=== block 1 ===
block_1/floorplan.png
Pins as bars on the die edge.
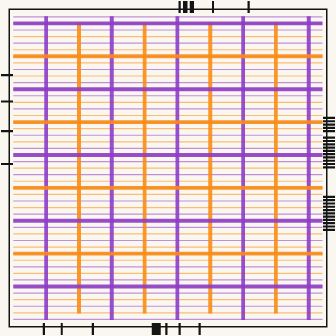

===== config.mk =====
export PLATFORM = sky130hd
export DESIGN_NAME = stack_unit
export DESIGN_NICKNAME = d
export VERILOG_FILES = /design/src/rtl/stack_unit.sv
export SDC_FILE = /design/constraint.sdc
export NUM_CORES = 1
export LEC_CHECK = 0
export CORE_UTILIZATION = 42
export CTS_CLUSTER_DIAMETER = 80
export DETAILED_ROUTE_END_ITERATION = 7
export GPL_TIMING_DRIVEN = 0
export SLEW_MARGIN = 20
export SYNTH_ARGS = -nofsm -noshare
export SYNTH_HDL_FRONTEND = slang
export SYNTH_SLANG_ARGS = --single-unit

===== constraint.sdc =====
create_clock -name clk -period 4.25 [get_ports clk]
set_input_delay 0.85 -clock clk [delete_from_list [all_inputs] [get_ports clk]]
set_output_delay 0.85 -clock clk [all_outputs]
set_load 0.02 [all_outputs]

===== src/rtl/stack_unit.sv =====
// Parametrised LIFO operand stack: push/pop/top/replace with combinational
// top/next-of-top read ports, occupancy count and sticky error flags.
module stack_unit #(
  parameter int unsigned WIDTH = 8,
  parameter int unsigned DEPTH = 16,
  parameter int unsigned CNT_W = $clog2(DEPTH + 1)
) (
  input  logic             clk,
  input  logic             rst,
  input  logic             push,
  input  logic             pop,
  input  logic             top,
  input  logic [WIDTH-1:0] d_in,
  input  logic             clr_err,
  output logic [WIDTH-1:0] d_out,
  output logic [WIDTH-1:0] tos_out,
  output logic [WIDTH-1:0] nos_out,
  output logic [CNT_W-1:0] count,
  output logic             full,
  output logic             empty,
  output logic             overflow,
  output logic             underflow
);

  localparam int unsigned AW = (DEPTH > 1) ? $clog2(DEPTH) : 1;
  localparam logic [CNT_W-1:0] DepthC = CNT_W'(DEPTH);

  logic [WIDTH-1:0] mem_q [DEPTH];
  logic [CNT_W-1:0] sp_q, sp_d;
  logic [WIDTH-1:0] d_out_q, d_out_d;
  logic             overflow_q, overflow_d;
  logic             underflow_q, underflow_d;

  logic [AW-1:0]    top_idx, nos_idx, push_idx, mem_idx;
  logic             mem_we;

  // Indices are only used when the corresponding entry is valid, so the
  // truncation never discards a meaningful bit.
  assign top_idx  = AW'(sp_q - CNT_W'(1));
  assign nos_idx  = AW'(sp_q - CNT_W'(2));
  assign push_idx = AW'(sp_q);

  assign empty     = (sp_q == '0);
  assign full      = (sp_q == DepthC);
  assign count     = sp_q;
  assign d_out     = d_out_q;
  assign overflow  = overflow_q;
  assign underflow = underflow_q;
  assign tos_out   = empty ? '0 : mem_q[top_idx];
  assign nos_out   = (sp_q < CNT_W'(2)) ? '0 : mem_q[nos_idx];

  always_comb begin
    sp_d        = sp_q;
    d_out_d     = d_out_q;
    overflow_d  = overflow_q & ~clr_err;
    underflow_d = underflow_q & ~clr_err;
    mem_we      = 1'b0;
    mem_idx     = push_idx;

    if (push && pop) begin
      // Replace: read old top and overwrite it in the same edge.
      if (empty) begin
        underflow_d = 1'b1;
      end else begin
        d_out_d = mem_q[top_idx];
        mem_we  = 1'b1;
        mem_idx = top_idx;
      end
    end else if (push) begin
      if (full) begin
        overflow_d = 1'b1;
      end else begin
        mem_we  = 1'b1;
        mem_idx = push_idx;
        sp_d    = sp_q + CNT_W'(1);
      end
    end else if (pop) begin
      if (empty) begin
        underflow_d = 1'b1;
      end else begin
        d_out_d = mem_q[top_idx];
        sp_d    = sp_q - CNT_W'(1);
      end
    end else if (top) begin
      if (empty) begin
        underflow_d = 1'b1;
      end else begin
        d_out_d = mem_q[top_idx];
      end
    end
  end

  always_ff @(posedge clk) begin
    if (rst) begin
      sp_q        <= '0;
      d_out_q     <= '0;
      overflow_q  <= 1'b0;
      underflow_q <= 1'b0;
    end else begin
      sp_q        <= sp_d;
      d_out_q     <= d_out_d;
      overflow_q  <= overflow_d;
      underflow_q <= underflow_d;
    end
  end

  // Storage is not reset; reset only suppresses the write.
  always_ff @(posedge clk) begin
    if (mem_we && !rst) begin
      mem_q[mem_idx] <= d_in;
    end
  end

endmodule

=== block 2 ===
File: src/rtl/rgb2nes_quant.sv
// rgb2nes_quant
//   Nearest-colour search from a 24-bit RRGGBB pixel to a 6-bit NES palette
//   index. The 64-entry palette ROM is scanned one entry per clock. The
//   L1 distance |dR|+|dG|+|dB| is computed for each entry, and the lowest
//   distance among the selectable entries is kept. When distances are
//   equal, the lower index wins.
//
// Ports
//   i_clk    system clock
//   i_rst    synchronous reset, active-high
//   i_valid  input colour valid (accepted when o_ready=1)
//   o_ready  block idle and able to accept a colour
//   i_rgb    colour to quantise, [23:16]=R [15:8]=G [7:0]=B
//   o_valid  result valid, held until i_ready
//   i_ready  downstream accepts the result
//   o_index  best palette index
//   o_dist   distance of the best match
//
// Parameter
//   EARLY_EXIT  1: stop at the first selectable entry whose distance is 0
//               0: always scan all 64 entries
module rgb2nes_quant #(
  parameter bit EARLY_EXIT = 1'b1
) (
  input  logic        i_clk,
  input  logic        i_rst,
  input  logic        i_valid,
  output logic        o_ready,
  input  logic [23:0] i_rgb,
  output logic        o_valid,
  input  logic        i_ready,
  output logic [5:0]  o_index,
  output logic [9:0]  o_dist
);

  typedef enum logic [1:0] {
    ST_IDLE = 2'd0,
    ST_SCAN = 2'd1,
    ST_DONE = 2'd2
  } state_t;

  state_t      state_q,     state_d;
  logic [5:0]  scan_idx_q,  scan_idx_d;
  logic [23:0] rgb_q,       rgb_d;
  logic [9:0]  best_dist_q, best_dist_d;
  logic [5:0]  best_idx_q,  best_idx_d;

  logic [23:0] pal_rgb;
  logic [9:0]  cur_dist;
  logic        cur_cand;

  // Palette ROM. Entries that can never be selected read as black. Because
  // they are excluded from selection, they cannot shadow index 0x0F.
  function automatic logic [23:0] pal_lookup(input logic [5:0] idx);
    logic [23:0] v;
    case (idx)
      6'h00: v = 24'h757575;
      6'h01: v = 24'h271B8F;
      6'h02: v = 24'h0000AB;
      6'h03: v = 24'h47009F;
      6'h04: v = 24'h8F0077;
      6'h05: v = 24'hAB0013;
      6'h06: v = 24'hA70000;
      6'h07: v = 24'h7F0B00;
      6'h08: v = 24'h432F00;
      6'h09: v = 24'h004700;
      6'h0A: v = 24'h005100;
      6'h0B: v = 24'h003F17;
      6'h0C: v = 24'h1B3F5F;
      6'h0F: v = 24'h000000;
      6'h10: v = 24'hBCBCBC;
      6'h11: v = 24'h0073EF;
      6'h12: v = 24'h233BEF;
      6'h13: v = 24'h8300F3;
      6'h14: v = 24'hBF00BF;
      6'h15: v = 24'hE7005B;
      6'h16: v = 24'hDB2B00;
      6'h17: v = 24'hCB4F0F;
      6'h18: v = 24'h8B7300;
      6'h19: v = 24'h009700;
      6'h1A: v = 24'h00AB00;
      6'h1B: v = 24'h00933B;
      6'h1C: v = 24'h00838B;
      6'h20: v = 24'hFFFFFF;
      6'h21: v = 24'h3FBFFF;
      6'h22: v = 24'h5F97FF;
      6'h23: v = 24'hA78BFD;
      6'h24: v = 24'hF77BFF;
      6'h25: v = 24'hFF77B7;
      6'h26: v = 24'hFF7763;
      6'h27: v = 24'hFF9B3B;
      6'h28: v = 24'hF3BF3F;
      6'h29: v = 24'h83D313;
      6'h2A: v = 24'h4FDF4B;
      6'h2B: v = 24'h58F898;
      6'h2C: v = 24'h00EBDB;
      6'h30: v = 24'hFFFFFF;
      6'h31: v = 24'hABE7FF;
      6'h32: v = 24'hC7D7FF;
      6'h33: v = 24'hD7CBFF;
      6'h34: v = 24'hFFC7FF;
      6'h35: v = 24'hFFC7DB;
      6'h36: v = 24'hFFBFB3;
      6'h37: v = 24'hFFDBAB;
      6'h38: v = 24'hFFE7A3;
      6'h39: v = 24'hE3FFA3;
      6'h3A: v = 24'hABF3BF;
      6'h3B: v = 24'hB3FFCF;
      6'h3C: v = 24'h9FFFF3;
      default: v = 24'h000000;
    endcase
    return v;
  endfunction

  // Absolute difference of two unsigned channels, via a signed 9-bit delta.
  function automatic logic [7:0] abs_diff(input logic [7:0] a, input logic [7:0] b);
    logic signed [8:0] d;
    logic signed [8:0] nd;
    d  = $signed({1'b0, a}) - $signed({1'b0, b});
    nd = -d;
    return d[8] ? nd[7:0] : d[7:0];
  endfunction

  // Sum of three channel deltas. The maximum is 765, so 10 bits never overflow.
  function automatic logic [9:0] l1_dist(input logic [23:0] x, input logic [23:0] y);
    return {2'b00, abs_diff(x[23:16], y[23:16])}
         + {2'b00, abs_diff(x[15:8],  y[15:8])}
         + {2'b00, abs_diff(x[7:0],   y[7:0])};
  endfunction

  // Selectable entries: low nibble 0..C in every row, plus 0x0F only.
  function automatic logic is_candidate(input logic [5:0] idx);
    return (idx[3:0] <= 4'hC) || (idx == 6'h0F);
  endfunction

  // Compare stage: ROM read and distance for the entry being scanned.
  always_comb begin
    pal_rgb  = pal_lookup(scan_idx_q);
    cur_dist = l1_dist(rgb_q, pal_rgb);
    cur_cand = is_candidate(scan_idx_q);
  end

  // Next-state and best-so-far update.
  always_comb begin
    state_d     = state_q;
    scan_idx_d  = scan_idx_q;
    rgb_d       = rgb_q;
    best_dist_d = best_dist_q;
    best_idx_d  = best_idx_q;
    case (state_q)
      ST_IDLE: begin
        if (i_valid) begin
          rgb_d       = i_rgb;
          best_dist_d = 10'h3FF;
          best_idx_d  = 6'h00;
          scan_idx_d  = 6'h00;
          state_d     = ST_SCAN;
        end
      end
      ST_SCAN: begin
        // A strict less-than keeps the earlier (lower) index when distances tie.
        if (cur_cand && (cur_dist < best_dist_q)) begin
          best_dist_d = cur_dist;
          best_idx_d  = scan_idx_q;
        end
        scan_idx_d = scan_idx_q + 6'd1;
        if ((scan_idx_q == 6'h3F) ||
            (EARLY_EXIT && cur_cand && (cur_dist == 10'd0))) begin
          state_d = ST_DONE;
        end
      end
      ST_DONE: begin
        if (i_ready) begin
          state_d = ST_IDLE;
        end
      end
      default: state_d = ST_IDLE;
    endcase
  end

  // State registers. Reset takes priority over a simultaneous handshake.
  always_ff @(posedge i_clk) begin
    if (i_rst) begin
      state_q     <= ST_IDLE;
      scan_idx_q  <= 6'h00;
      best_dist_q <= 10'h3FF;
      best_idx_q  <= 6'h00;
    end else begin
      state_q     <= state_d;
      scan_idx_q  <= scan_idx_d;
      best_dist_q <= best_dist_d;
      best_idx_q  <= best_idx_d;
    end
  end

  // The latched colour is data only. It is reloaded on every accept.
  always_ff @(posedge i_clk) begin
    rgb_q <= rgb_d;
  end

  // Output stage.
  always_comb begin
    o_ready = (state_q == ST_IDLE);
    o_valid = (state_q == ST_DONE);
    o_index = best_idx_q;
    o_dist  = best_dist_q;
  end

endmodule

File: config.mk
export PLATFORM = sky130hd
export DESIGN_NAME = rgb2nes_quant
export DESIGN_NICKNAME = d
export VERILOG_FILES = /design/src/rtl/rgb2nes_quant.sv
export SDC_FILE = /design/constraint.sdc
export NUM_CORES = 1
export LEC_CHECK = 0
export CAP_MARGIN = 25
export CORE_AREA = 2 2 106 108
export DETAILED_ROUTE_END_ITERATION = 7
export DIE_AREA = 0 0 108 110
export HOLD_SLACK_MARGIN = 0.05
export PLACE_DENSITY = 0.8
export SYNTH_ARGS = -nofsm -noshare
export SYNTH_HDL_FRONTEND = slang
export SYNTH_SLANG_ARGS = --single-unit
File: constraint.sdc
create_clock -name i_clk -period 7.65 [get_ports i_clk]
set_input_delay 1.1475 -clock i_clk [delete_from_list [all_inputs] [get_ports i_clk]]
set_output_delay 1.1475 -clock i_clk [all_outputs]
set_load 0.01 [all_outputs]
=== block 3 ===
===== src/rtl/conv3x3_sequencer_if.sv =====
// Stream-in, MAC-issue and result signals of the 3x3 convolution sequencer.
// The master side is the environment that feeds data and hosts the MAC; the sequencer is the slave.
interface conv3x3_sequencer_if;
  logic        in_valid;
  logic        weight_valid;
  logic [15:0] In_IFM_1;
  logic [15:0] In_Weight_1;
  logic        mac_en;
  logic        mac_clr;
  logic [15:0] mac_a;
  logic [15:0] mac_b;
  logic [35:0] mac_acc;
  logic        busy;
  logic        out_valid;
  logic [35:0] Out_OFM;

  modport master (
    output in_valid, weight_valid, In_IFM_1, In_Weight_1, mac_acc,
    input  mac_en, mac_clr, mac_a, mac_b, busy, out_valid, Out_OFM
  );

  modport slave (
    input  in_valid, weight_valid, In_IFM_1, In_Weight_1, mac_acc,
    output mac_en, mac_clr, mac_a, mac_b, busy, out_valid, Out_OFM
  );
endinterface


===== src/rtl/conv3x3_sequencer.sv =====
// Buffers an IFM_W x IFM_W map and 9 weights, then drives an external MAC one tap per cycle.
// First issue one cycle after both buffers fill; each result appears one cycle after its k=8 tap; no input backpressure.
module conv3x3_sequencer #(
  parameter int IFM_W = 6
) (
  input  logic                 clk,
  input  logic                 rst,
  conv3x3_sequencer_if.slave   bus
);

  localparam int OFM_W = IFM_W - 2;
  localparam int IFM_N = IFM_W * IFM_W;
  localparam int CW    = $clog2(IFM_N + 1);
  localparam int IW    = $clog2(IFM_N);
  localparam int PW    = $clog2(IFM_W);

  typedef enum logic [1:0] {
    IDLE,
    LOAD,
    COMPUTE,
    FLUSH
  } state_t;

  state_t          state_q;
  state_t          state_d;

  logic [15:0]     ifm_buf [IFM_N];
  logic [15:0]     w_buf   [9];

  logic [CW-1:0]   ifm_cnt;
  logic [3:0]      w_cnt;
  logic [PW-1:0]   r_q;
  logic [PW-1:0]   c_q;
  logic [1:0]      kr_q;
  logic [1:0]      kc_q;
  logic            out_vld_q;

  logic            loading;
  logic            computing;
  logic            ifm_we;
  logic            w_we;
  logic            ifm_full_d;
  logic            w_full_d;
  logic            k_last;
  logic            pix_last;
  logic [IW-1:0]   ifm_idx;
  logic [3:0]      w_idx;

  assign loading   = (state_q == IDLE) || (state_q == LOAD);
  assign computing = (state_q == COMPUTE);

  // Words past the buffer depth are dropped rather than wrapping over index 0.
  assign ifm_we = loading && bus.in_valid     && (ifm_cnt < CW'(IFM_N));
  assign w_we   = loading && bus.weight_valid && (w_cnt < 4'd9);

  // "Full after this edge" lets the last write and the move to COMPUTE share a cycle.
  assign ifm_full_d = (ifm_cnt == CW'(IFM_N)) || (ifm_we && (ifm_cnt == CW'(IFM_N - 1)));
  assign w_full_d   = (w_cnt == 4'd9) || (w_we && (w_cnt == 4'd8));

  assign k_last   = (kr_q == 2'd2) && (kc_q == 2'd2);
  assign pix_last = (r_q == PW'(OFM_W - 1)) && (c_q == PW'(OFM_W - 1));

  assign ifm_idx = IW'((int'(r_q) + int'(kr_q)) * IFM_W + int'(c_q) + int'(kc_q));
  assign w_idx   = ({2'b00, kr_q} * 4'd3) + {2'b00, kc_q};

  always_comb begin
    state_d = state_q;
    case (state_q)
      IDLE: begin
        if (bus.in_valid || bus.weight_valid) begin
          state_d = LOAD;
        end
      end
      LOAD: begin
        if (ifm_full_d && w_full_d) begin
          state_d = COMPUTE;
        end
      end
      COMPUTE: begin
        if (k_last && pix_last) begin
          state_d = FLUSH;
        end
      end
      FLUSH: begin
        state_d = IDLE;
      end
      default: begin
        state_d = IDLE;
      end
    endcase
  end

  // Issue outputs decode straight from registered state so the MAC sees them in the cycle they belong to.
  always_comb begin
    bus.mac_en    = 1'b0;
    bus.mac_clr   = 1'b0;
    bus.mac_a     = 16'h0000;
    bus.mac_b     = 16'h0000;
    bus.busy      = (state_q != IDLE);
    bus.out_valid = out_vld_q;
    bus.Out_OFM   = 36'd0;
    if (computing) begin
      bus.mac_en  = 1'b1;
      bus.mac_clr = (kr_q == 2'd0) && (kc_q == 2'd0);
      bus.mac_a   = ifm_buf[ifm_idx];
      bus.mac_b   = w_buf[w_idx];
    end
    if (out_vld_q) begin
      bus.Out_OFM = bus.mac_acc;
    end
  end

  always_ff @(posedge clk) begin
    if (rst) begin
      state_q   <= IDLE;
      ifm_cnt   <= '0;
      w_cnt     <= 4'd0;
      r_q       <= '0;
      c_q       <= '0;
      kr_q      <= 2'd0;
      kc_q      <= 2'd0;
      out_vld_q <= 1'b0;
    end else begin
      state_q   <= state_d;
      out_vld_q <= computing && k_last;

      if (ifm_we) begin
        ifm_cnt <= ifm_cnt + CW'(1);
      end
      if (w_we) begin
        w_cnt <= w_cnt + 4'd1;
      end
      if (state_q == FLUSH) begin
        ifm_cnt <= '0;
        w_cnt   <= 4'd0;
      end

      // Tap counter (kr,kc) nested inside the pixel counter (r,c); all wrap to 0 after the last pixel.
      if (computing) begin
        if (kc_q == 2'd2) begin
          kc_q <= 2'd0;
          if (kr_q == 2'd2) begin
            kr_q <= 2'd0;
            if (c_q == PW'(OFM_W - 1)) begin
              c_q <= '0;
              if (r_q == PW'(OFM_W - 1)) begin
                r_q <= '0;
              end else begin
                r_q <= r_q + PW'(1);
              end
            end else begin
              c_q <= c_q + PW'(1);
            end
          end else begin
            kr_q <= kr_q + 2'd1;
          end
        end else begin
          kc_q <= kc_q + 2'd1;
        end
      end
    end
  end

  always_ff @(posedge clk) begin
    if (ifm_we) begin
      ifm_buf[ifm_cnt[IW-1:0]] <= bus.In_IFM_1;
    end
    if (w_we) begin
      w_buf[w_idx_wr()] <= bus.In_Weight_1;
    end
  end

  function automatic logic [3:0] w_idx_wr();
    return w_cnt;
  endfunction

endmodule


===== src/flat_wrapper.sv =====
// flat-port wrapper written by rule: the top's interface ports become plain ports
module conv3x3_sequencer_flat 
#(
  parameter int IFM_W = 6
)
  (clk, rst, bus_in_valid, bus_weight_valid, bus_In_IFM_1, bus_In_Weight_1, bus_mac_acc, bus_mac_en, bus_mac_clr, bus_mac_a, bus_mac_b, bus_busy, bus_out_valid, bus_Out_OFM);
  conv3x3_sequencer_if bus_i ();
  input  logic clk;
  input  logic rst;
  input wire logic [$bits(bus_i.in_valid)-1:0] bus_in_valid;
  input wire logic [$bits(bus_i.weight_valid)-1:0] bus_weight_valid;
  input wire logic [$bits(bus_i.In_IFM_1)-1:0] bus_In_IFM_1;
  input wire logic [$bits(bus_i.In_Weight_1)-1:0] bus_In_Weight_1;
  input wire logic [$bits(bus_i.mac_acc)-1:0] bus_mac_acc;
  output wire logic [$bits(bus_i.mac_en)-1:0] bus_mac_en;
  output wire logic [$bits(bus_i.mac_clr)-1:0] bus_mac_clr;
  output wire logic [$bits(bus_i.mac_a)-1:0] bus_mac_a;
  output wire logic [$bits(bus_i.mac_b)-1:0] bus_mac_b;
  output wire logic [$bits(bus_i.busy)-1:0] bus_busy;
  output wire logic [$bits(bus_i.out_valid)-1:0] bus_out_valid;
  output wire logic [$bits(bus_i.Out_OFM)-1:0] bus_Out_OFM;
  assign bus_i.in_valid = bus_in_valid;
  assign bus_i.weight_valid = bus_weight_valid;
  assign bus_i.In_IFM_1 = bus_In_IFM_1;
  assign bus_i.In_Weight_1 = bus_In_Weight_1;
  assign bus_i.mac_acc = bus_mac_acc;
  assign bus_mac_en = bus_i.mac_en;
  assign bus_mac_clr = bus_i.mac_clr;
  assign bus_mac_a = bus_i.mac_a;
  assign bus_mac_b = bus_i.mac_b;
  assign bus_busy = bus_i.busy;
  assign bus_out_valid = bus_i.out_valid;
  assign bus_Out_OFM = bus_i.Out_OFM;
  conv3x3_sequencer #(.IFM_W(IFM_W)) u_core (.clk(clk), .rst(rst), .bus(bus_i));
endmodule

===== config.mk =====
export PLATFORM = sky130hd
export DESIGN_NAME = conv3x3_sequencer_flat
export DESIGN_NICKNAME = d
export VERILOG_FILES = /design/src/rtl/conv3x3_sequencer_if.sv /design/src/rtl/conv3x3_sequencer.sv /design/src/flat_wrapper.sv
export SDC_FILE = /design/constraint.sdc
export NUM_CORES = 1
export LEC_CHECK = 0
export CORE_MARGIN = 2
export CORE_UTILIZATION = 60
export CTS_BUF_LIST = sky130_fd_sc_hd__clkbuf_16
export DETAILED_ROUTE_END_ITERATION = 6
export PLACE_DENSITY = 0.79
export REMOVE_ABC_BUFFERS = 1
export SYNTH_ARGS = -nofsm -noshare
export SYNTH_HDL_FRONTEND = slang
export SYNTH_SLANG_ARGS = --single-unit

===== constraint.sdc =====
create_clock -name clk -period 4.9 [get_ports clk]
set_input_delay 0.98 -clock clk [delete_from_list [all_inputs] [get_ports clk]]
set_output_delay 0.98 -clock clk [all_outputs]
set_load 0.005 [all_outputs]

=== block 4 ===
`src/rtl/div_unit.sv`:
```
// Iterative radix-2 restoring divider (DIV/DIVU) feeding the HI/LO writeback path.
// One quotient bit per cycle; result_o = {remainder, quotient}.
module div_unit #(
    parameter int WIDTH = 32,
    parameter int CNT_W = 6
) (
    input  logic               cpu_clk_50M,
    input  logic               cpu_rst_n,
    input  logic               start_i,
    input  logic               signed_i,
    input  logic               annul_i,
    input  logic [WIDTH-1:0]   opdata1_i,
    input  logic [WIDTH-1:0]   opdata2_i,
    output logic [2*WIDTH-1:0] result_o,
    output logic               ready_o,
    output logic               stall_o
);

    typedef enum logic [1:0] {
        IDLE     = 2'd0,
        DIV_ZERO = 2'd1,
        ON       = 2'd2,
        END      = 2'd3
    } state_t;

    // Conditional two's-complement negation, also used to take magnitudes.
    function automatic logic [WIDTH-1:0] neg_if(input logic [WIDTH-1:0] v, input logic neg);
        return neg ? (~v + {{(WIDTH-1){1'b0}}, 1'b1}) : v;
    endfunction

    state_t               state_r, state_nxt_s;
    logic [CNT_W-1:0]     cnt_r;
    logic [WIDTH-1:0]     rem_r, dvd_r, dsr_r;
    logic                 sign_q_r, sign_r_r;
    logic [2*WIDTH-1:0]   result_r;
    logic                 ready_r;

    logic [WIDTH:0]       trial_s;
    logic [WIDTH-1:0]     rem_nxt_s, dvd_nxt_s;
    logic                 last_s, go_s;

    assign go_s   = start_i & ~annul_i;
    assign last_s = (cnt_r == CNT_W'(WIDTH - 1));

    // One restoring step: shifted partial remainder minus divisor decides the quotient bit.
    always_comb begin
        trial_s   = {rem_r, dvd_r[WIDTH-1]} - {1'b0, dsr_r};
        rem_nxt_s = {rem_r[WIDTH-2:0], dvd_r[WIDTH-1]};
        dvd_nxt_s = {dvd_r[WIDTH-2:0], 1'b0};
        if (!trial_s[WIDTH]) begin
            rem_nxt_s = trial_s[WIDTH-1:0];
            dvd_nxt_s = {dvd_r[WIDTH-2:0], 1'b1};
        end else begin
            rem_nxt_s = {rem_r[WIDTH-2:0], dvd_r[WIDTH-1]};
            dvd_nxt_s = {dvd_r[WIDTH-2:0], 1'b0};
        end
    end

    // Next-state logic.
    always_comb begin
        state_nxt_s = state_r;
        case (state_r)
            IDLE: begin
                if (go_s) begin
                    if (opdata2_i == {WIDTH{1'b0}}) begin
                        state_nxt_s = DIV_ZERO;
                    end else begin
                        state_nxt_s = ON;
                    end
                end else begin
                    state_nxt_s = IDLE;
                end
            end
            DIV_ZERO: state_nxt_s = END;
            ON: begin
                if (annul_i) begin
                    state_nxt_s = IDLE;
                end else if (last_s) begin
                    state_nxt_s = END;
                end else begin
                    state_nxt_s = ON;
                end
            end
            END: begin
                if (annul_i || !start_i) begin
                    state_nxt_s = IDLE;
                end else begin
                    state_nxt_s = END;
                end
            end
            default: state_nxt_s = IDLE;
        endcase
    end

    // State register.
    always_ff @(posedge cpu_clk_50M) begin
        if (!cpu_rst_n) begin
            state_r <= IDLE;
        end else begin
            state_r <= state_nxt_s;
        end
    end

    // Operand latch, iteration datapath and registered result/ready.
    always_ff @(posedge cpu_clk_50M) begin
        if (!cpu_rst_n) begin
            cnt_r    <= {CNT_W{1'b0}};
            rem_r    <= {WIDTH{1'b0}};
            dvd_r    <= {WIDTH{1'b0}};
            dsr_r    <= {WIDTH{1'b0}};
            sign_q_r <= 1'b0;
            sign_r_r <= 1'b0;
            result_r <= {(2*WIDTH){1'b0}};
            ready_r  <= 1'b0;
        end else begin
            case (state_r)
                IDLE: begin
                    ready_r <= 1'b0;
                    if (go_s && (opdata2_i != {WIDTH{1'b0}})) begin
                        dvd_r    <= neg_if(opdata1_i, signed_i & opdata1_i[WIDTH-1]);
                        dsr_r    <= neg_if(opdata2_i, signed_i & opdata2_i[WIDTH-1]);
                        sign_q_r <= signed_i & (opdata1_i[WIDTH-1] ^ opdata2_i[WIDTH-1]);
                        sign_r_r <= signed_i & opdata1_i[WIDTH-1];
                        rem_r    <= {WIDTH{1'b0}};
                        cnt_r    <= {CNT_W{1'b0}};
                    end
                end
                DIV_ZERO: begin
                    result_r <= {(2*WIDTH){1'b0}};
                    ready_r  <= 1'b1;
                end
                ON: begin
                    if (!annul_i) begin
                        rem_r <= rem_nxt_s;
                        dvd_r <= dvd_nxt_s;
                        cnt_r <= cnt_r + CNT_W'(1);
                        if (last_s) begin
                            result_r <= {neg_if(rem_nxt_s, sign_r_r), neg_if(dvd_nxt_s, sign_q_r)};
                            ready_r  <= 1'b1;
                        end
                    end
                end
                END: begin
                    if (annul_i || !start_i) begin
                        ready_r <= 1'b0;
                    end
                end
                default: ready_r <= 1'b0;
            endcase
        end
    end

    assign result_o = result_r;
    assign ready_o  = ready_r;
    // Hold request is combinational so EX stalls in the same cycle it raises start.
    assign stall_o  = start_i & ~annul_i & (state_r != END);

endmodule
```
`config.mk`:
```
export PLATFORM = sky130hd
export DESIGN_NAME = div_unit
export DESIGN_NICKNAME = d
export VERILOG_FILES = /design/src/rtl/div_unit.sv
export SDC_FILE = /design/constraint.sdc
export NUM_CORES = 1
export LEC_CHECK = 0
export CORE_MARGIN = 2
export CORE_UTILIZATION = 55
export CTS_CLUSTER_DIAMETER = 120
export DETAILED_ROUTE_END_ITERATION = 6
export GPL_TIMING_DRIVEN = 0
export PLACE_DENSITY = 0.79
export SKIP_CTS_REPAIR_TIMING = 1
export SYNTH_ARGS = -nofsm -noshare
export SYNTH_HDL_FRONTEND = slang
export SYNTH_SLANG_ARGS = --single-unit
```
`constraint.sdc`:
```
create_clock -name cpu_clk_50M -period 9 [get_ports cpu_clk_50M]
set_input_delay 1.8 -clock cpu_clk_50M [delete_from_list [all_inputs] [get_ports cpu_clk_50M]]
set_output_delay 1.8 -clock cpu_clk_50M [all_outputs]
set_load 0.05 [all_outputs]
```
block_2/layers.png
Only two layers are drawn.
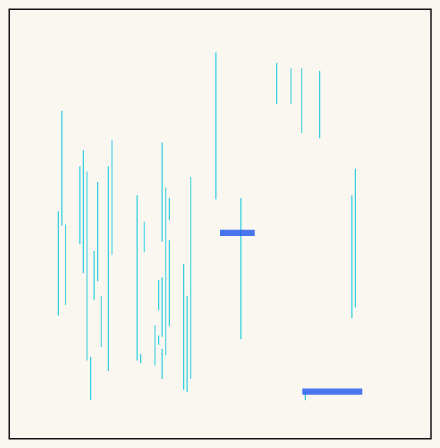
| layer | color | wire length |
|---|---|---|
| M5 | blue | 21.2 um |
| M4 | cyan | 811 um |
via count of the routed design: 5964
overall routing resource usage: 31.3%
Final Routed Wirelength: 18300 um
final routed wire length divided by cell count: 19.8 um

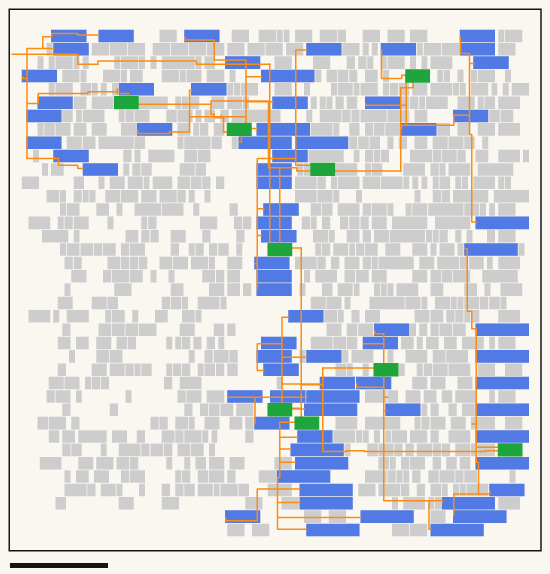
block_2/clock_wires.png
The bar under the picture is 20 um long.
[clock wires] orange | length: 970 um
[clock-net drivers] green | count: 9
[flip-flops] blue | count: 72
routed clock nets: 10
flops lie: all over the die
worst-skew pair later-pin latency: 0.36 ns
Worst Clk Skew: 0.00691 ns
part of the total power dissipated in the clock network: 12.3%
power in the clock group: 0.275 mW

==> impl.org, block 2 <==
#+TITLE: Flow metrics

** Synth
- Of the post-synthesis cell area, the part taken by muxes is 3.91%.
- Mapped Area :: 0.00631 mm^2
- EDFF count, synth :: 24
- Synthesized-area fraction occupied by ao, oa, aoi and oai cells :: 25.7%
- Counting flops and latches in the post-synthesis netlist gives 72.

** Power
- The internal power of the cells totals 1.18 mW.
- Combinational logic is responsible for 67.0% of the overall power.
- Seq pwr share :: 20.6%

** Outcome
- The flow ran to the end, and the final reports show no timing, DRC or antenna violations.

** Worst hold path
- The most critical min-delay path falls under reg -> reg.

** Worst setup path
- Worst reg2reg path endpoint :: o_dist[4]
- The report puts the cell count of the worst reg-to-reg path at 24.
- Register-to-register setup slack :: 1.33 ns
- Arr. time, crit path :: 6.58 ns

** Floorplanning
- Chip height :: 110 um
- Floorplan die area :: 0.0119 mm^2

** STA
- OpenROAD reports that the post-layout worst path occupies 82.6% of the period.

** Place
- Summed over all nets, the half-perimeter wirelength after detailed placement is 13800 um.

** Clock tree
- Number of buffers added for setup after CTS :: 0
- CTS tree :: yes

** Final layout
- Leaving out fill and tap cells, the most frequent cells in the layout are inv_1 (76), nor2_1 (71), ha_1 (53).
- Across the whole layout, storage elements account for 0.00168 mm^2.
- Fillcell total :: 929

** Route
- Antenna-violating nets left :: 0

** Global route
- Entering global routing, the biggest net connects 36 pins.

** Job
- The number of warnings reported in the stage logs is 34.
==> block 2: sequential cells by signal (all words and copies together), names as in the netlist <==
| name | cells |
|---|---|
| pal_rgb | 24 |
| rgb_q | 24 |
| o_dist | 10 |
| o_index | 6 |
| scan_idx_q | 6 |
| state_q | 2 |
==> block 2: layer usage <==
metal	vias up	part of all wire (%)	global-route usage, %
met5	-	0.11	0
met4	4	4.4	14.8
met3	80	8.1	7.29
met2	313	48	53.3
met1	2764	40	37.5
li1	2803	-	-
==> block 2: area by class of cell <==
cell class | instances | share of cell area (%)
clock buffers | 13 | 2.29
clock inverters | 3 | 0.234
inverters | 81 | 4.45
multi-input cells | 565 | 59.1
flip-flops and latches | 72 | 24.2
well taps | 140 | 2.52
repair buffers | 49 | 7.20
==> block 2: through the flow <==
step | cells | area, um^2 | hold slack (ns)
global route | 923 | 6950 | 0.481
detailed placement | 906 | 6750 | 0.459
global placement | 906 | 6750 | 0.446
floorplan | 755 | 6310 | 0.465
CTS | 922 | 6920 | 0.469
finish | 923 | 6950 | 0.462
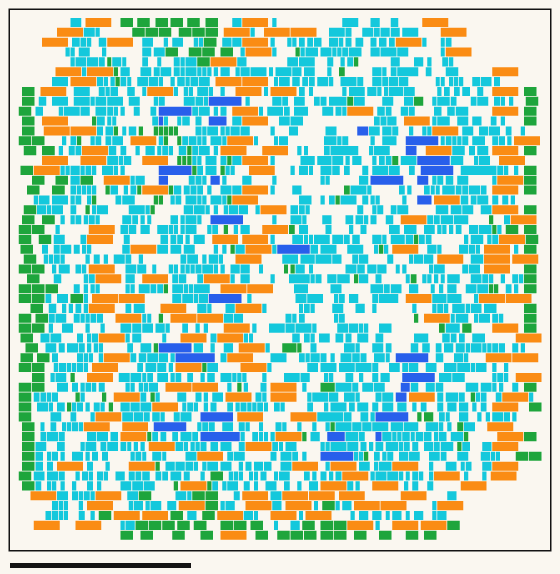
block_4/class_map.png
The bar under the picture is 50 um long.
| class | color | cells | share of their area |
|---|---|---|---|
| remaining logic cells | cyan | 1306 | 58% |
| registers | orange | 171 | 25% |
| remaining buffers and delay cells | green | 215 | 12% |
| clock drivers and dummy loads | blue | 31 | 4.4% |
Seq/total area: 24.7%
Core Area: 0.0208 mm^2
design area: 0.0138 mm^2
placement row count: 53
Layout Utilization: 66.4%

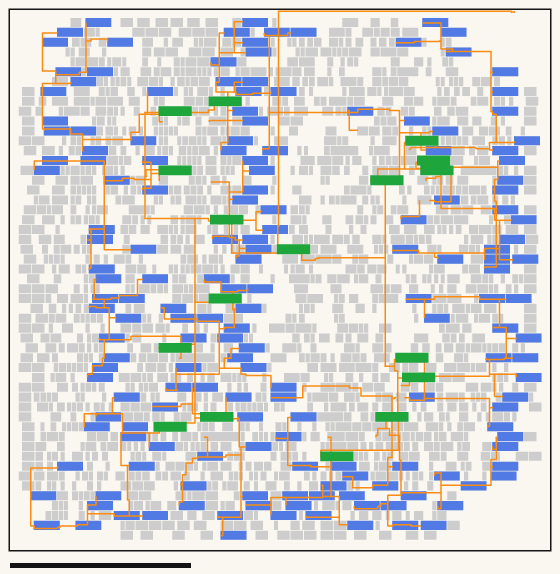
block_4/clock_wires.png
The bar under the picture is 50 um long.
[clock wires] orange | length: 2240 um
[clock-net drivers] green | count: 17
[flip-flops] blue | count: 171
flops lie: all over the die
routed clock nets: 18
worst-skew pair later-pin latency: 0.44 ns
Worst Clk Skew: 0.0113 ns

==> impl.org, block 4 <==
#+TITLE: Flow metrics

** Route
- The routed design shows a wire length per standard cell of 19.1 um.
- After detailed routing, the number of remaining DRC violations is 1.
- After the first detailed-routing iteration, the DRC count stood at 1350.

** Final layout
- Sequential cells placed in the final layout were counted as 171.
- The flow measured a signed area growth from synthesis to layout of 19.7%.
- Dominant class by area :: multi-input combinational cells
- Leaving out buffers and inverters, the combinational logic in the layout accounts for 0.00757 mm^2.

** Outcome
- Violations in the final reports :: DRC
- The run finished, with violations left.

** Clock tree
- Number of buffers inserted during clock tree synthesis :: 17
- The clock passes through at most 2 buffers.
- Clock input transition at the sequential cells of the worst setup and hold paths :: 0.07 ns

** Synth
- Of the synthesized area, sequential elements account for 29.6%.
- Among all cell types in the netlist, the one instantiated most often is nand2_1.
- Dominant flop cell :: dfxtp_1
- Per the synth stats, the proportion of register bits with asynchronous set or reset is 0%.

** Worst setup path
- On the worst path, the slowest cell contributes a delay of 0.57 ns.
- Worst R2R Path Depth :: 27
- Startpoint types :: flip-flop

** Global route
- The via count of the first global-routing pass came to 11300.
- Met3 track demand over resource :: 4.92%

** Place
- In this run the tool buffered the top-level ports with 134 buffer cells.
- Final weighted congestion in routability-driven placement :: 0.976

** STA
- On the final layout, the worst hold slack is 0.446 ns.
- Slew headroom :: 3.35%
- Counting I/O delays and the setup requirement, the final critical path takes 7.06 ns.
- Unrepaired setup endpoints after global routing :: no
- Setup-failing EPs final :: 0

** Worst hold path
- Hold analysis shows the worst path with a depth of 2.

** Power
- Power density normalized to cell area :: 187 mW/mm^2
## block 4: registers in the layout, indices dropped and copies added, names as in the netlist
name,flops
result_o,64
sign_q_r,1
sign_r_r,1
state_r,2
dsr_r,32
rem_r,32
ready_o,1
dvd_r,32
cnt_r,6
## block 4: cells by family (layout without fill, tap and decap cells)
group,after synthesis,count (layout),share of synthesized area (%)
xor+xnor,142,142,10.8
fa+ha+maj,43,43,4.72
mux,37,37,3.28
simple gates,585,585,22.6
flops,171,171,29.6
buf+inv,141,306,4.89
compound gates,439,439,24.1
## block 4: worst reg2reg max path: cells and delay by family, from the launching register on
family	cells	cell delay (ns)
buffers and inverters	7	1.67
DFF	1	0.37
muxes	2	0.49
and+or+nand+nor	7	1.63
adders and majority gates	3	0.92
AOI/OAI and AO/OA	8	1.90
## block 4: per-stage QoR
stage	util (%)	total power [mW]
finish	66.4	2.58
global route	66.4	2.70
CTS	66.4	2.56
detailed placement	63.6	1.81
global placement	63.6	1.80
floorplan	-	1.51
## block 4: power breakdown
group / switching, mW / internal, mW
clock: 0.332 / 0.427
sequential: 0.0569 / 0.811
combinational: 0.635 / 0.319
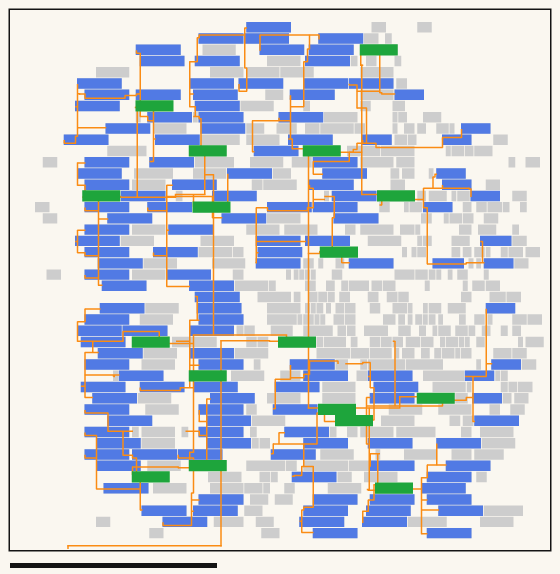
block_1/clock_wires.png
The bar under the picture is 50 um long.
[clock-net drivers] green | count: 17
[clock wires] orange | length: 1620 um
[flip-flops] blue | count: 143
routed clock nets: 18
flops lie: all over the die
power in the clock group: 1.40 mW
Worst Clk Skew: 0.00648 ns

About block_1/floorplan.png:
| net | color |
|---|---|
| VDD | orange |
| VSS | purple |
met5 straps: 9
signal pins: 47
IR Drop Worst-Case VDD: 0.446 mV
Core Area: 0.0160 mm^2
width of the chip: 131 um

==> impl.org, block 1 <==
#+TITLE: Flow metrics

** Place
- Number of cells in the design after placement :: 671
- Post-DP HPWL :: 12500 um

** Final layout
- Design area :: 0.00861 mm^2
- The finished layout holds 714 standard cells, fillers aside.

** Synth
- Top non-seq family :: multiplexers
- XOR Share, Synth :: 1.40%
- Dominant flop cell :: edfxtp_1
- After synthesis, the netlist uses 44 different library cells.

** Worst setup path
- Crit-path max cell delay :: 0.56 ns

** Power
- In this run the static leakage power is 2.90 nW.
- Comb pwr share :: 55.8%
- Power in sequential cells :: 1.67 mW
- Cell internal power was estimated by the tool at 4.25 mW.
- The final power report lists total power as 6.95 mW.
- In the power breakdown, the biggest contributor is combinational logic.

** Outcome
- The flow ran to the end, and the final reports show no timing, DRC or antenna violations.

** Floorplanning
- The die covers 0.0171 mm^2.

** Route
- The script logs the mean routed wire length per placed instance as 25.8 um.

** Worst hold path
- Hold analysis shows the worst path with a depth of 2.
## block 1: worst max-delay path by stage
stage               cells after the start      from         end  slack (ns)
floorplan                              10  count[0]  tos_out[1]        0.21
global placement                       11  count[0]  tos_out[2]       -1.24
detailed placement                     11  count[0]  tos_out[2]       -1.23
CTS                                     9  count[1]  nos_out[3]        0.01
global route                           13  count[1]  tos_out[2]       0.002
finish                                 13  count[0]  tos_out[2]        0.07
## block 1: state kept, by name (all words and copies together), names as in the netlist
name / count
mem_q: 128
d_out: 8
underflow: 1
count: 5
overflow: 1
## block 1: area by class of cell
type | count | area share (%)
inverters | 7 | 0.392
well taps | 216 | 3.14
flip-flops and latches | 143 | 48.1
plain buffers | 26 | 2.75
multi-input cells | 231 | 32.7
clock inverters | 13 | 1.42
repair buffers | 59 | 6.39
clock buffers | 19 | 5.03
## block 1: repair_timing
item / in CTS / in global routing
setup buffers: 12 / 2
gates resized: 101 / 17
hold buffers: 0 / 0
endpoints found under the setup margin: 113 / 16
cloned: 0 / 0
pin swaps: 1 / 0
## block 1: worst min-delay path, delay by kind of cell, from the launching register on
family / cells / cell delay (ns)
compound gates: 1 / 0.06
flops: 1 / 0.30
simple gates: 1 / 0.06
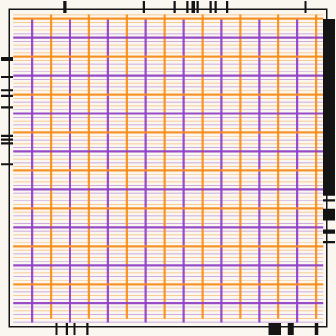
block_3/floorplan.png
Pins as bars on the die edge.
| net | color |
|---|---|
| VSS | purple |
| VDD | orange |
rows: 81
met4 straps: 16
met5 straps: 16
IR Drop Worst-Case VDD: 0.407 mV
chip height: 227 um
width of the chip: 227 um
Core Area: 0.0490 mm^2

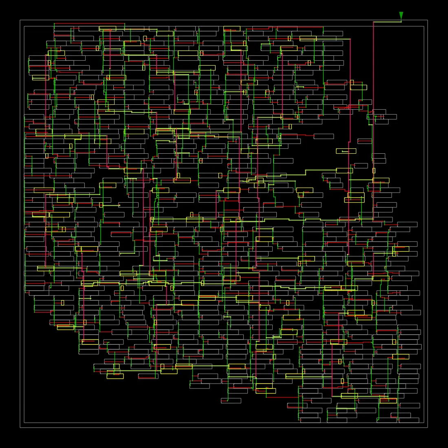
block_3/clock_nets.png
number of buffers inserted during clock tree synthesis: 73
layout sequential cell count: 743
power in the clock group: 5.56 mW
number of clock buffers in the layout: 76
worst-skew pair later-pin latency: 0.64 ns

==> impl.org, block 3 <==
#+TITLE: Flow metrics

** Outcome
- The run finished, with violations left.
- The checks that failed: setup timing.

** Global route
- Global-route congestion overflow total :: 0

** Synth
- Summed over its instances, the top area cell type makes up 72.8% of the synthesized netlist area.
- In the synthesized netlist, the dominant kind of combinational cell is multiplexers.
- EDFF count, synth :: 720

** Route
- The first routing iteration left 2728 violations.
- Final routed wire length divided by cell count :: 31.9 um

** Worst setup path
- In this run the critical register-to-register path is captured at u_core.ifm_buf[16][13].
- STA classifies the critical path startpoint as a flip-flop.
- Library cell appearing most often on the critical path :: ha_4

** Clock tree
- Buffers from clock root to sink, at most :: 3

** STA
- Final WS setup :: -0.291 ns
- Endpoints with negative setup slack in the final report add up to 16.

** Final layout
- The final report gives the standard cell area, fillers excluded, as 0.0364 mm^2.
- Fraction of layout cells with a size suffix above 1 :: 30.1%
## block 3: metal layers
layer | GRT usage (%) | share of wire [%]
met3 | 8.28 | 11
met5 | 0 | 0
met4 | 14.0 | 5.8
met1 | 41.0 | 34
met2 | 51.5 | 49
## block 3: where the power goes
group          internal, mW  switching, mW  total, mW
clock network          3.13           2.42       5.56
registers              7.17         0.0785       7.25
logic                  1.06           1.29       2.35
total                  11.4           3.79       15.2
## block 3: critical path: cells and delay by family (launching register included)
family	cells	cell delay [ns]
adders and majority gates	5	1.58
DFF	1	0.34
and+or+nand+nor	2	0.30
AOI/OAI and AO/OA	1	0.33
buffers and inverters	6	0.82
xor gates and xnor gates	1	0.21
## block 3: final cells by class
cell class	count	area share (%)
Clock buffer	76	5.23
Clock inverter	54	1.20
Inverter	25	0.258
Multi-Input combinational cell	676	21.5
Sequential cell	743	60.7
Tap cell	664	2.28
Timing Repair Buffer	317	8.81
## block 3: state kept, by name, indices dropped and copies added (netlist names)
signal                flops
u_core.ifm_buf          576
u_core.state_q            2
u_core.kc_q               2
u_core.r_q                3
u_core.bus.out_valid      1
u_core.w_cnt              4
u_core.kr_q               2
u_core.c_q                3
u_core.w_buf            144
u_core.ifm_cnt            6

=== block 5 ===
### config.mk
export PLATFORM = sky130hd
export DESIGN_NAME = load_hazard_scoreboard_flat
export DESIGN_NICKNAME = d
export VERILOG_FILES = /design/src/rtl/load_hazard_scoreboard_pkg.sv /design/src/rtl/load_hazard_scoreboard_if.sv /design/src/rtl/load_hazard_scoreboard_shreg.sv /design/src/rtl/load_hazard_scoreboard.sv /design/src/flat_wrapper.sv
export SDC_FILE = /design/constraint.sdc
export NUM_CORES = 1
export LEC_CHECK = 0
export ABC_AREA = 1
export CORE_UTILIZATION = 25
export CTS_CLUSTER_SIZE = 25
export DETAILED_ROUTE_END_ITERATION = 12
export GPL_TIMING_DRIVEN = 0
export PLACE_DENSITY = 0.42
export SYNTH_ARGS = -nofsm -noshare
export SYNTH_HDL_FRONTEND = slang
export SYNTH_SLANG_ARGS = --single-unit
### constraint.sdc
create_clock -name clk -period 3.1 [get_ports clk]
set_clock_uncertainty 0.05 [all_clocks]
set_input_delay 0.31 -clock clk [delete_from_list [all_inputs] [get_ports clk]]
set_output_delay 0.31 -clock clk [all_outputs]
set_load 0.01 [all_outputs]
### src/rtl/load_hazard_scoreboard_pkg.sv
// Shared constants and the pending-load slot type used by the load-use hazard unit.
package hazard_pkg;

    localparam int REG_AW   = 5;
    localparam int ZERO_REG = 31;

    localparam int SRC_RN = 0;
    localparam int SRC_RM = 1;
    localparam int SRC_RT = 2;

    typedef struct packed {
        logic              valid;
        logic [REG_AW-1:0] dest;
    } pend_slot_t;

endpackage

### src/rtl/load_hazard_scoreboard_if.sv
// Bundle between the ID-stage pipeline control and the load-use hazard unit.
interface load_hazard_scoreboard_if #(
    parameter int NUM_SRC = 3,
    parameter int REG_AW  = 5,
    parameter int CNT_W   = 32
);
    logic                      ex_mem_read;
    logic [REG_AW-1:0]         ex_dest;
    logic                      id_valid;
    logic [NUM_SRC*REG_AW-1:0] id_src;
    logic [NUM_SRC-1:0]        id_src_used;
    logic                      flush;
    logic                      hold;
    logic                      pc_write;
    logic                      ifid_write;
    logic                      ctrl_bubble;
    logic [CNT_W-1:0]          stall_count;

    modport master (
        output ex_mem_read, ex_dest, id_valid, id_src, id_src_used, flush, hold,
        input  pc_write, ifid_write, ctrl_bubble, stall_count
    );

    modport slave (
        input  ex_mem_read, ex_dest, id_valid, id_src, id_src_used, flush, hold,
        output pc_write, ifid_write, ctrl_bubble, stall_count
    );
endinterface

### src/rtl/load_hazard_scoreboard_shreg.sv
// Age pipeline of loads that have left EX but whose data is not yet forwardable.
module load_pending_shreg
    import hazard_pkg::*;
#(
    parameter int  DEPTH = 0,
    localparam int W     = (DEPTH > 0) ? DEPTH : 1
) (
    input  logic       clk,
    input  logic       reset,
    input  logic       hold_i,
    input  pend_slot_t slot_i,
    output pend_slot_t slot_o [W]
);

    if (DEPTH > 0) begin : g_shreg
        pend_slot_t slot_q [DEPTH];
        pend_slot_t slot_d [DEPTH];

        always_comb begin
            for (int k = 0; k < DEPTH; k++) slot_d[k] = slot_q[k];
            if (!hold_i) begin
                slot_d[0] = slot_i;
                for (int k = 1; k < DEPTH; k++) slot_d[k] = slot_q[k-1];
            end
        end

        always_ff @(posedge clk) begin
            for (int k = 0; k < DEPTH; k++) begin
                if (reset) slot_q[k] <= '0;
                else       slot_q[k] <= slot_d[k];
            end
        end

        assign slot_o = slot_q;
    end else begin : g_empty
        // Single-cycle latency: the EX slot alone covers the hazard window.
        logic unused_in;
        assign unused_in = ^{slot_i, hold_i, clk, reset};
        assign slot_o[0] = '0;
    end

endmodule

### src/rtl/load_hazard_scoreboard.sv
// Load-use hazard unit: stalls ID while any source is owed by an in-flight load.
module load_hazard_scoreboard #(
    parameter int LOAD_LAT = 1,
    parameter int NUM_SRC  = 3,
    parameter int REG_AW   = 5,
    parameter int ZERO_REG = 31,
    parameter int CNT_W    = 32
) (
    input  logic                     clk,
    input  logic                     reset,
    load_hazard_scoreboard_if.slave  bus
);
    import hazard_pkg::*;

    localparam logic [REG_AW-1:0] ZR  = REG_AW'(ZERO_REG);
    localparam int                SHW = (LOAD_LAT > 1) ? LOAD_LAT - 1 : 1;

    pend_slot_t             slot [LOAD_LAT];
    pend_slot_t             shreg_slot [SHW];
    logic [NUM_SRC*LOAD_LAT-1:0] hit;
    logic                   hazard;
    logic [CNT_W-1:0]       cnt_q, cnt_d;

    assign slot[0] = {bus.ex_mem_read && (bus.ex_dest != ZR), bus.ex_dest};

    load_pending_shreg #(.DEPTH(LOAD_LAT - 1)) u_shreg (
        .clk    (clk),
        .reset  (reset),
        .hold_i (bus.hold),
        .slot_i (slot[0]),
        .slot_o (shreg_slot)
    );

    if (LOAD_LAT > 1) begin : g_age
        for (genvar k = 1; k < LOAD_LAT; k++) begin : g_slot
            assign slot[k] = shreg_slot[k-1];
        end
    end else begin : g_no_age
        logic unused_shreg;
        assign unused_shreg = ^shreg_slot[0];
    end

    for (genvar s = 0; s < NUM_SRC; s++) begin : g_src
        logic [REG_AW-1:0] src;
        assign src = bus.id_src[s*REG_AW +: REG_AW];
        for (genvar k = 0; k < LOAD_LAT; k++) begin : g_cmp
            assign hit[s*LOAD_LAT + k] = bus.id_src_used[s] && (src != ZR) &&
                                         slot[k].valid && (slot[k].dest == src);
        end
    end

    // OR-reduce so duplicate matches collapse into a single stall.
    assign hazard = bus.id_valid && !bus.flush && (|hit);

    always_comb begin
        cnt_d = cnt_q;
        if (hazard && !bus.hold && (cnt_q != '1)) cnt_d = cnt_q + 1'b1;
    end

    always_ff @(posedge clk) begin
        if (reset) cnt_q <= '0;
        else       cnt_q <= cnt_d;
    end

    always_comb begin
        bus.pc_write    = 1'b1;
        bus.ifid_write  = 1'b1;
        bus.ctrl_bubble = 1'b0;
        if (!reset && hazard) begin
            bus.pc_write    = 1'b0;
            bus.ifid_write  = 1'b0;
            bus.ctrl_bubble = 1'b1;
        end
    end

    assign bus.stall_count = cnt_q;

endmodule

### src/flat_wrapper.sv
// flat-port wrapper written by rule: the top's interface ports become plain ports
module load_hazard_scoreboard_flat import hazard_pkg::*;
#(
    parameter int LOAD_LAT = 1,
    parameter int NUM_SRC  = 3,
    parameter int REG_AW   = 5,
    parameter int ZERO_REG = 31,
    parameter int CNT_W    = 32
)
  (clk, reset, bus_ex_mem_read, bus_ex_dest, bus_id_valid, bus_id_src, bus_id_src_used, bus_flush, bus_hold, bus_pc_write, bus_ifid_write, bus_ctrl_bubble, bus_stall_count);
  load_hazard_scoreboard_if #(.NUM_SRC(NUM_SRC), .REG_AW(REG_AW), .CNT_W(CNT_W)) bus_i ();
  input  logic clk;
  input  logic reset;
  input wire logic [$bits(bus_i.ex_mem_read)-1:0] bus_ex_mem_read;
  input wire logic [$bits(bus_i.ex_dest)-1:0] bus_ex_dest;
  input wire logic [$bits(bus_i.id_valid)-1:0] bus_id_valid;
  input wire logic [$bits(bus_i.id_src)-1:0] bus_id_src;
  input wire logic [$bits(bus_i.id_src_used)-1:0] bus_id_src_used;
  input wire logic [$bits(bus_i.flush)-1:0] bus_flush;
  input wire logic [$bits(bus_i.hold)-1:0] bus_hold;
  output wire logic [$bits(bus_i.pc_write)-1:0] bus_pc_write;
  output wire logic [$bits(bus_i.ifid_write)-1:0] bus_ifid_write;
  output wire logic [$bits(bus_i.ctrl_bubble)-1:0] bus_ctrl_bubble;
  output wire logic [$bits(bus_i.stall_count)-1:0] bus_stall_count;
  assign bus_i.ex_mem_read = bus_ex_mem_read;
  assign bus_i.ex_dest = bus_ex_dest;
  assign bus_i.id_valid = bus_id_valid;
  assign bus_i.id_src = bus_id_src;
  assign bus_i.id_src_used = bus_id_src_used;
  assign bus_i.flush = bus_flush;
  assign bus_i.hold = bus_hold;
  assign bus_pc_write = bus_i.pc_write;
  assign bus_ifid_write = bus_i.ifid_write;
  assign bus_ctrl_bubble = bus_i.ctrl_bubble;
  assign bus_stall_count = bus_i.stall_count;
  load_hazard_scoreboard #(.LOAD_LAT(LOAD_LAT), .NUM_SRC(NUM_SRC), .REG_AW(REG_AW), .ZERO_REG(ZERO_REG), .CNT_W(CNT_W)) u_core (.clk(clk), .reset(reset), .bus(bus_i));
endmodule
=== block 6 ===
[src/rtl/add64_scheduler.sv]
// 64-bit adder service for two requesters, time-sharing one 32-bit carry-select adder.
// Each request runs a low pass, a high pass and, only when the low half carries, an increment pass.

module CSelA32 (
   output logic [31:0] sum,
   output logic        cout,
   input  logic [31:0] a,
   input  logic [31:0] b
);

   localparam int BLK  = 8;
   localparam int NBLK = 4;

   logic [NBLK:0] carry;

   assign carry[0] = 1'b0;

   // Each byte precomputes its result for both possible carry-ins; the incoming carry only selects.
   for (genvar g = 0; g < NBLK; g++) begin : g_blk
      logic [BLK:0] s_c0;
      logic [BLK:0] s_c1;

      assign s_c0 = {1'b0, a[g*BLK +: BLK]} + {1'b0, b[g*BLK +: BLK]};
      assign s_c1 = {1'b0, a[g*BLK +: BLK]} + {1'b0, b[g*BLK +: BLK]} + {{BLK{1'b0}}, 1'b1};

      assign sum[g*BLK +: BLK] = carry[g] ? s_c1[BLK-1:0] : s_c0[BLK-1:0];
      assign carry[g+1]        = carry[g] ? s_c1[BLK]     : s_c0[BLK];
   end

   assign cout = carry[NBLK];

endmodule

module add64_scheduler (
   input  logic        clk,
   input  logic        rst,
   input  logic        req0_valid,
   output logic        req0_ready,
   input  logic [63:0] req0_a,
   input  logic [63:0] req0_b,
   input  logic        req1_valid,
   output logic        req1_ready,
   input  logic [63:0] req1_a,
   input  logic [63:0] req1_b,
   output logic        rsp_valid,
   input  logic        rsp_ready,
   output logic        rsp_id,
   output logic [63:0] rsp_sum,
   output logic        rsp_cout,
   output logic        busy
);

   typedef enum logic [2:0] {
      IDLE,
      LO,
      HI,
      INC,
      RSP
   } state_t;

   state_t      state_q, state_d;
   logic [63:0] op_a_q, op_a_d;
   logic [63:0] op_b_q, op_b_d;
   logic        id_q, id_d;
   logic [31:0] sum_lo_q, sum_lo_d;
   logic [31:0] sum_hi_q, sum_hi_d;
   logic        c_lo_q, c_lo_d;
   logic        c_hi_q, c_hi_d;
   logic        last_q, last_d;

   logic        grant0;
   logic        grant1;
   logic [31:0] adder_a;
   logic [31:0] adder_b;
   logic [31:0] adder_sum;
   logic        adder_cout;

   CSelA32 u_adder (
      .sum  (adder_sum),
      .cout (adder_cout),
      .a    (adder_a),
      .b    (adder_b)
   );

   // Round-robin grant: under contention the requester that did not own the last result wins.
   always_comb begin
      grant0 = 1'b0;
      grant1 = 1'b0;
      if (state_q == IDLE && !rst) begin
         if (req0_valid && req1_valid) begin
            grant0 = last_q;
            grant1 = ~last_q;
         end else begin
            grant0 = req0_valid;
            grant1 = req1_valid;
         end
      end
   end

   assign req0_ready = grant0;
   assign req1_ready = grant1;

   always_comb begin
      adder_a = 32'h0;
      adder_b = 32'h0;
      case (state_q)
         LO: begin
            adder_a = op_a_q[31:0];
            adder_b = op_b_q[31:0];
         end
         HI: begin
            adder_a = op_a_q[63:32];
            adder_b = op_b_q[63:32];
         end
         INC: begin
            adder_a = sum_hi_q;
            adder_b = 32'h1;
         end
         default: begin
            adder_a = 32'h0;
            adder_b = 32'h0;
         end
      endcase
   end

   // A high-half carry and an increment carry cannot coexist, so OR-ing them gives the true carry-out.
   always_comb begin
      state_d  = state_q;
      op_a_d   = op_a_q;
      op_b_d   = op_b_q;
      id_d     = id_q;
      sum_lo_d = sum_lo_q;
      sum_hi_d = sum_hi_q;
      c_lo_d   = c_lo_q;
      c_hi_d   = c_hi_q;
      last_d   = last_q;
      case (state_q)
         IDLE: begin
            if (grant0 || grant1) begin
               op_a_d  = grant1 ? req1_a : req0_a;
               op_b_d  = grant1 ? req1_b : req0_b;
               id_d    = grant1;
               state_d = LO;
            end
         end
         LO: begin
            sum_lo_d = adder_sum;
            c_lo_d   = adder_cout;
            state_d  = HI;
         end
         HI: begin
            sum_hi_d = adder_sum;
            c_hi_d   = adder_cout;
            state_d  = c_lo_q ? INC : RSP;
         end
         INC: begin
            sum_hi_d = adder_sum;
            c_hi_d   = c_hi_q | adder_cout;
            state_d  = RSP;
         end
         RSP: begin
            if (rsp_ready) begin
               last_d  = id_q;
               state_d = IDLE;
            end
         end
         default: begin
            state_d = IDLE;
         end
      endcase
   end

   always_ff @(posedge clk) begin
      if (rst) begin
         state_q  <= IDLE;
         op_a_q   <= 64'h0;
         op_b_q   <= 64'h0;
         id_q     <= 1'b0;
         sum_lo_q <= 32'h0;
         sum_hi_q <= 32'h0;
         c_lo_q   <= 1'b0;
         c_hi_q   <= 1'b0;
         last_q   <= 1'b1;
      end else begin
         state_q  <= state_d;
         op_a_q   <= op_a_d;
         op_b_q   <= op_b_d;
         id_q     <= id_d;
         sum_lo_q <= sum_lo_d;
         sum_hi_q <= sum_hi_d;
         c_lo_q   <= c_lo_d;
         c_hi_q   <= c_hi_d;
         last_q   <= last_d;
      end
   end

   assign rsp_valid = (state_q == RSP);
   assign rsp_sum   = rsp_valid ? {sum_hi_q, sum_lo_q} : 64'h0;
   assign rsp_cout  = rsp_valid & c_hi_q;
   assign rsp_id    = rsp_valid & id_q;
   assign busy      = (state_q != IDLE);

endmodule

[config.mk]
export PLATFORM = sky130hd
export DESIGN_NAME = add64_scheduler
export DESIGN_NICKNAME = d
export VERILOG_FILES = /design/src/rtl/add64_scheduler.sv
export SDC_FILE = /design/constraint.sdc
export NUM_CORES = 1
export LEC_CHECK = 0
export ABC_AREA = 1
export CORE_ASPECT_RATIO = 0.7
export CORE_MARGIN = 2
export CORE_UTILIZATION = 45
export CTS_CLUSTER_DIAMETER = 150
export DETAILED_ROUTE_END_ITERATION = 8
export PLACE_DENSITY = 0.84
export SETUP_SLACK_MARGIN = 0.05
export SLEW_MARGIN = 20
export SYNTH_ARGS = -nofsm -noshare
export SYNTH_HDL_FRONTEND = slang
export SYNTH_SLANG_ARGS = --single-unit
[constraint.sdc]
create_clock -name clk -period 3.5 [get_ports clk]
set_input_delay 0.7 -clock clk [delete_from_list [all_inputs] [get_ports clk]]
set_output_delay 0.7 -clock clk [all_outputs]
set_load 0.005 [all_outputs]
=== block 7 ===
`src/rtl/input_pkg.sv`:
```
// ---------------------------------------------------------------------------
// | Module      : input_pkg                                                 |
// | Description : Shared constants and repeat-FSM state encoding for the    |
// |               debounce bank.                                            |
// | Revision    : 1.0 - initial release                                     |
// ---------------------------------------------------------------------------
`default_nettype none

package input_pkg;

  // Default timing, in clock cycles
  localparam int DEF_NCH             = 8;
  localparam int DEF_NSYNC           = 3;
  localparam int DEF_DEBOUNCE_CYCLES = 1_000_000;
  localparam int DEF_REPEAT_DELAY    = 50_000_000;
  localparam int DEF_REPEAT_RATE     = 10_000_000;

  // Auto-repeat state per channel
  typedef enum logic [1:0] {
    IDLE   = 2'd0,
    WAIT   = 2'd1,
    REPEAT = 2'd2
  } rpt_state_t;

  // Larger of two integers, used to size the shared repeat counter
  function automatic int max2(input int a, input int b);
    return (a > b) ? a : b;
  endfunction

endpackage

`default_nettype wire

```
`src/rtl/debounce_channel.sv`:
```
// ---------------------------------------------------------------------------
// | Module      : debounce_channel                                          |
// | Description : One button channel: synchroniser, debounce counter, edge  |
// |               pulses and auto-repeat state machine.                     |
// | Revision    : 1.0 - initial release                                     |
// ---------------------------------------------------------------------------
`default_nettype none

module debounce_channel
  import input_pkg::*;
#(
  parameter int NSYNC           = DEF_NSYNC,
  parameter int DEBOUNCE_CYCLES = DEF_DEBOUNCE_CYCLES,
  parameter int REPEAT_DELAY    = DEF_REPEAT_DELAY,
  parameter int REPEAT_RATE     = DEF_REPEAT_RATE
) (
  input  logic clk_in,
  input  logic rst_in,
  input  logic noisy_in,
  input  logic repeat_en,
  output logic clean_out,
  output logic rise_out,
  output logic fall_out,
  output logic press_out
);

  localparam int CW = $clog2(DEBOUNCE_CYCLES + 1);
  localparam int RW = $clog2(max2(REPEAT_DELAY, REPEAT_RATE) + 1);

  // Counter value on the edge that completes each interval
  localparam logic [CW-1:0] DB_LAST    = CW'(DEBOUNCE_CYCLES - 1);
  localparam logic [RW-1:0] DELAY_LAST = RW'(REPEAT_DELAY - 1);
  localparam logic [RW-1:0] RATE_LAST  = RW'(REPEAT_RATE - 1);

  logic [NSYNC-1:0] sync;
  logic             synced;
  logic [CW-1:0]    db_cnt;
  logic             toggle;
  logic             went_high;
  logic             went_low;

  rpt_state_t       state;
  rpt_state_t       state_nxt;
  logic [RW-1:0]    rpt_cnt;
  logic [RW-1:0]    rpt_cnt_nxt;
  logic             press_nxt;

  assign synced    = sync[NSYNC-1];
  // The counter is one short of the threshold and the input still disagrees
  assign toggle    = (synced != clean_out) && (db_cnt == DB_LAST);
  assign went_high = toggle &  synced;
  assign went_low  = toggle & ~synced;

  // Shift the raw input through the synchroniser chain
  always_ff @(posedge clk_in or negedge rst_in) begin
    if (!rst_in) begin
      sync <= '0;
    end else begin
      sync <= {sync[NSYNC-2:0], noisy_in};
    end
  end

  // Count disagreeing cycles; flip the clean level and flag the edge together
  always_ff @(posedge clk_in or negedge rst_in) begin
    if (!rst_in) begin
      db_cnt    <= '0;
      clean_out <= 1'b0;
      rise_out  <= 1'b0;
      fall_out  <= 1'b0;
    end else begin
      rise_out <= went_high;
      fall_out <= went_low;
      if (toggle) begin
        clean_out <= synced;
        db_cnt    <= '0;
      end else if (synced != clean_out) begin
        db_cnt <= db_cnt + CW'(1);
      end else begin
        db_cnt <= '0;
      end
    end
  end

  // Repeat state, interval counter and press pulse register
  always_ff @(posedge clk_in or negedge rst_in) begin
    if (!rst_in) begin
      state     <= IDLE;
      rpt_cnt   <= '0;
      press_out <= 1'b0;
    end else begin
      state     <= state_nxt;
      rpt_cnt   <= rpt_cnt_nxt;
      press_out <= press_nxt;
    end
  end

  // Next repeat state; a falling edge overrides any pulse due in the same cycle
  always_comb begin
    state_nxt   = state;
    rpt_cnt_nxt = rpt_cnt;
    press_nxt   = 1'b0;
    if (went_low) begin
      state_nxt   = IDLE;
      rpt_cnt_nxt = '0;
    end else if (went_high) begin
      state_nxt   = WAIT;
      rpt_cnt_nxt = '0;
      press_nxt   = 1'b1;
    end else begin
      case (state)
        WAIT: begin
          if (rpt_cnt == DELAY_LAST) begin
            state_nxt   = REPEAT;
            rpt_cnt_nxt = '0;
            press_nxt   = repeat_en;
          end else begin
            rpt_cnt_nxt = rpt_cnt + RW'(1);
          end
        end
        REPEAT: begin
          if (rpt_cnt == RATE_LAST) begin
            rpt_cnt_nxt = '0;
            press_nxt   = repeat_en;
          end else begin
            rpt_cnt_nxt = rpt_cnt + RW'(1);
          end
        end
        default: begin
          state_nxt   = IDLE;
          rpt_cnt_nxt = '0;
        end
      endcase
    end
  end

endmodule

`default_nettype wire

```
`src/rtl/debounce_bank.sv`:
```
// ---------------------------------------------------------------------------
// | Module      : debounce_bank                                             |
// | Description : Bank of NCH independent debounced button channels with    |
// |               rise/fall pulses and auto-repeat press pulses.            |
// | Revision    : 1.0 - initial release                                     |
// ---------------------------------------------------------------------------
`default_nettype none

module debounce_bank
  import input_pkg::*;
#(
  parameter int NCH             = DEF_NCH,
  parameter int NSYNC           = DEF_NSYNC,
  parameter int DEBOUNCE_CYCLES = DEF_DEBOUNCE_CYCLES,
  parameter int REPEAT_DELAY    = DEF_REPEAT_DELAY,
  parameter int REPEAT_RATE     = DEF_REPEAT_RATE
) (
  input  logic           clk_in,
  input  logic           rst_in,
  input  logic [NCH-1:0] noisy_in,
  input  logic [NCH-1:0] repeat_en,
  output logic [NCH-1:0] clean_out,
  output logic [NCH-1:0] rise_out,
  output logic [NCH-1:0] fall_out,
  output logic [NCH-1:0] press_out
);

  // Channels share only clock and reset
  for (genvar ch = 0; ch < NCH; ch++) begin : g_ch
    debounce_channel #(
      .NSYNC          (NSYNC),
      .DEBOUNCE_CYCLES(DEBOUNCE_CYCLES),
      .REPEAT_DELAY   (REPEAT_DELAY),
      .REPEAT_RATE    (REPEAT_RATE)
    ) u_channel (
      .clk_in   (clk_in),
      .rst_in   (rst_in),
      .noisy_in (noisy_in[ch]),
      .repeat_en(repeat_en[ch]),
      .clean_out(clean_out[ch]),
      .rise_out (rise_out[ch]),
      .fall_out (fall_out[ch]),
      .press_out(press_out[ch])
    );
  end

endmodule

`default_nettype wire

```
`config.mk`:
```
export PLATFORM = sky130hd
export DESIGN_NAME = debounce_bank
export DESIGN_NICKNAME = d
export VERILOG_FILES = /design/src/rtl/input_pkg.sv /design/src/rtl/debounce_channel.sv /design/src/rtl/debounce_bank.sv
export SDC_FILE = /design/constraint.sdc
export NUM_CORES = 1
export LEC_CHECK = 0
export CORE_AREA = 2 2 201 203
export DETAILED_ROUTE_END_ITERATION = 7
export DIE_AREA = 0 0 203 205
export PLACE_DENSITY = 0.74
export SYNTH_ARGS = -nofsm -noshare
export SYNTH_HDL_FRONTEND = slang
export SYNTH_HIERARCHICAL = 1
export SYNTH_SLANG_ARGS = --single-unit
export TNS_END_PERCENT = 30
```
`constraint.sdc`:
```
create_clock -name clk_in -period 2.1 [get_ports clk_in]
set_clock_uncertainty 0.05 [all_clocks]
set_input_delay 0.21 -clock clk_in [delete_from_list [all_inputs] [get_ports clk_in]]
set_output_delay 0.21 -clock clk_in [all_outputs]
set_load 0.05 [all_outputs]
```
=== block 8 ===
`src/rtl/dll_normalizer_pkg.sv`:
```
// dll_normalizer_pkg: constants shared across the DLL discriminator path,
// including dll_priority_enc, plus the stage-1 pipe payload type.
// Build option: DLL_NORM_ROUND_EN adds a guard bit to the stage-1 payload.
package dll_normalizer_pkg;

  localparam int unsigned DLL_VALUE_WIDTH = 36;
  localparam int unsigned DLL_POS_WIDTH   = 6;
  localparam int unsigned DLL_MANT_WIDTH  = 11;
  localparam int unsigned DLL_POS_MIN     = DLL_MANT_WIDTH - 1;
  localparam int unsigned DLL_POS_MAX     = DLL_VALUE_WIDTH - 1;
  localparam int unsigned DLL_ENC_LATENCY = 2;
  localparam int unsigned DLL_SHIFT_WIDTH = 5;
  // After the coarse (multiple-of-8) shift at most 7 more bits are dropped.
  localparam int unsigned DLL_V1_WIDTH    = DLL_MANT_WIDTH + 7;

  typedef struct packed {
    logic [DLL_V1_WIDTH-1:0]    v1;
    logic [DLL_SHIFT_WIDTH-1:0] sh;
    logic                       err;
`ifdef DLL_NORM_ROUND_EN
    logic                       guard;
`endif
  } dll_s1_t;

endpackage

```
`src/rtl/dll_normalizer_if.sv`:
```
// dll_normalizer_if: sample/result bundle between the encoder side and the
// normalizer.
//   value_valid, value, pos    : producer -> normalizer
//   out_valid, mant, shift,
//   pos_err                    : normalizer -> consumer
// master = producer/consumer side, slave = normalizer.
interface dll_normalizer_if;
  import dll_normalizer_pkg::*;

  logic                       value_valid;
  logic [DLL_VALUE_WIDTH-1:0] value;
  logic [DLL_POS_WIDTH-1:0]   pos;
  logic                       out_valid;
  logic [DLL_MANT_WIDTH-1:0]  mant;
  logic [DLL_SHIFT_WIDTH-1:0] shift;
  logic                       pos_err;

  modport master (
    output value_valid, value, pos,
    input  out_valid, mant, shift, pos_err
  );

  modport slave (
    input  value_valid, value, pos,
    output out_valid, mant, shift, pos_err
  );

endinterface

```
`src/rtl/dll_normalizer_align_delay.sv`:
```
// dll_normalizer_align_delay: DEPTH-stage valid+data delay line that
// realigns the raw value with the encoder's position output.
// Ports: clk, reset (async, active-high), i_valid/i_data in,
//        o_valid/o_data out (DEPTH cycles later, registered).
module dll_normalizer_align_delay #(
  parameter int unsigned DEPTH = 2,
  parameter int unsigned WIDTH = 36
) (
  input  logic             clk,
  input  logic             reset,
  input  logic             i_valid,
  input  logic [WIDTH-1:0] i_data,
  output logic             o_valid,
  output logic [WIDTH-1:0] o_data
);

  logic [DEPTH-1:0]            r_valid;
  logic [DEPTH-1:0][WIDTH-1:0] r_data;

  // Shift register; reset drops every in-flight sample.
  always_ff @(posedge clk or posedge reset) begin
    if (reset) begin
      r_valid <= '0;
      r_data  <= '0;
    end else begin
      r_valid[0] <= i_valid;
      r_data[0]  <= i_data;
      for (int i = 1; i < int'(DEPTH); i++) begin
        r_valid[i] <= r_valid[i-1];
        r_data[i]  <= r_data[i-1];
      end
    end
  end

  assign o_valid = r_valid[DEPTH-1];
  assign o_data  = r_data[DEPTH-1];

endmodule

```
`src/rtl/dll_normalizer.sv`:
```
// dll_normalizer: normalizes a 36-bit DLL magnitude to an 11-bit mantissa
// using the MSB position from dll_priority_enc, via a 2-stage barrel shift.
// Ports: clk, reset (async, active-high), bus (dll_normalizer_if.slave).
// Latency: value -> outputs 4 cycles, pos -> outputs 2 cycles.
// Build option: DLL_NORM_ROUND_EN enables round-half-up with saturation;
// without it the mantissa is truncated.
module dll_normalizer
  import dll_normalizer_pkg::*;
(
  input  logic             clk,
  input  logic             reset,
  dll_normalizer_if.slave  bus
);

  logic                       w_dly_valid;
  logic [DLL_VALUE_WIDTH-1:0] w_dly_value;
  logic                       w_pos_bad;
  logic [DLL_SHIFT_WIDTH-1:0] w_sh;
  dll_s1_t                    w_s1_next;
  logic [DLL_MANT_WIDTH-1:0]  w_mant_trunc;
  logic [DLL_MANT_WIDTH-1:0]  w_mant;

  logic                       r_s1_valid;
  dll_s1_t                    r_s1;
  logic                       r_out_valid;
  logic [DLL_MANT_WIDTH-1:0]  r_mant;
  logic [DLL_SHIFT_WIDTH-1:0] r_shift;
  logic                       r_pos_err;

  dll_normalizer_align_delay #(
    .DEPTH (DLL_ENC_LATENCY),
    .WIDTH (DLL_VALUE_WIDTH)
  ) u_align (
    .clk     (clk),
    .reset   (reset),
    .i_valid (bus.value_valid),
    .i_data  (bus.value),
    .o_valid (w_dly_valid),
    .o_data  (w_dly_value)
  );

  // Stage 1: shift amount, range check and coarse (byte) shift.
  assign w_pos_bad = (bus.pos < DLL_POS_WIDTH'(DLL_POS_MIN)) ||
                     (bus.pos > DLL_POS_WIDTH'(DLL_POS_MAX));
  assign w_sh      = w_pos_bad ? '0
                   : DLL_SHIFT_WIDTH'(bus.pos - DLL_POS_WIDTH'(DLL_POS_MIN));

  always_comb begin
    w_s1_next     = '0;
    w_s1_next.sh  = w_sh;
    w_s1_next.err = w_pos_bad;
    w_s1_next.v1  = DLL_V1_WIDTH'(w_dly_value >> {w_sh[4:3], 3'b000});
`ifdef DLL_NORM_ROUND_EN
    // Guard is the first bit below the mantissa, i.e. value[pos-11].
    if (w_sh != '0) begin
      w_s1_next.guard = w_dly_value[DLL_POS_WIDTH'(w_sh) - DLL_POS_WIDTH'(1)];
    end
`endif
  end

  always_ff @(posedge clk or posedge reset) begin
    if (reset) begin
      r_s1_valid <= 1'b0;
      r_s1       <= '0;
    end else begin
      r_s1_valid <= w_dly_valid;
      if (w_dly_valid) begin
        r_s1 <= w_s1_next;
      end
    end
  end

  // Stage 2: fine shift (0..7) and optional rounding.
  assign w_mant_trunc = DLL_MANT_WIDTH'(r_s1.v1 >> r_s1.sh[2:0]);

`ifdef DLL_NORM_ROUND_EN
  logic [DLL_MANT_WIDTH:0] w_sum;
  assign w_sum  = {1'b0, w_mant_trunc} + {{DLL_MANT_WIDTH{1'b0}}, r_s1.guard};
  // Carry past the mantissa width saturates rather than wrapping.
  assign w_mant = w_sum[DLL_MANT_WIDTH] ? '1 : w_sum[DLL_MANT_WIDTH-1:0];
`else
  assign w_mant = w_mant_trunc;
`endif

  // Outputs hold while no new sample completes.
  always_ff @(posedge clk or posedge reset) begin
    if (reset) begin
      r_out_valid <= 1'b0;
      r_mant      <= '0;
      r_shift     <= '0;
      r_pos_err   <= 1'b0;
    end else begin
      r_out_valid <= r_s1_valid;
      if (r_s1_valid) begin
        r_mant    <= r_s1.err ? '0 : w_mant;
        r_shift   <= r_s1.sh;
        r_pos_err <= r_s1.err;
      end
    end
  end

  assign bus.out_valid = r_out_valid;
  assign bus.mant      = r_mant;
  assign bus.shift     = r_shift;
  assign bus.pos_err   = r_pos_err;

endmodule

```
`src/flat_wrapper.sv`:
```
// flat-port wrapper written by rule: the top's interface ports become plain ports
module dll_normalizer_flat import dll_normalizer_pkg::*;
  (clk, reset, bus_value_valid, bus_value, bus_pos, bus_out_valid, bus_mant, bus_shift, bus_pos_err);
  dll_normalizer_if bus_i ();
  input  logic clk;
  input  logic reset;
  input wire logic [$bits(bus_i.value_valid)-1:0] bus_value_valid;
  input wire logic [$bits(bus_i.value)-1:0] bus_value;
  input wire logic [$bits(bus_i.pos)-1:0] bus_pos;
  output wire logic [$bits(bus_i.out_valid)-1:0] bus_out_valid;
  output wire logic [$bits(bus_i.mant)-1:0] bus_mant;
  output wire logic [$bits(bus_i.shift)-1:0] bus_shift;
  output wire logic [$bits(bus_i.pos_err)-1:0] bus_pos_err;
  assign bus_i.value_valid = bus_value_valid;
  assign bus_i.value = bus_value;
  assign bus_i.pos = bus_pos;
  assign bus_out_valid = bus_i.out_valid;
  assign bus_mant = bus_i.mant;
  assign bus_shift = bus_i.shift;
  assign bus_pos_err = bus_i.pos_err;
  dll_normalizer u_core (.clk(clk), .reset(reset), .bus(bus_i));
endmodule
```
`config.mk`:
```
export PLATFORM = sky130hd
export DESIGN_NAME = dll_normalizer_flat
export DESIGN_NICKNAME = d
export VERILOG_FILES = /design/src/rtl/dll_normalizer_pkg.sv /design/src/rtl/dll_normalizer_if.sv /design/src/rtl/dll_normalizer_align_delay.sv /design/src/rtl/dll_normalizer.sv /design/src/flat_wrapper.sv
export SDC_FILE = /design/constraint.sdc
export NUM_CORES = 1
export LEC_CHECK = 0
export ABC_AREA = 1
export CORE_ASPECT_RATIO = 1.4
export CORE_MARGIN = 2
export CORE_UTILIZATION = 30
export DETAILED_ROUTE_END_ITERATION = 16
export PLACE_DENSITY = 0.53
export RECOVER_POWER = 25
export SLEW_MARGIN = 20
export SYNTH_ARGS = -nofsm -noshare
export SYNTH_HDL_FRONTEND = slang
export SYNTH_SLANG_ARGS = --single-unit
```
`constraint.sdc`:
```
create_clock -name clk -period 6 [get_ports clk]
set_clock_uncertainty 0.1 [all_clocks]
set_input_delay 1.2 -clock clk [delete_from_list [all_inputs] [get_ports clk]]
set_output_delay 1.2 -clock clk [all_outputs]
set_load 0.02 [all_outputs]
```

==> notes/layouts.md <==
Pictures saved along the way, in no particular order.

Clock wires, drivers and flops.
shot_01.png
The bar under the picture is 20 um long.
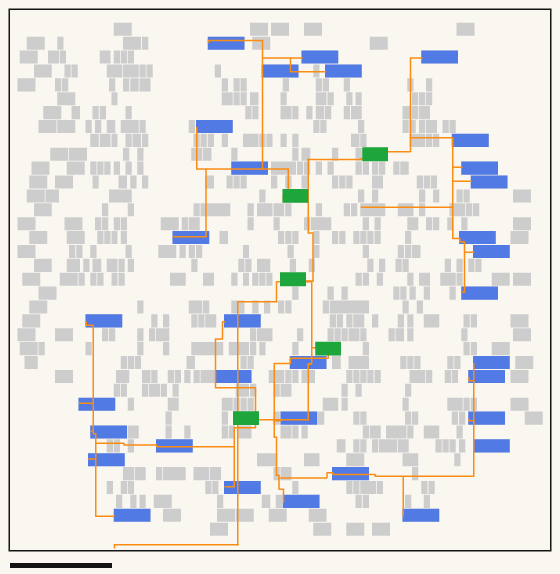
shot_02.png
The bar under the picture is 50 um long.
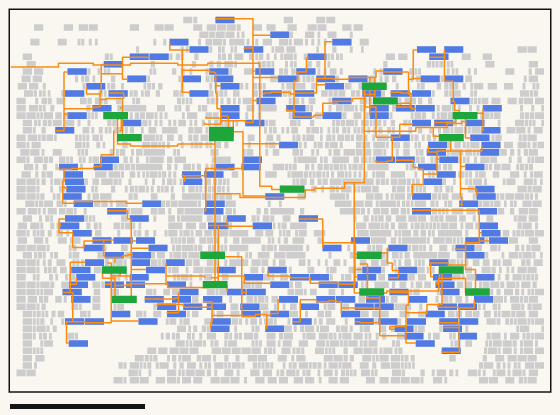
shot_03.png
The bar under the picture is 50 um long.
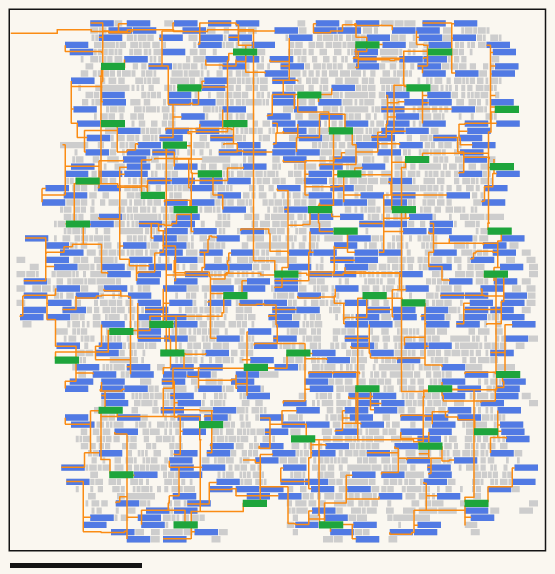
shot_04.png
The bar under the picture is 20 um long.
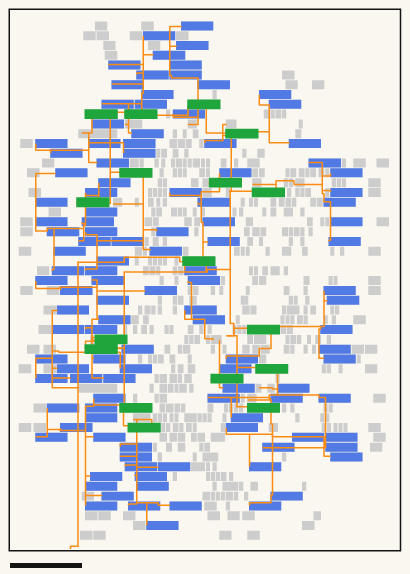
shot_04.png: block 8
shot_01.png: block 5
shot_02.png: block 6
shot_03.png: block 7

block_6/layers.png
Only two layers are drawn.
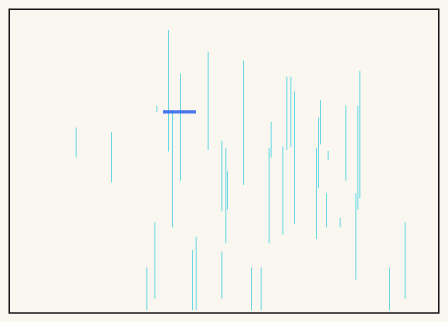
| layer | color | wire length |
|---|---|---|
| M5 | blue | 13.8 um |
| M4 | cyan | 1160 um |
Final Routed Wirelength: 41700 um
final routed wire length divided by cell count: 16.7 um
overall routing resource usage: 27.9%
via count of the routed design: 13100

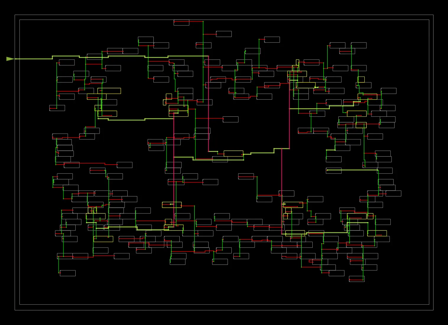
block_6/clock_nets.png
power in the clock group: 1.91 mW
number of buffers inserted during clock tree synthesis: 17
Worst Clk Skew: 0.0108 ns
Clock Sinks: 199

==> impl.org, block 6 <==
#+TITLE: Flow metrics

** Outcome
- Outcome :: finished clean

** Final layout
- Count of multi-input gates :: 1181
- According to the cell report, flip-flops and latches in the layout number 199.
- The layout report gives the register share of total cell area as 23.8%.
- Portion of the layout cell area used by clock cells :: 3.27%
- In this run the layout overhead on the synthesized area is reported as 38.7%.

** Power
- IR Drop Worst-Case VDD :: 0.334 mV
- Total power for the finished layout comes to 9.05 mW.
- Leakage power of the design :: 7.77 nW

** Synth
- Before any placement, the netlist area is recorded as 0.0121 mm^2.
- In the synthesized netlist the dominant register cell turns out to be dfxtp_1.

** Worst setup path
- Register-to-register setup slack :: 0.09 ns
- Worst R2R Path Depth :: 19
- Cell with the largest stage delay on the worst path :: fa_2
- Crit path required time :: 3.85 ns

** Global route
- Routing resource usage on met2 recorded by global route was 48.1%.
- Entering global routing, the biggest net connects 117 pins.

** Floorplanning
- Row generation in the floorplan step produced 50 rows.

** STA
- Count of pins over their slew limit :: 0
- Slew headroom :: 28.8%

** Route
- Summed over all nets, wire length on met3 after detailed routing comes to 3030 um.
- Met2 WL :: 19600 um

** Place
- Count of input and output buffers :: 330
## block 6: sequential cells by signal, indices dropped and copies added (netlist names)
| name | cells |
|---|---|
| c_hi_q | 1 |
| c_lo_q | 1 |
| id_q | 1 |
| last_q | 1 |
| op_a_q | 64 |
| op_b_q | 64 |
| state_q | 3 |
| sum_hi_q | 32 |
| sum_lo_q | 32 |
## block 6: metrics by stage
stage | worst slack (ns) | area [um^2] | utilization (%) | cells | hold slack (ns)
after floorplan | 0.0656 | 12100 | - | 1825 | 0.430
after global placement | 0.177 | 15700 | 59.0 | 2432 | 0.450
after detailed placement | 0.0401 | 15700 | 59.0 | 2432 | 0.453
after CTS | 0.100 | 16200 | 61.0 | 2463 | 0.465
after global routing | -0.0876 | 16800 | 63.0 | 2488 | 0.484
final | 0.0921 | 16800 | 63.0 | 2488 | 0.460
## block 6: cell usage in the layout, fill, tap and decap left out, drive strengths merged, types with 35 or more instances in the layout
master,count
nand2,467
inv,334
clkdlybuf4s50,329
dfxtp,199
nand3,187
o211ai,166
nor2,100
a21oi,80
buf,47
o21ai,46
ha,35
## block 6: worst min-delay path, cell delays in order (launching register included)
cell and delay [ns]:
dfxtp_1 0.30, inv_1 0.06, a21oi_1 0.06
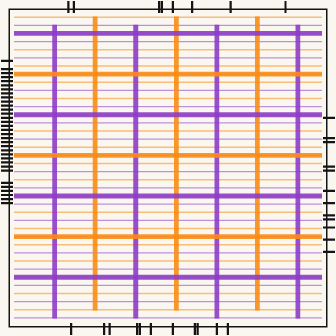
block_5/floorplan.png
Pins as bars on the die edge.
| net | color |
|---|---|
| VSS | purple |
| VDD | orange |
met5 straps: 7
met4 straps: 7
rows: 37
met1 rails: 38
signal pins: 64
chip height: 106 um
IR Drop Worst-Case VDD: 0.117 mV

==> impl.org, block 5 <==
#+TITLE: Flow metrics

** Outcome
- Outcome :: finished clean

** STA
- For this run, the top clock speed supported by timing is 359 MHz.
- Headroom to the max-slew limit came out at 57.7%.

** Worst setup path
- Worst reg2reg path endpoint :: u_core.bus.stall_count[13]
- The data required time reported for the critical path is 2.74 ns.
- Crit path capture type :: primary output

** Global route
- The via count of the first global-routing pass is 2995.
- Met2 Track Usage GR :: 30.8%

** Route
- The highest layer touched by signal routing is met4.

** Clock tree
- In the CTS report, the clock slew at the register clock pins of the worst setup and hold paths is listed as 0.07 ns.

** Power
- Per report_power, the combinational group accounts for 13.7% of the total.
- Power in sequential cells :: 0.417 mW
- In this run, the clock network consumes 40.3% of the power.

** Final layout
- Fillcell total :: 1225
- Max reg flops :: 32
- Comb gate area :: 0.00172 mm^2

** Floorplanning
- The overall die size recorded for this design is 0.0112 mm^2.
- For this design the top-level I/O count stands at 64.

** Place
- The pre-CTS setup check shows a worst slack of 0.278 ns.
[block 5: worst max-delay path: stages]
cell and delay, ns:
clkdlybuf4s50_1 0.59, inv_2 0.09, nand2_1 0.06, nand2_1 0.05
nor2_1 0.09, nand4_1 0.13, nand3_2 0.18, nand2_1 0.10
nor2_1 0.15, inv_1 0.07, buf_4 0.13, clkdlybuf4s50_1 0.47
[block 5: cell families (layout without fill, tap and decap cells)]
kind of cell | Yosys count | count (layout) | synth area share (%)
xor gates and xnor gates | 20 | 20 | 6.51
and+or+nand+nor | 343 | 343 | 55.1
AOI/OAI and AO/OA | 6 | 6 | 1.91
buffers and inverters | 79 | 149 | 12.2
DFF | 32 | 32 | 23.8
adders and majority gates | 1 | 1 | 0.465
[block 5: area by class of cell]
| type | count | area share (%) |
|---|---|---|
| Multi-Input combinational cell | 370 | 48.0 |
| Tap cell | 136 | 4.74 |
| Sequential cell | 32 | 17.8 |
| Buffer | 15 | 2.47 |
| Inverter | 64 | 6.69 |
| Clock buffer | 7 | 2.68 |
| Timing Repair Buffer | 63 | 17.6 |
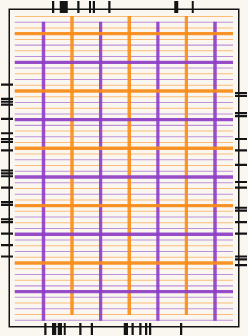
block_8/floorplan.png
Pins as bars on the die edge.
| net | color |
|---|---|
| VSS | purple |
| VDD | orange |
signal pins: 63
rows: 53
met5 straps: 10
met4 straps: 7
met1 rails: 54
Core Area: 0.0149 mm^2
chip height: 150 um
width of the chip: 108 um

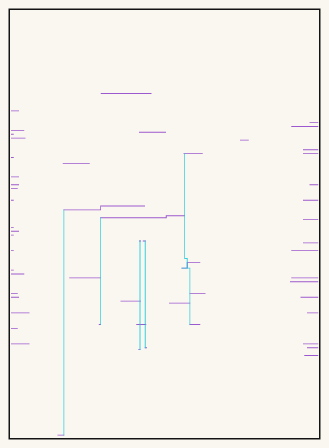
block_8/layers.png
Only two layers are drawn.
| layer | color | wire length |
|---|---|---|
| M3 | purple | 294 um |
| M4 | cyan | 255 um |
final routed wire length divided by cell count: 12.6 um
overall routing resource usage: 12.7%
via count of the routed design: 3259

==> impl.org, block 8 <==
#+TITLE: Flow metrics

** Outcome
- The flow ran to the end, and the final reports show no timing, DRC or antenna violations.

** Clock tree
- Per the skew report, the later register of the worst-skew pair sees a clock latency of 0.41 ns.
- Hold bufs inserted after CTS :: 0
- Buffers from clock root to sink, at most :: 2

** Final layout
- For this run, the script counts the antenna cells in the layout as 0.
- The top cell types in the final layout, fill and taps aside, are nand2_1 (167), dfrtp_1 (117), nand3_1 (40), clkdlybuf4s50_1 (40), o21ai_0 (28).

** Worst hold path
- Worst min-delay path startpoint :: u_core.u_align.r_data[27]
- In this run the worst hold path is classified as reg -> reg.

** Power
- IR Drop Worst-Case VDD :: 0.156 mV
- Power density normalized to cell area :: 362 mW/mm^2

** STA
- Count of pins over their slew limit :: 0
- Hold Fails Final Rpt :: 0

** Floorplanning
- Floorplan die area :: 0.0162 mm^2

** Route
- The detail route stage leaves a number of antenna-violating nets equal to 0.

** Global route
- Global-route congestion overflow total :: 0

** Place
- The HPWL after detailed placement is 6740 um.
- Setup slack on the worst path after placement came out at 2.18 ns.

** Worst setup path
- Launch point of the worst path :: bus_pos[1]

** Synth
- Mux share of post-synthesis cell area :: 0.658%
-- block 8: critical path, stage by stage --
cell and delay (ns):
clkdlybuf4s50_1 0.50, inv_2 0.05, ha_1 0.21, inv_1 0.05, nand2_1 0.05, nand2_1 0.30, nand3_2 0.59, clkinv_1 0.39
nand2_1 0.08, o21ai_1 0.08, nand2_1 0.06, nand3_1 0.08
-- block 8: report_power, final --
| group | switching (mW) | internal, mW |
|---|---|---|
| Clock | 0.346 | 0.630 |
| Combinational | 0.152 | 0.111 |
| Sequential | 0.0448 | 0.855 |
| Total | 0.544 | 1.60 |
-- block 8: layout make-up --
cell class	instances	share of cell area, %
clock buffers	20	7.72
multi-input cells	306	23.8
clock inverters	11	2.16
well taps	192	4.06
repair buffers	64	10.7
flip-flops and latches	117	49.5
inverters	32	2.07
-- block 8: flip-flops by register name, summed over array words and instances, names as in the netlist --
register	count
u_core.r_s1	24
u_core.bus.shift	5
u_core.u_align.r_data	36
u_core.u_align.r_valid	2
u_core.bus.mant	11
u_core.u_align.o_data	36
u_core.bus.pos_err	1
u_core.bus.out_valid	1
u_core.r_s1_valid	1
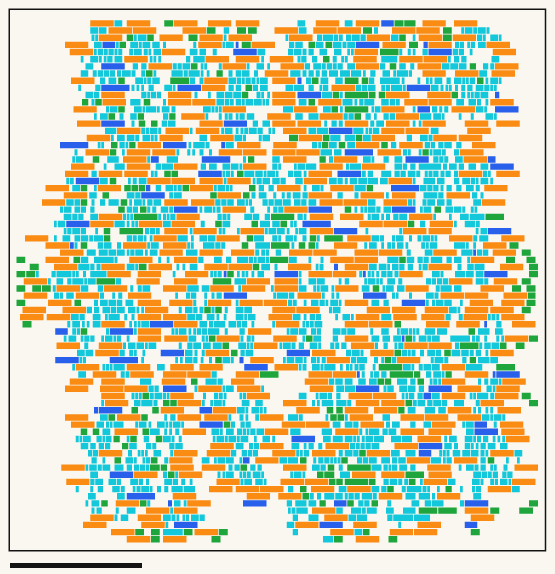
block_7/class_map.png
The bar under the picture is 50 um long.
| class | color | cells | share of their area |
|---|---|---|---|
| clock drivers and dummy loads | blue | 88 | 6.7% |
| registers | orange | 440 | 43% |
| remaining logic cells | cyan | 1645 | 41% |
| remaining buffers and delay cells | green | 229 | 8.7% |
design area: 0.0260 mm^2
placement row count: 73
Seq/total area: 42.3%

==> impl.org, block 7 <==
#+TITLE: Flow metrics

** Final layout
- Final non-clock buffer share :: 8.45%
- Fillcell total :: 2900
- Most frequent logic cells in the routed design :: dfrtp_1 (440), nor2_1 (372), xor2_1 (194)

** Global route
- Number of antenna violations at the first check in global routing :: 0

** Worst setup path
- OpenSTA lists the critical path startpoint as g_ch[0].u_channel/rpt_cnt[24].
- Crit. path cell count :: 6

** Synth
- Top-area cell share :: 51.5%
- Per the synth stats, the flop cell with the highest instance count is dfrtp_1.

** Floorplanning
- The floorplan report lists the tap cell count as 525.

** STA
- The end-of-flow timing check tallies setup violations at 197.
- Unrepaired setup endpoints after global routing :: yes
- Final WS setup :: -0.297 ns
- The pin closest to its max-slew limit shows a slew of 0.605 ns.

** Clock tree
- The CTS report gives the tree buffer count as 48.
- Worst-skew pair later-pin latency :: 0.57 ns

** Outcome
- Violations in the final reports :: setup timing
- The flow ran to the end, but the final reports show violations.
[block 7: report_power, final]
part / total (mW) / leakage, nW / internal (mW) / switching [mW]
Combinational: 0.370 / 3.86 / 0.113 / 0.257
Clock: 8.97 / 0.843 / 5.58 / 3.40
Sequential: 8.59 / 6.07 / 8.54 / 0.0502
[block 7: kinds of logic (layout without fill, tap and decap cells)]
logic type               Yosys count  in the layout  share of synthesized area, %
AND-OR/OR-AND                     72             72                          2.36
adder cells (fa/ha/maj)           40             40                          2.34
multiplexers                       1              1                        0.0527
XOR/XNOR                         338            338                          13.8
flip-flops                       440            440                          51.5
AND/OR/NAND/NOR                 1119           1119                          26.4
buffers and inverters            128            392                          3.56
[block 7: through the flow]
stage	setup WS (ns)	cells	util [%]	power [mW]
final	-0.297	2927	66.1	17.9
after floorplan	-0.199	2138	-	8.85
after global routing	-0.348	2927	66.1	18.6
after CTS	-0.258	2912	64.1	18.2
after global placement	-0.176	2822	59.6	9.10
after detailed placement	-0.232	2822	59.6	9.12
[block 7: metal layers]
layer | track usage [%] | vias up
met5 | 0 | -
met4 | 6.15 | 0
met3 | 2.83 | 68
met2 | 35.0 | 320
met1 | 28.2 | 8029
li1 | - | 7755


==> layout pictures side by side <==
PDN straps and rails.
Pins as bars on the die edge.
(a)
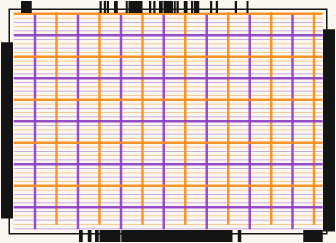
(b)
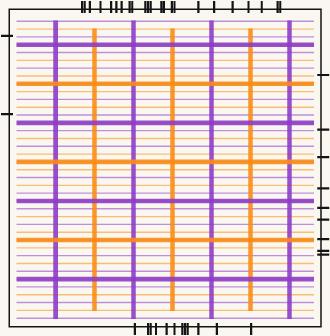
(c)
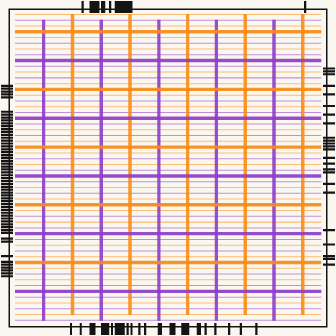
(d)
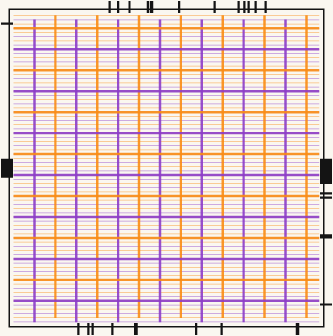
block 7 -> (d)
block 4 -> (c)
block 6 -> (a)
block 2 -> (b)


==> screenshots <==
Placed cells, one color a class.
image #1
The bar under the picture is 20 um long.
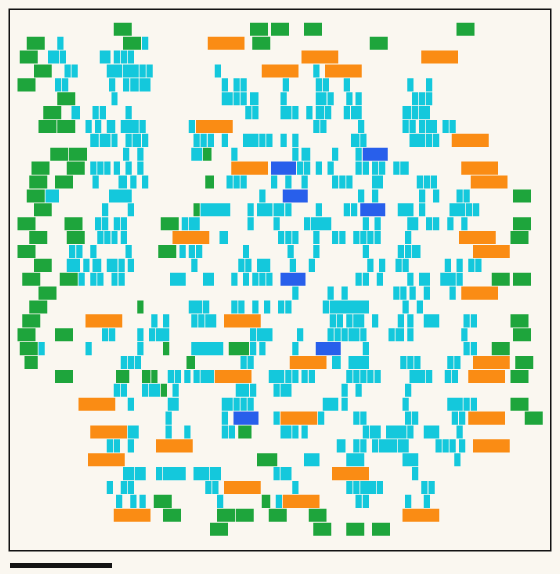
image #2
The bar under the picture is 20 um long.
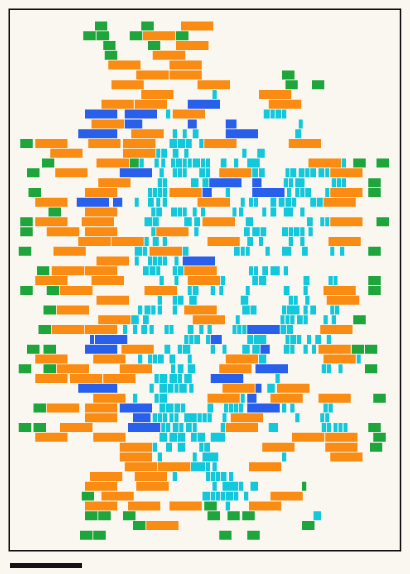
image #3
The bar under the picture is 20 um long.
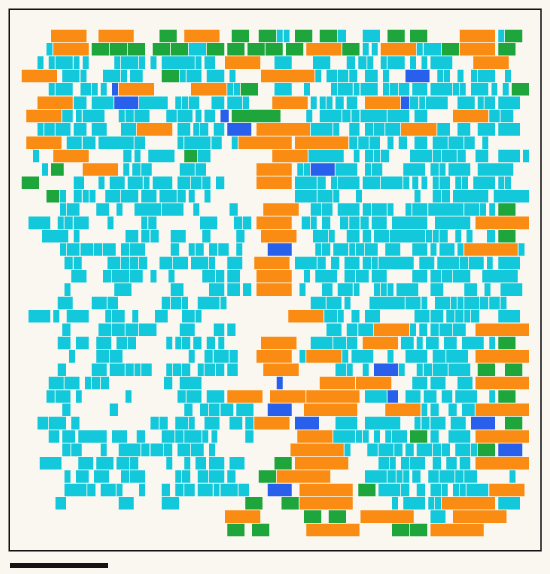
image #4
The bar under the picture is 50 um long.
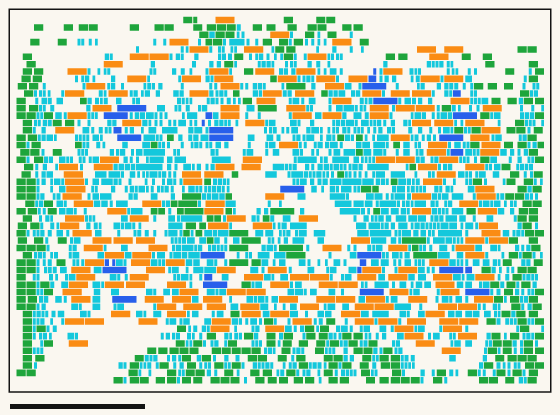
image #5
The bar under the picture is 50 um long.
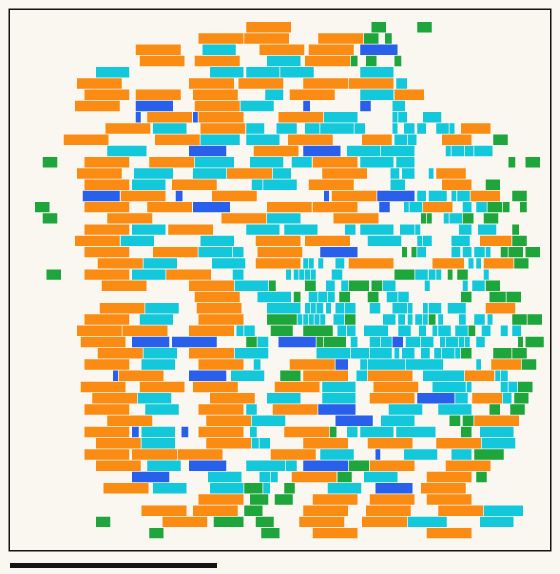
image #6
The bar under the picture is 50 um long.
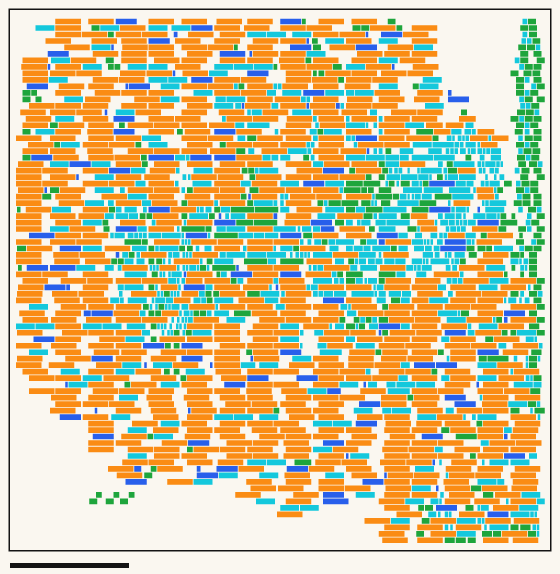
- block 1 = image #5
- block 5 = image #1
- block 6 = image #4
- block 8 = image #2
- block 3 = image #6
- block 2 = image #3
Of these, largest die: image #6
Of these, fewest sequential cells: image #1

Key to image #6:
| class | color | cells | share of their area |
|---|---|---|---|
| clock drivers and dummy loads | blue | 130 | 6.6% |
| remaining buffers and delay cells | green | 317 | 9.0% |
| remaining logic cells | cyan | 701 | 22% |
| registers | orange | 743 | 62% |

Power is estimated from default activity; no workload was simulated.
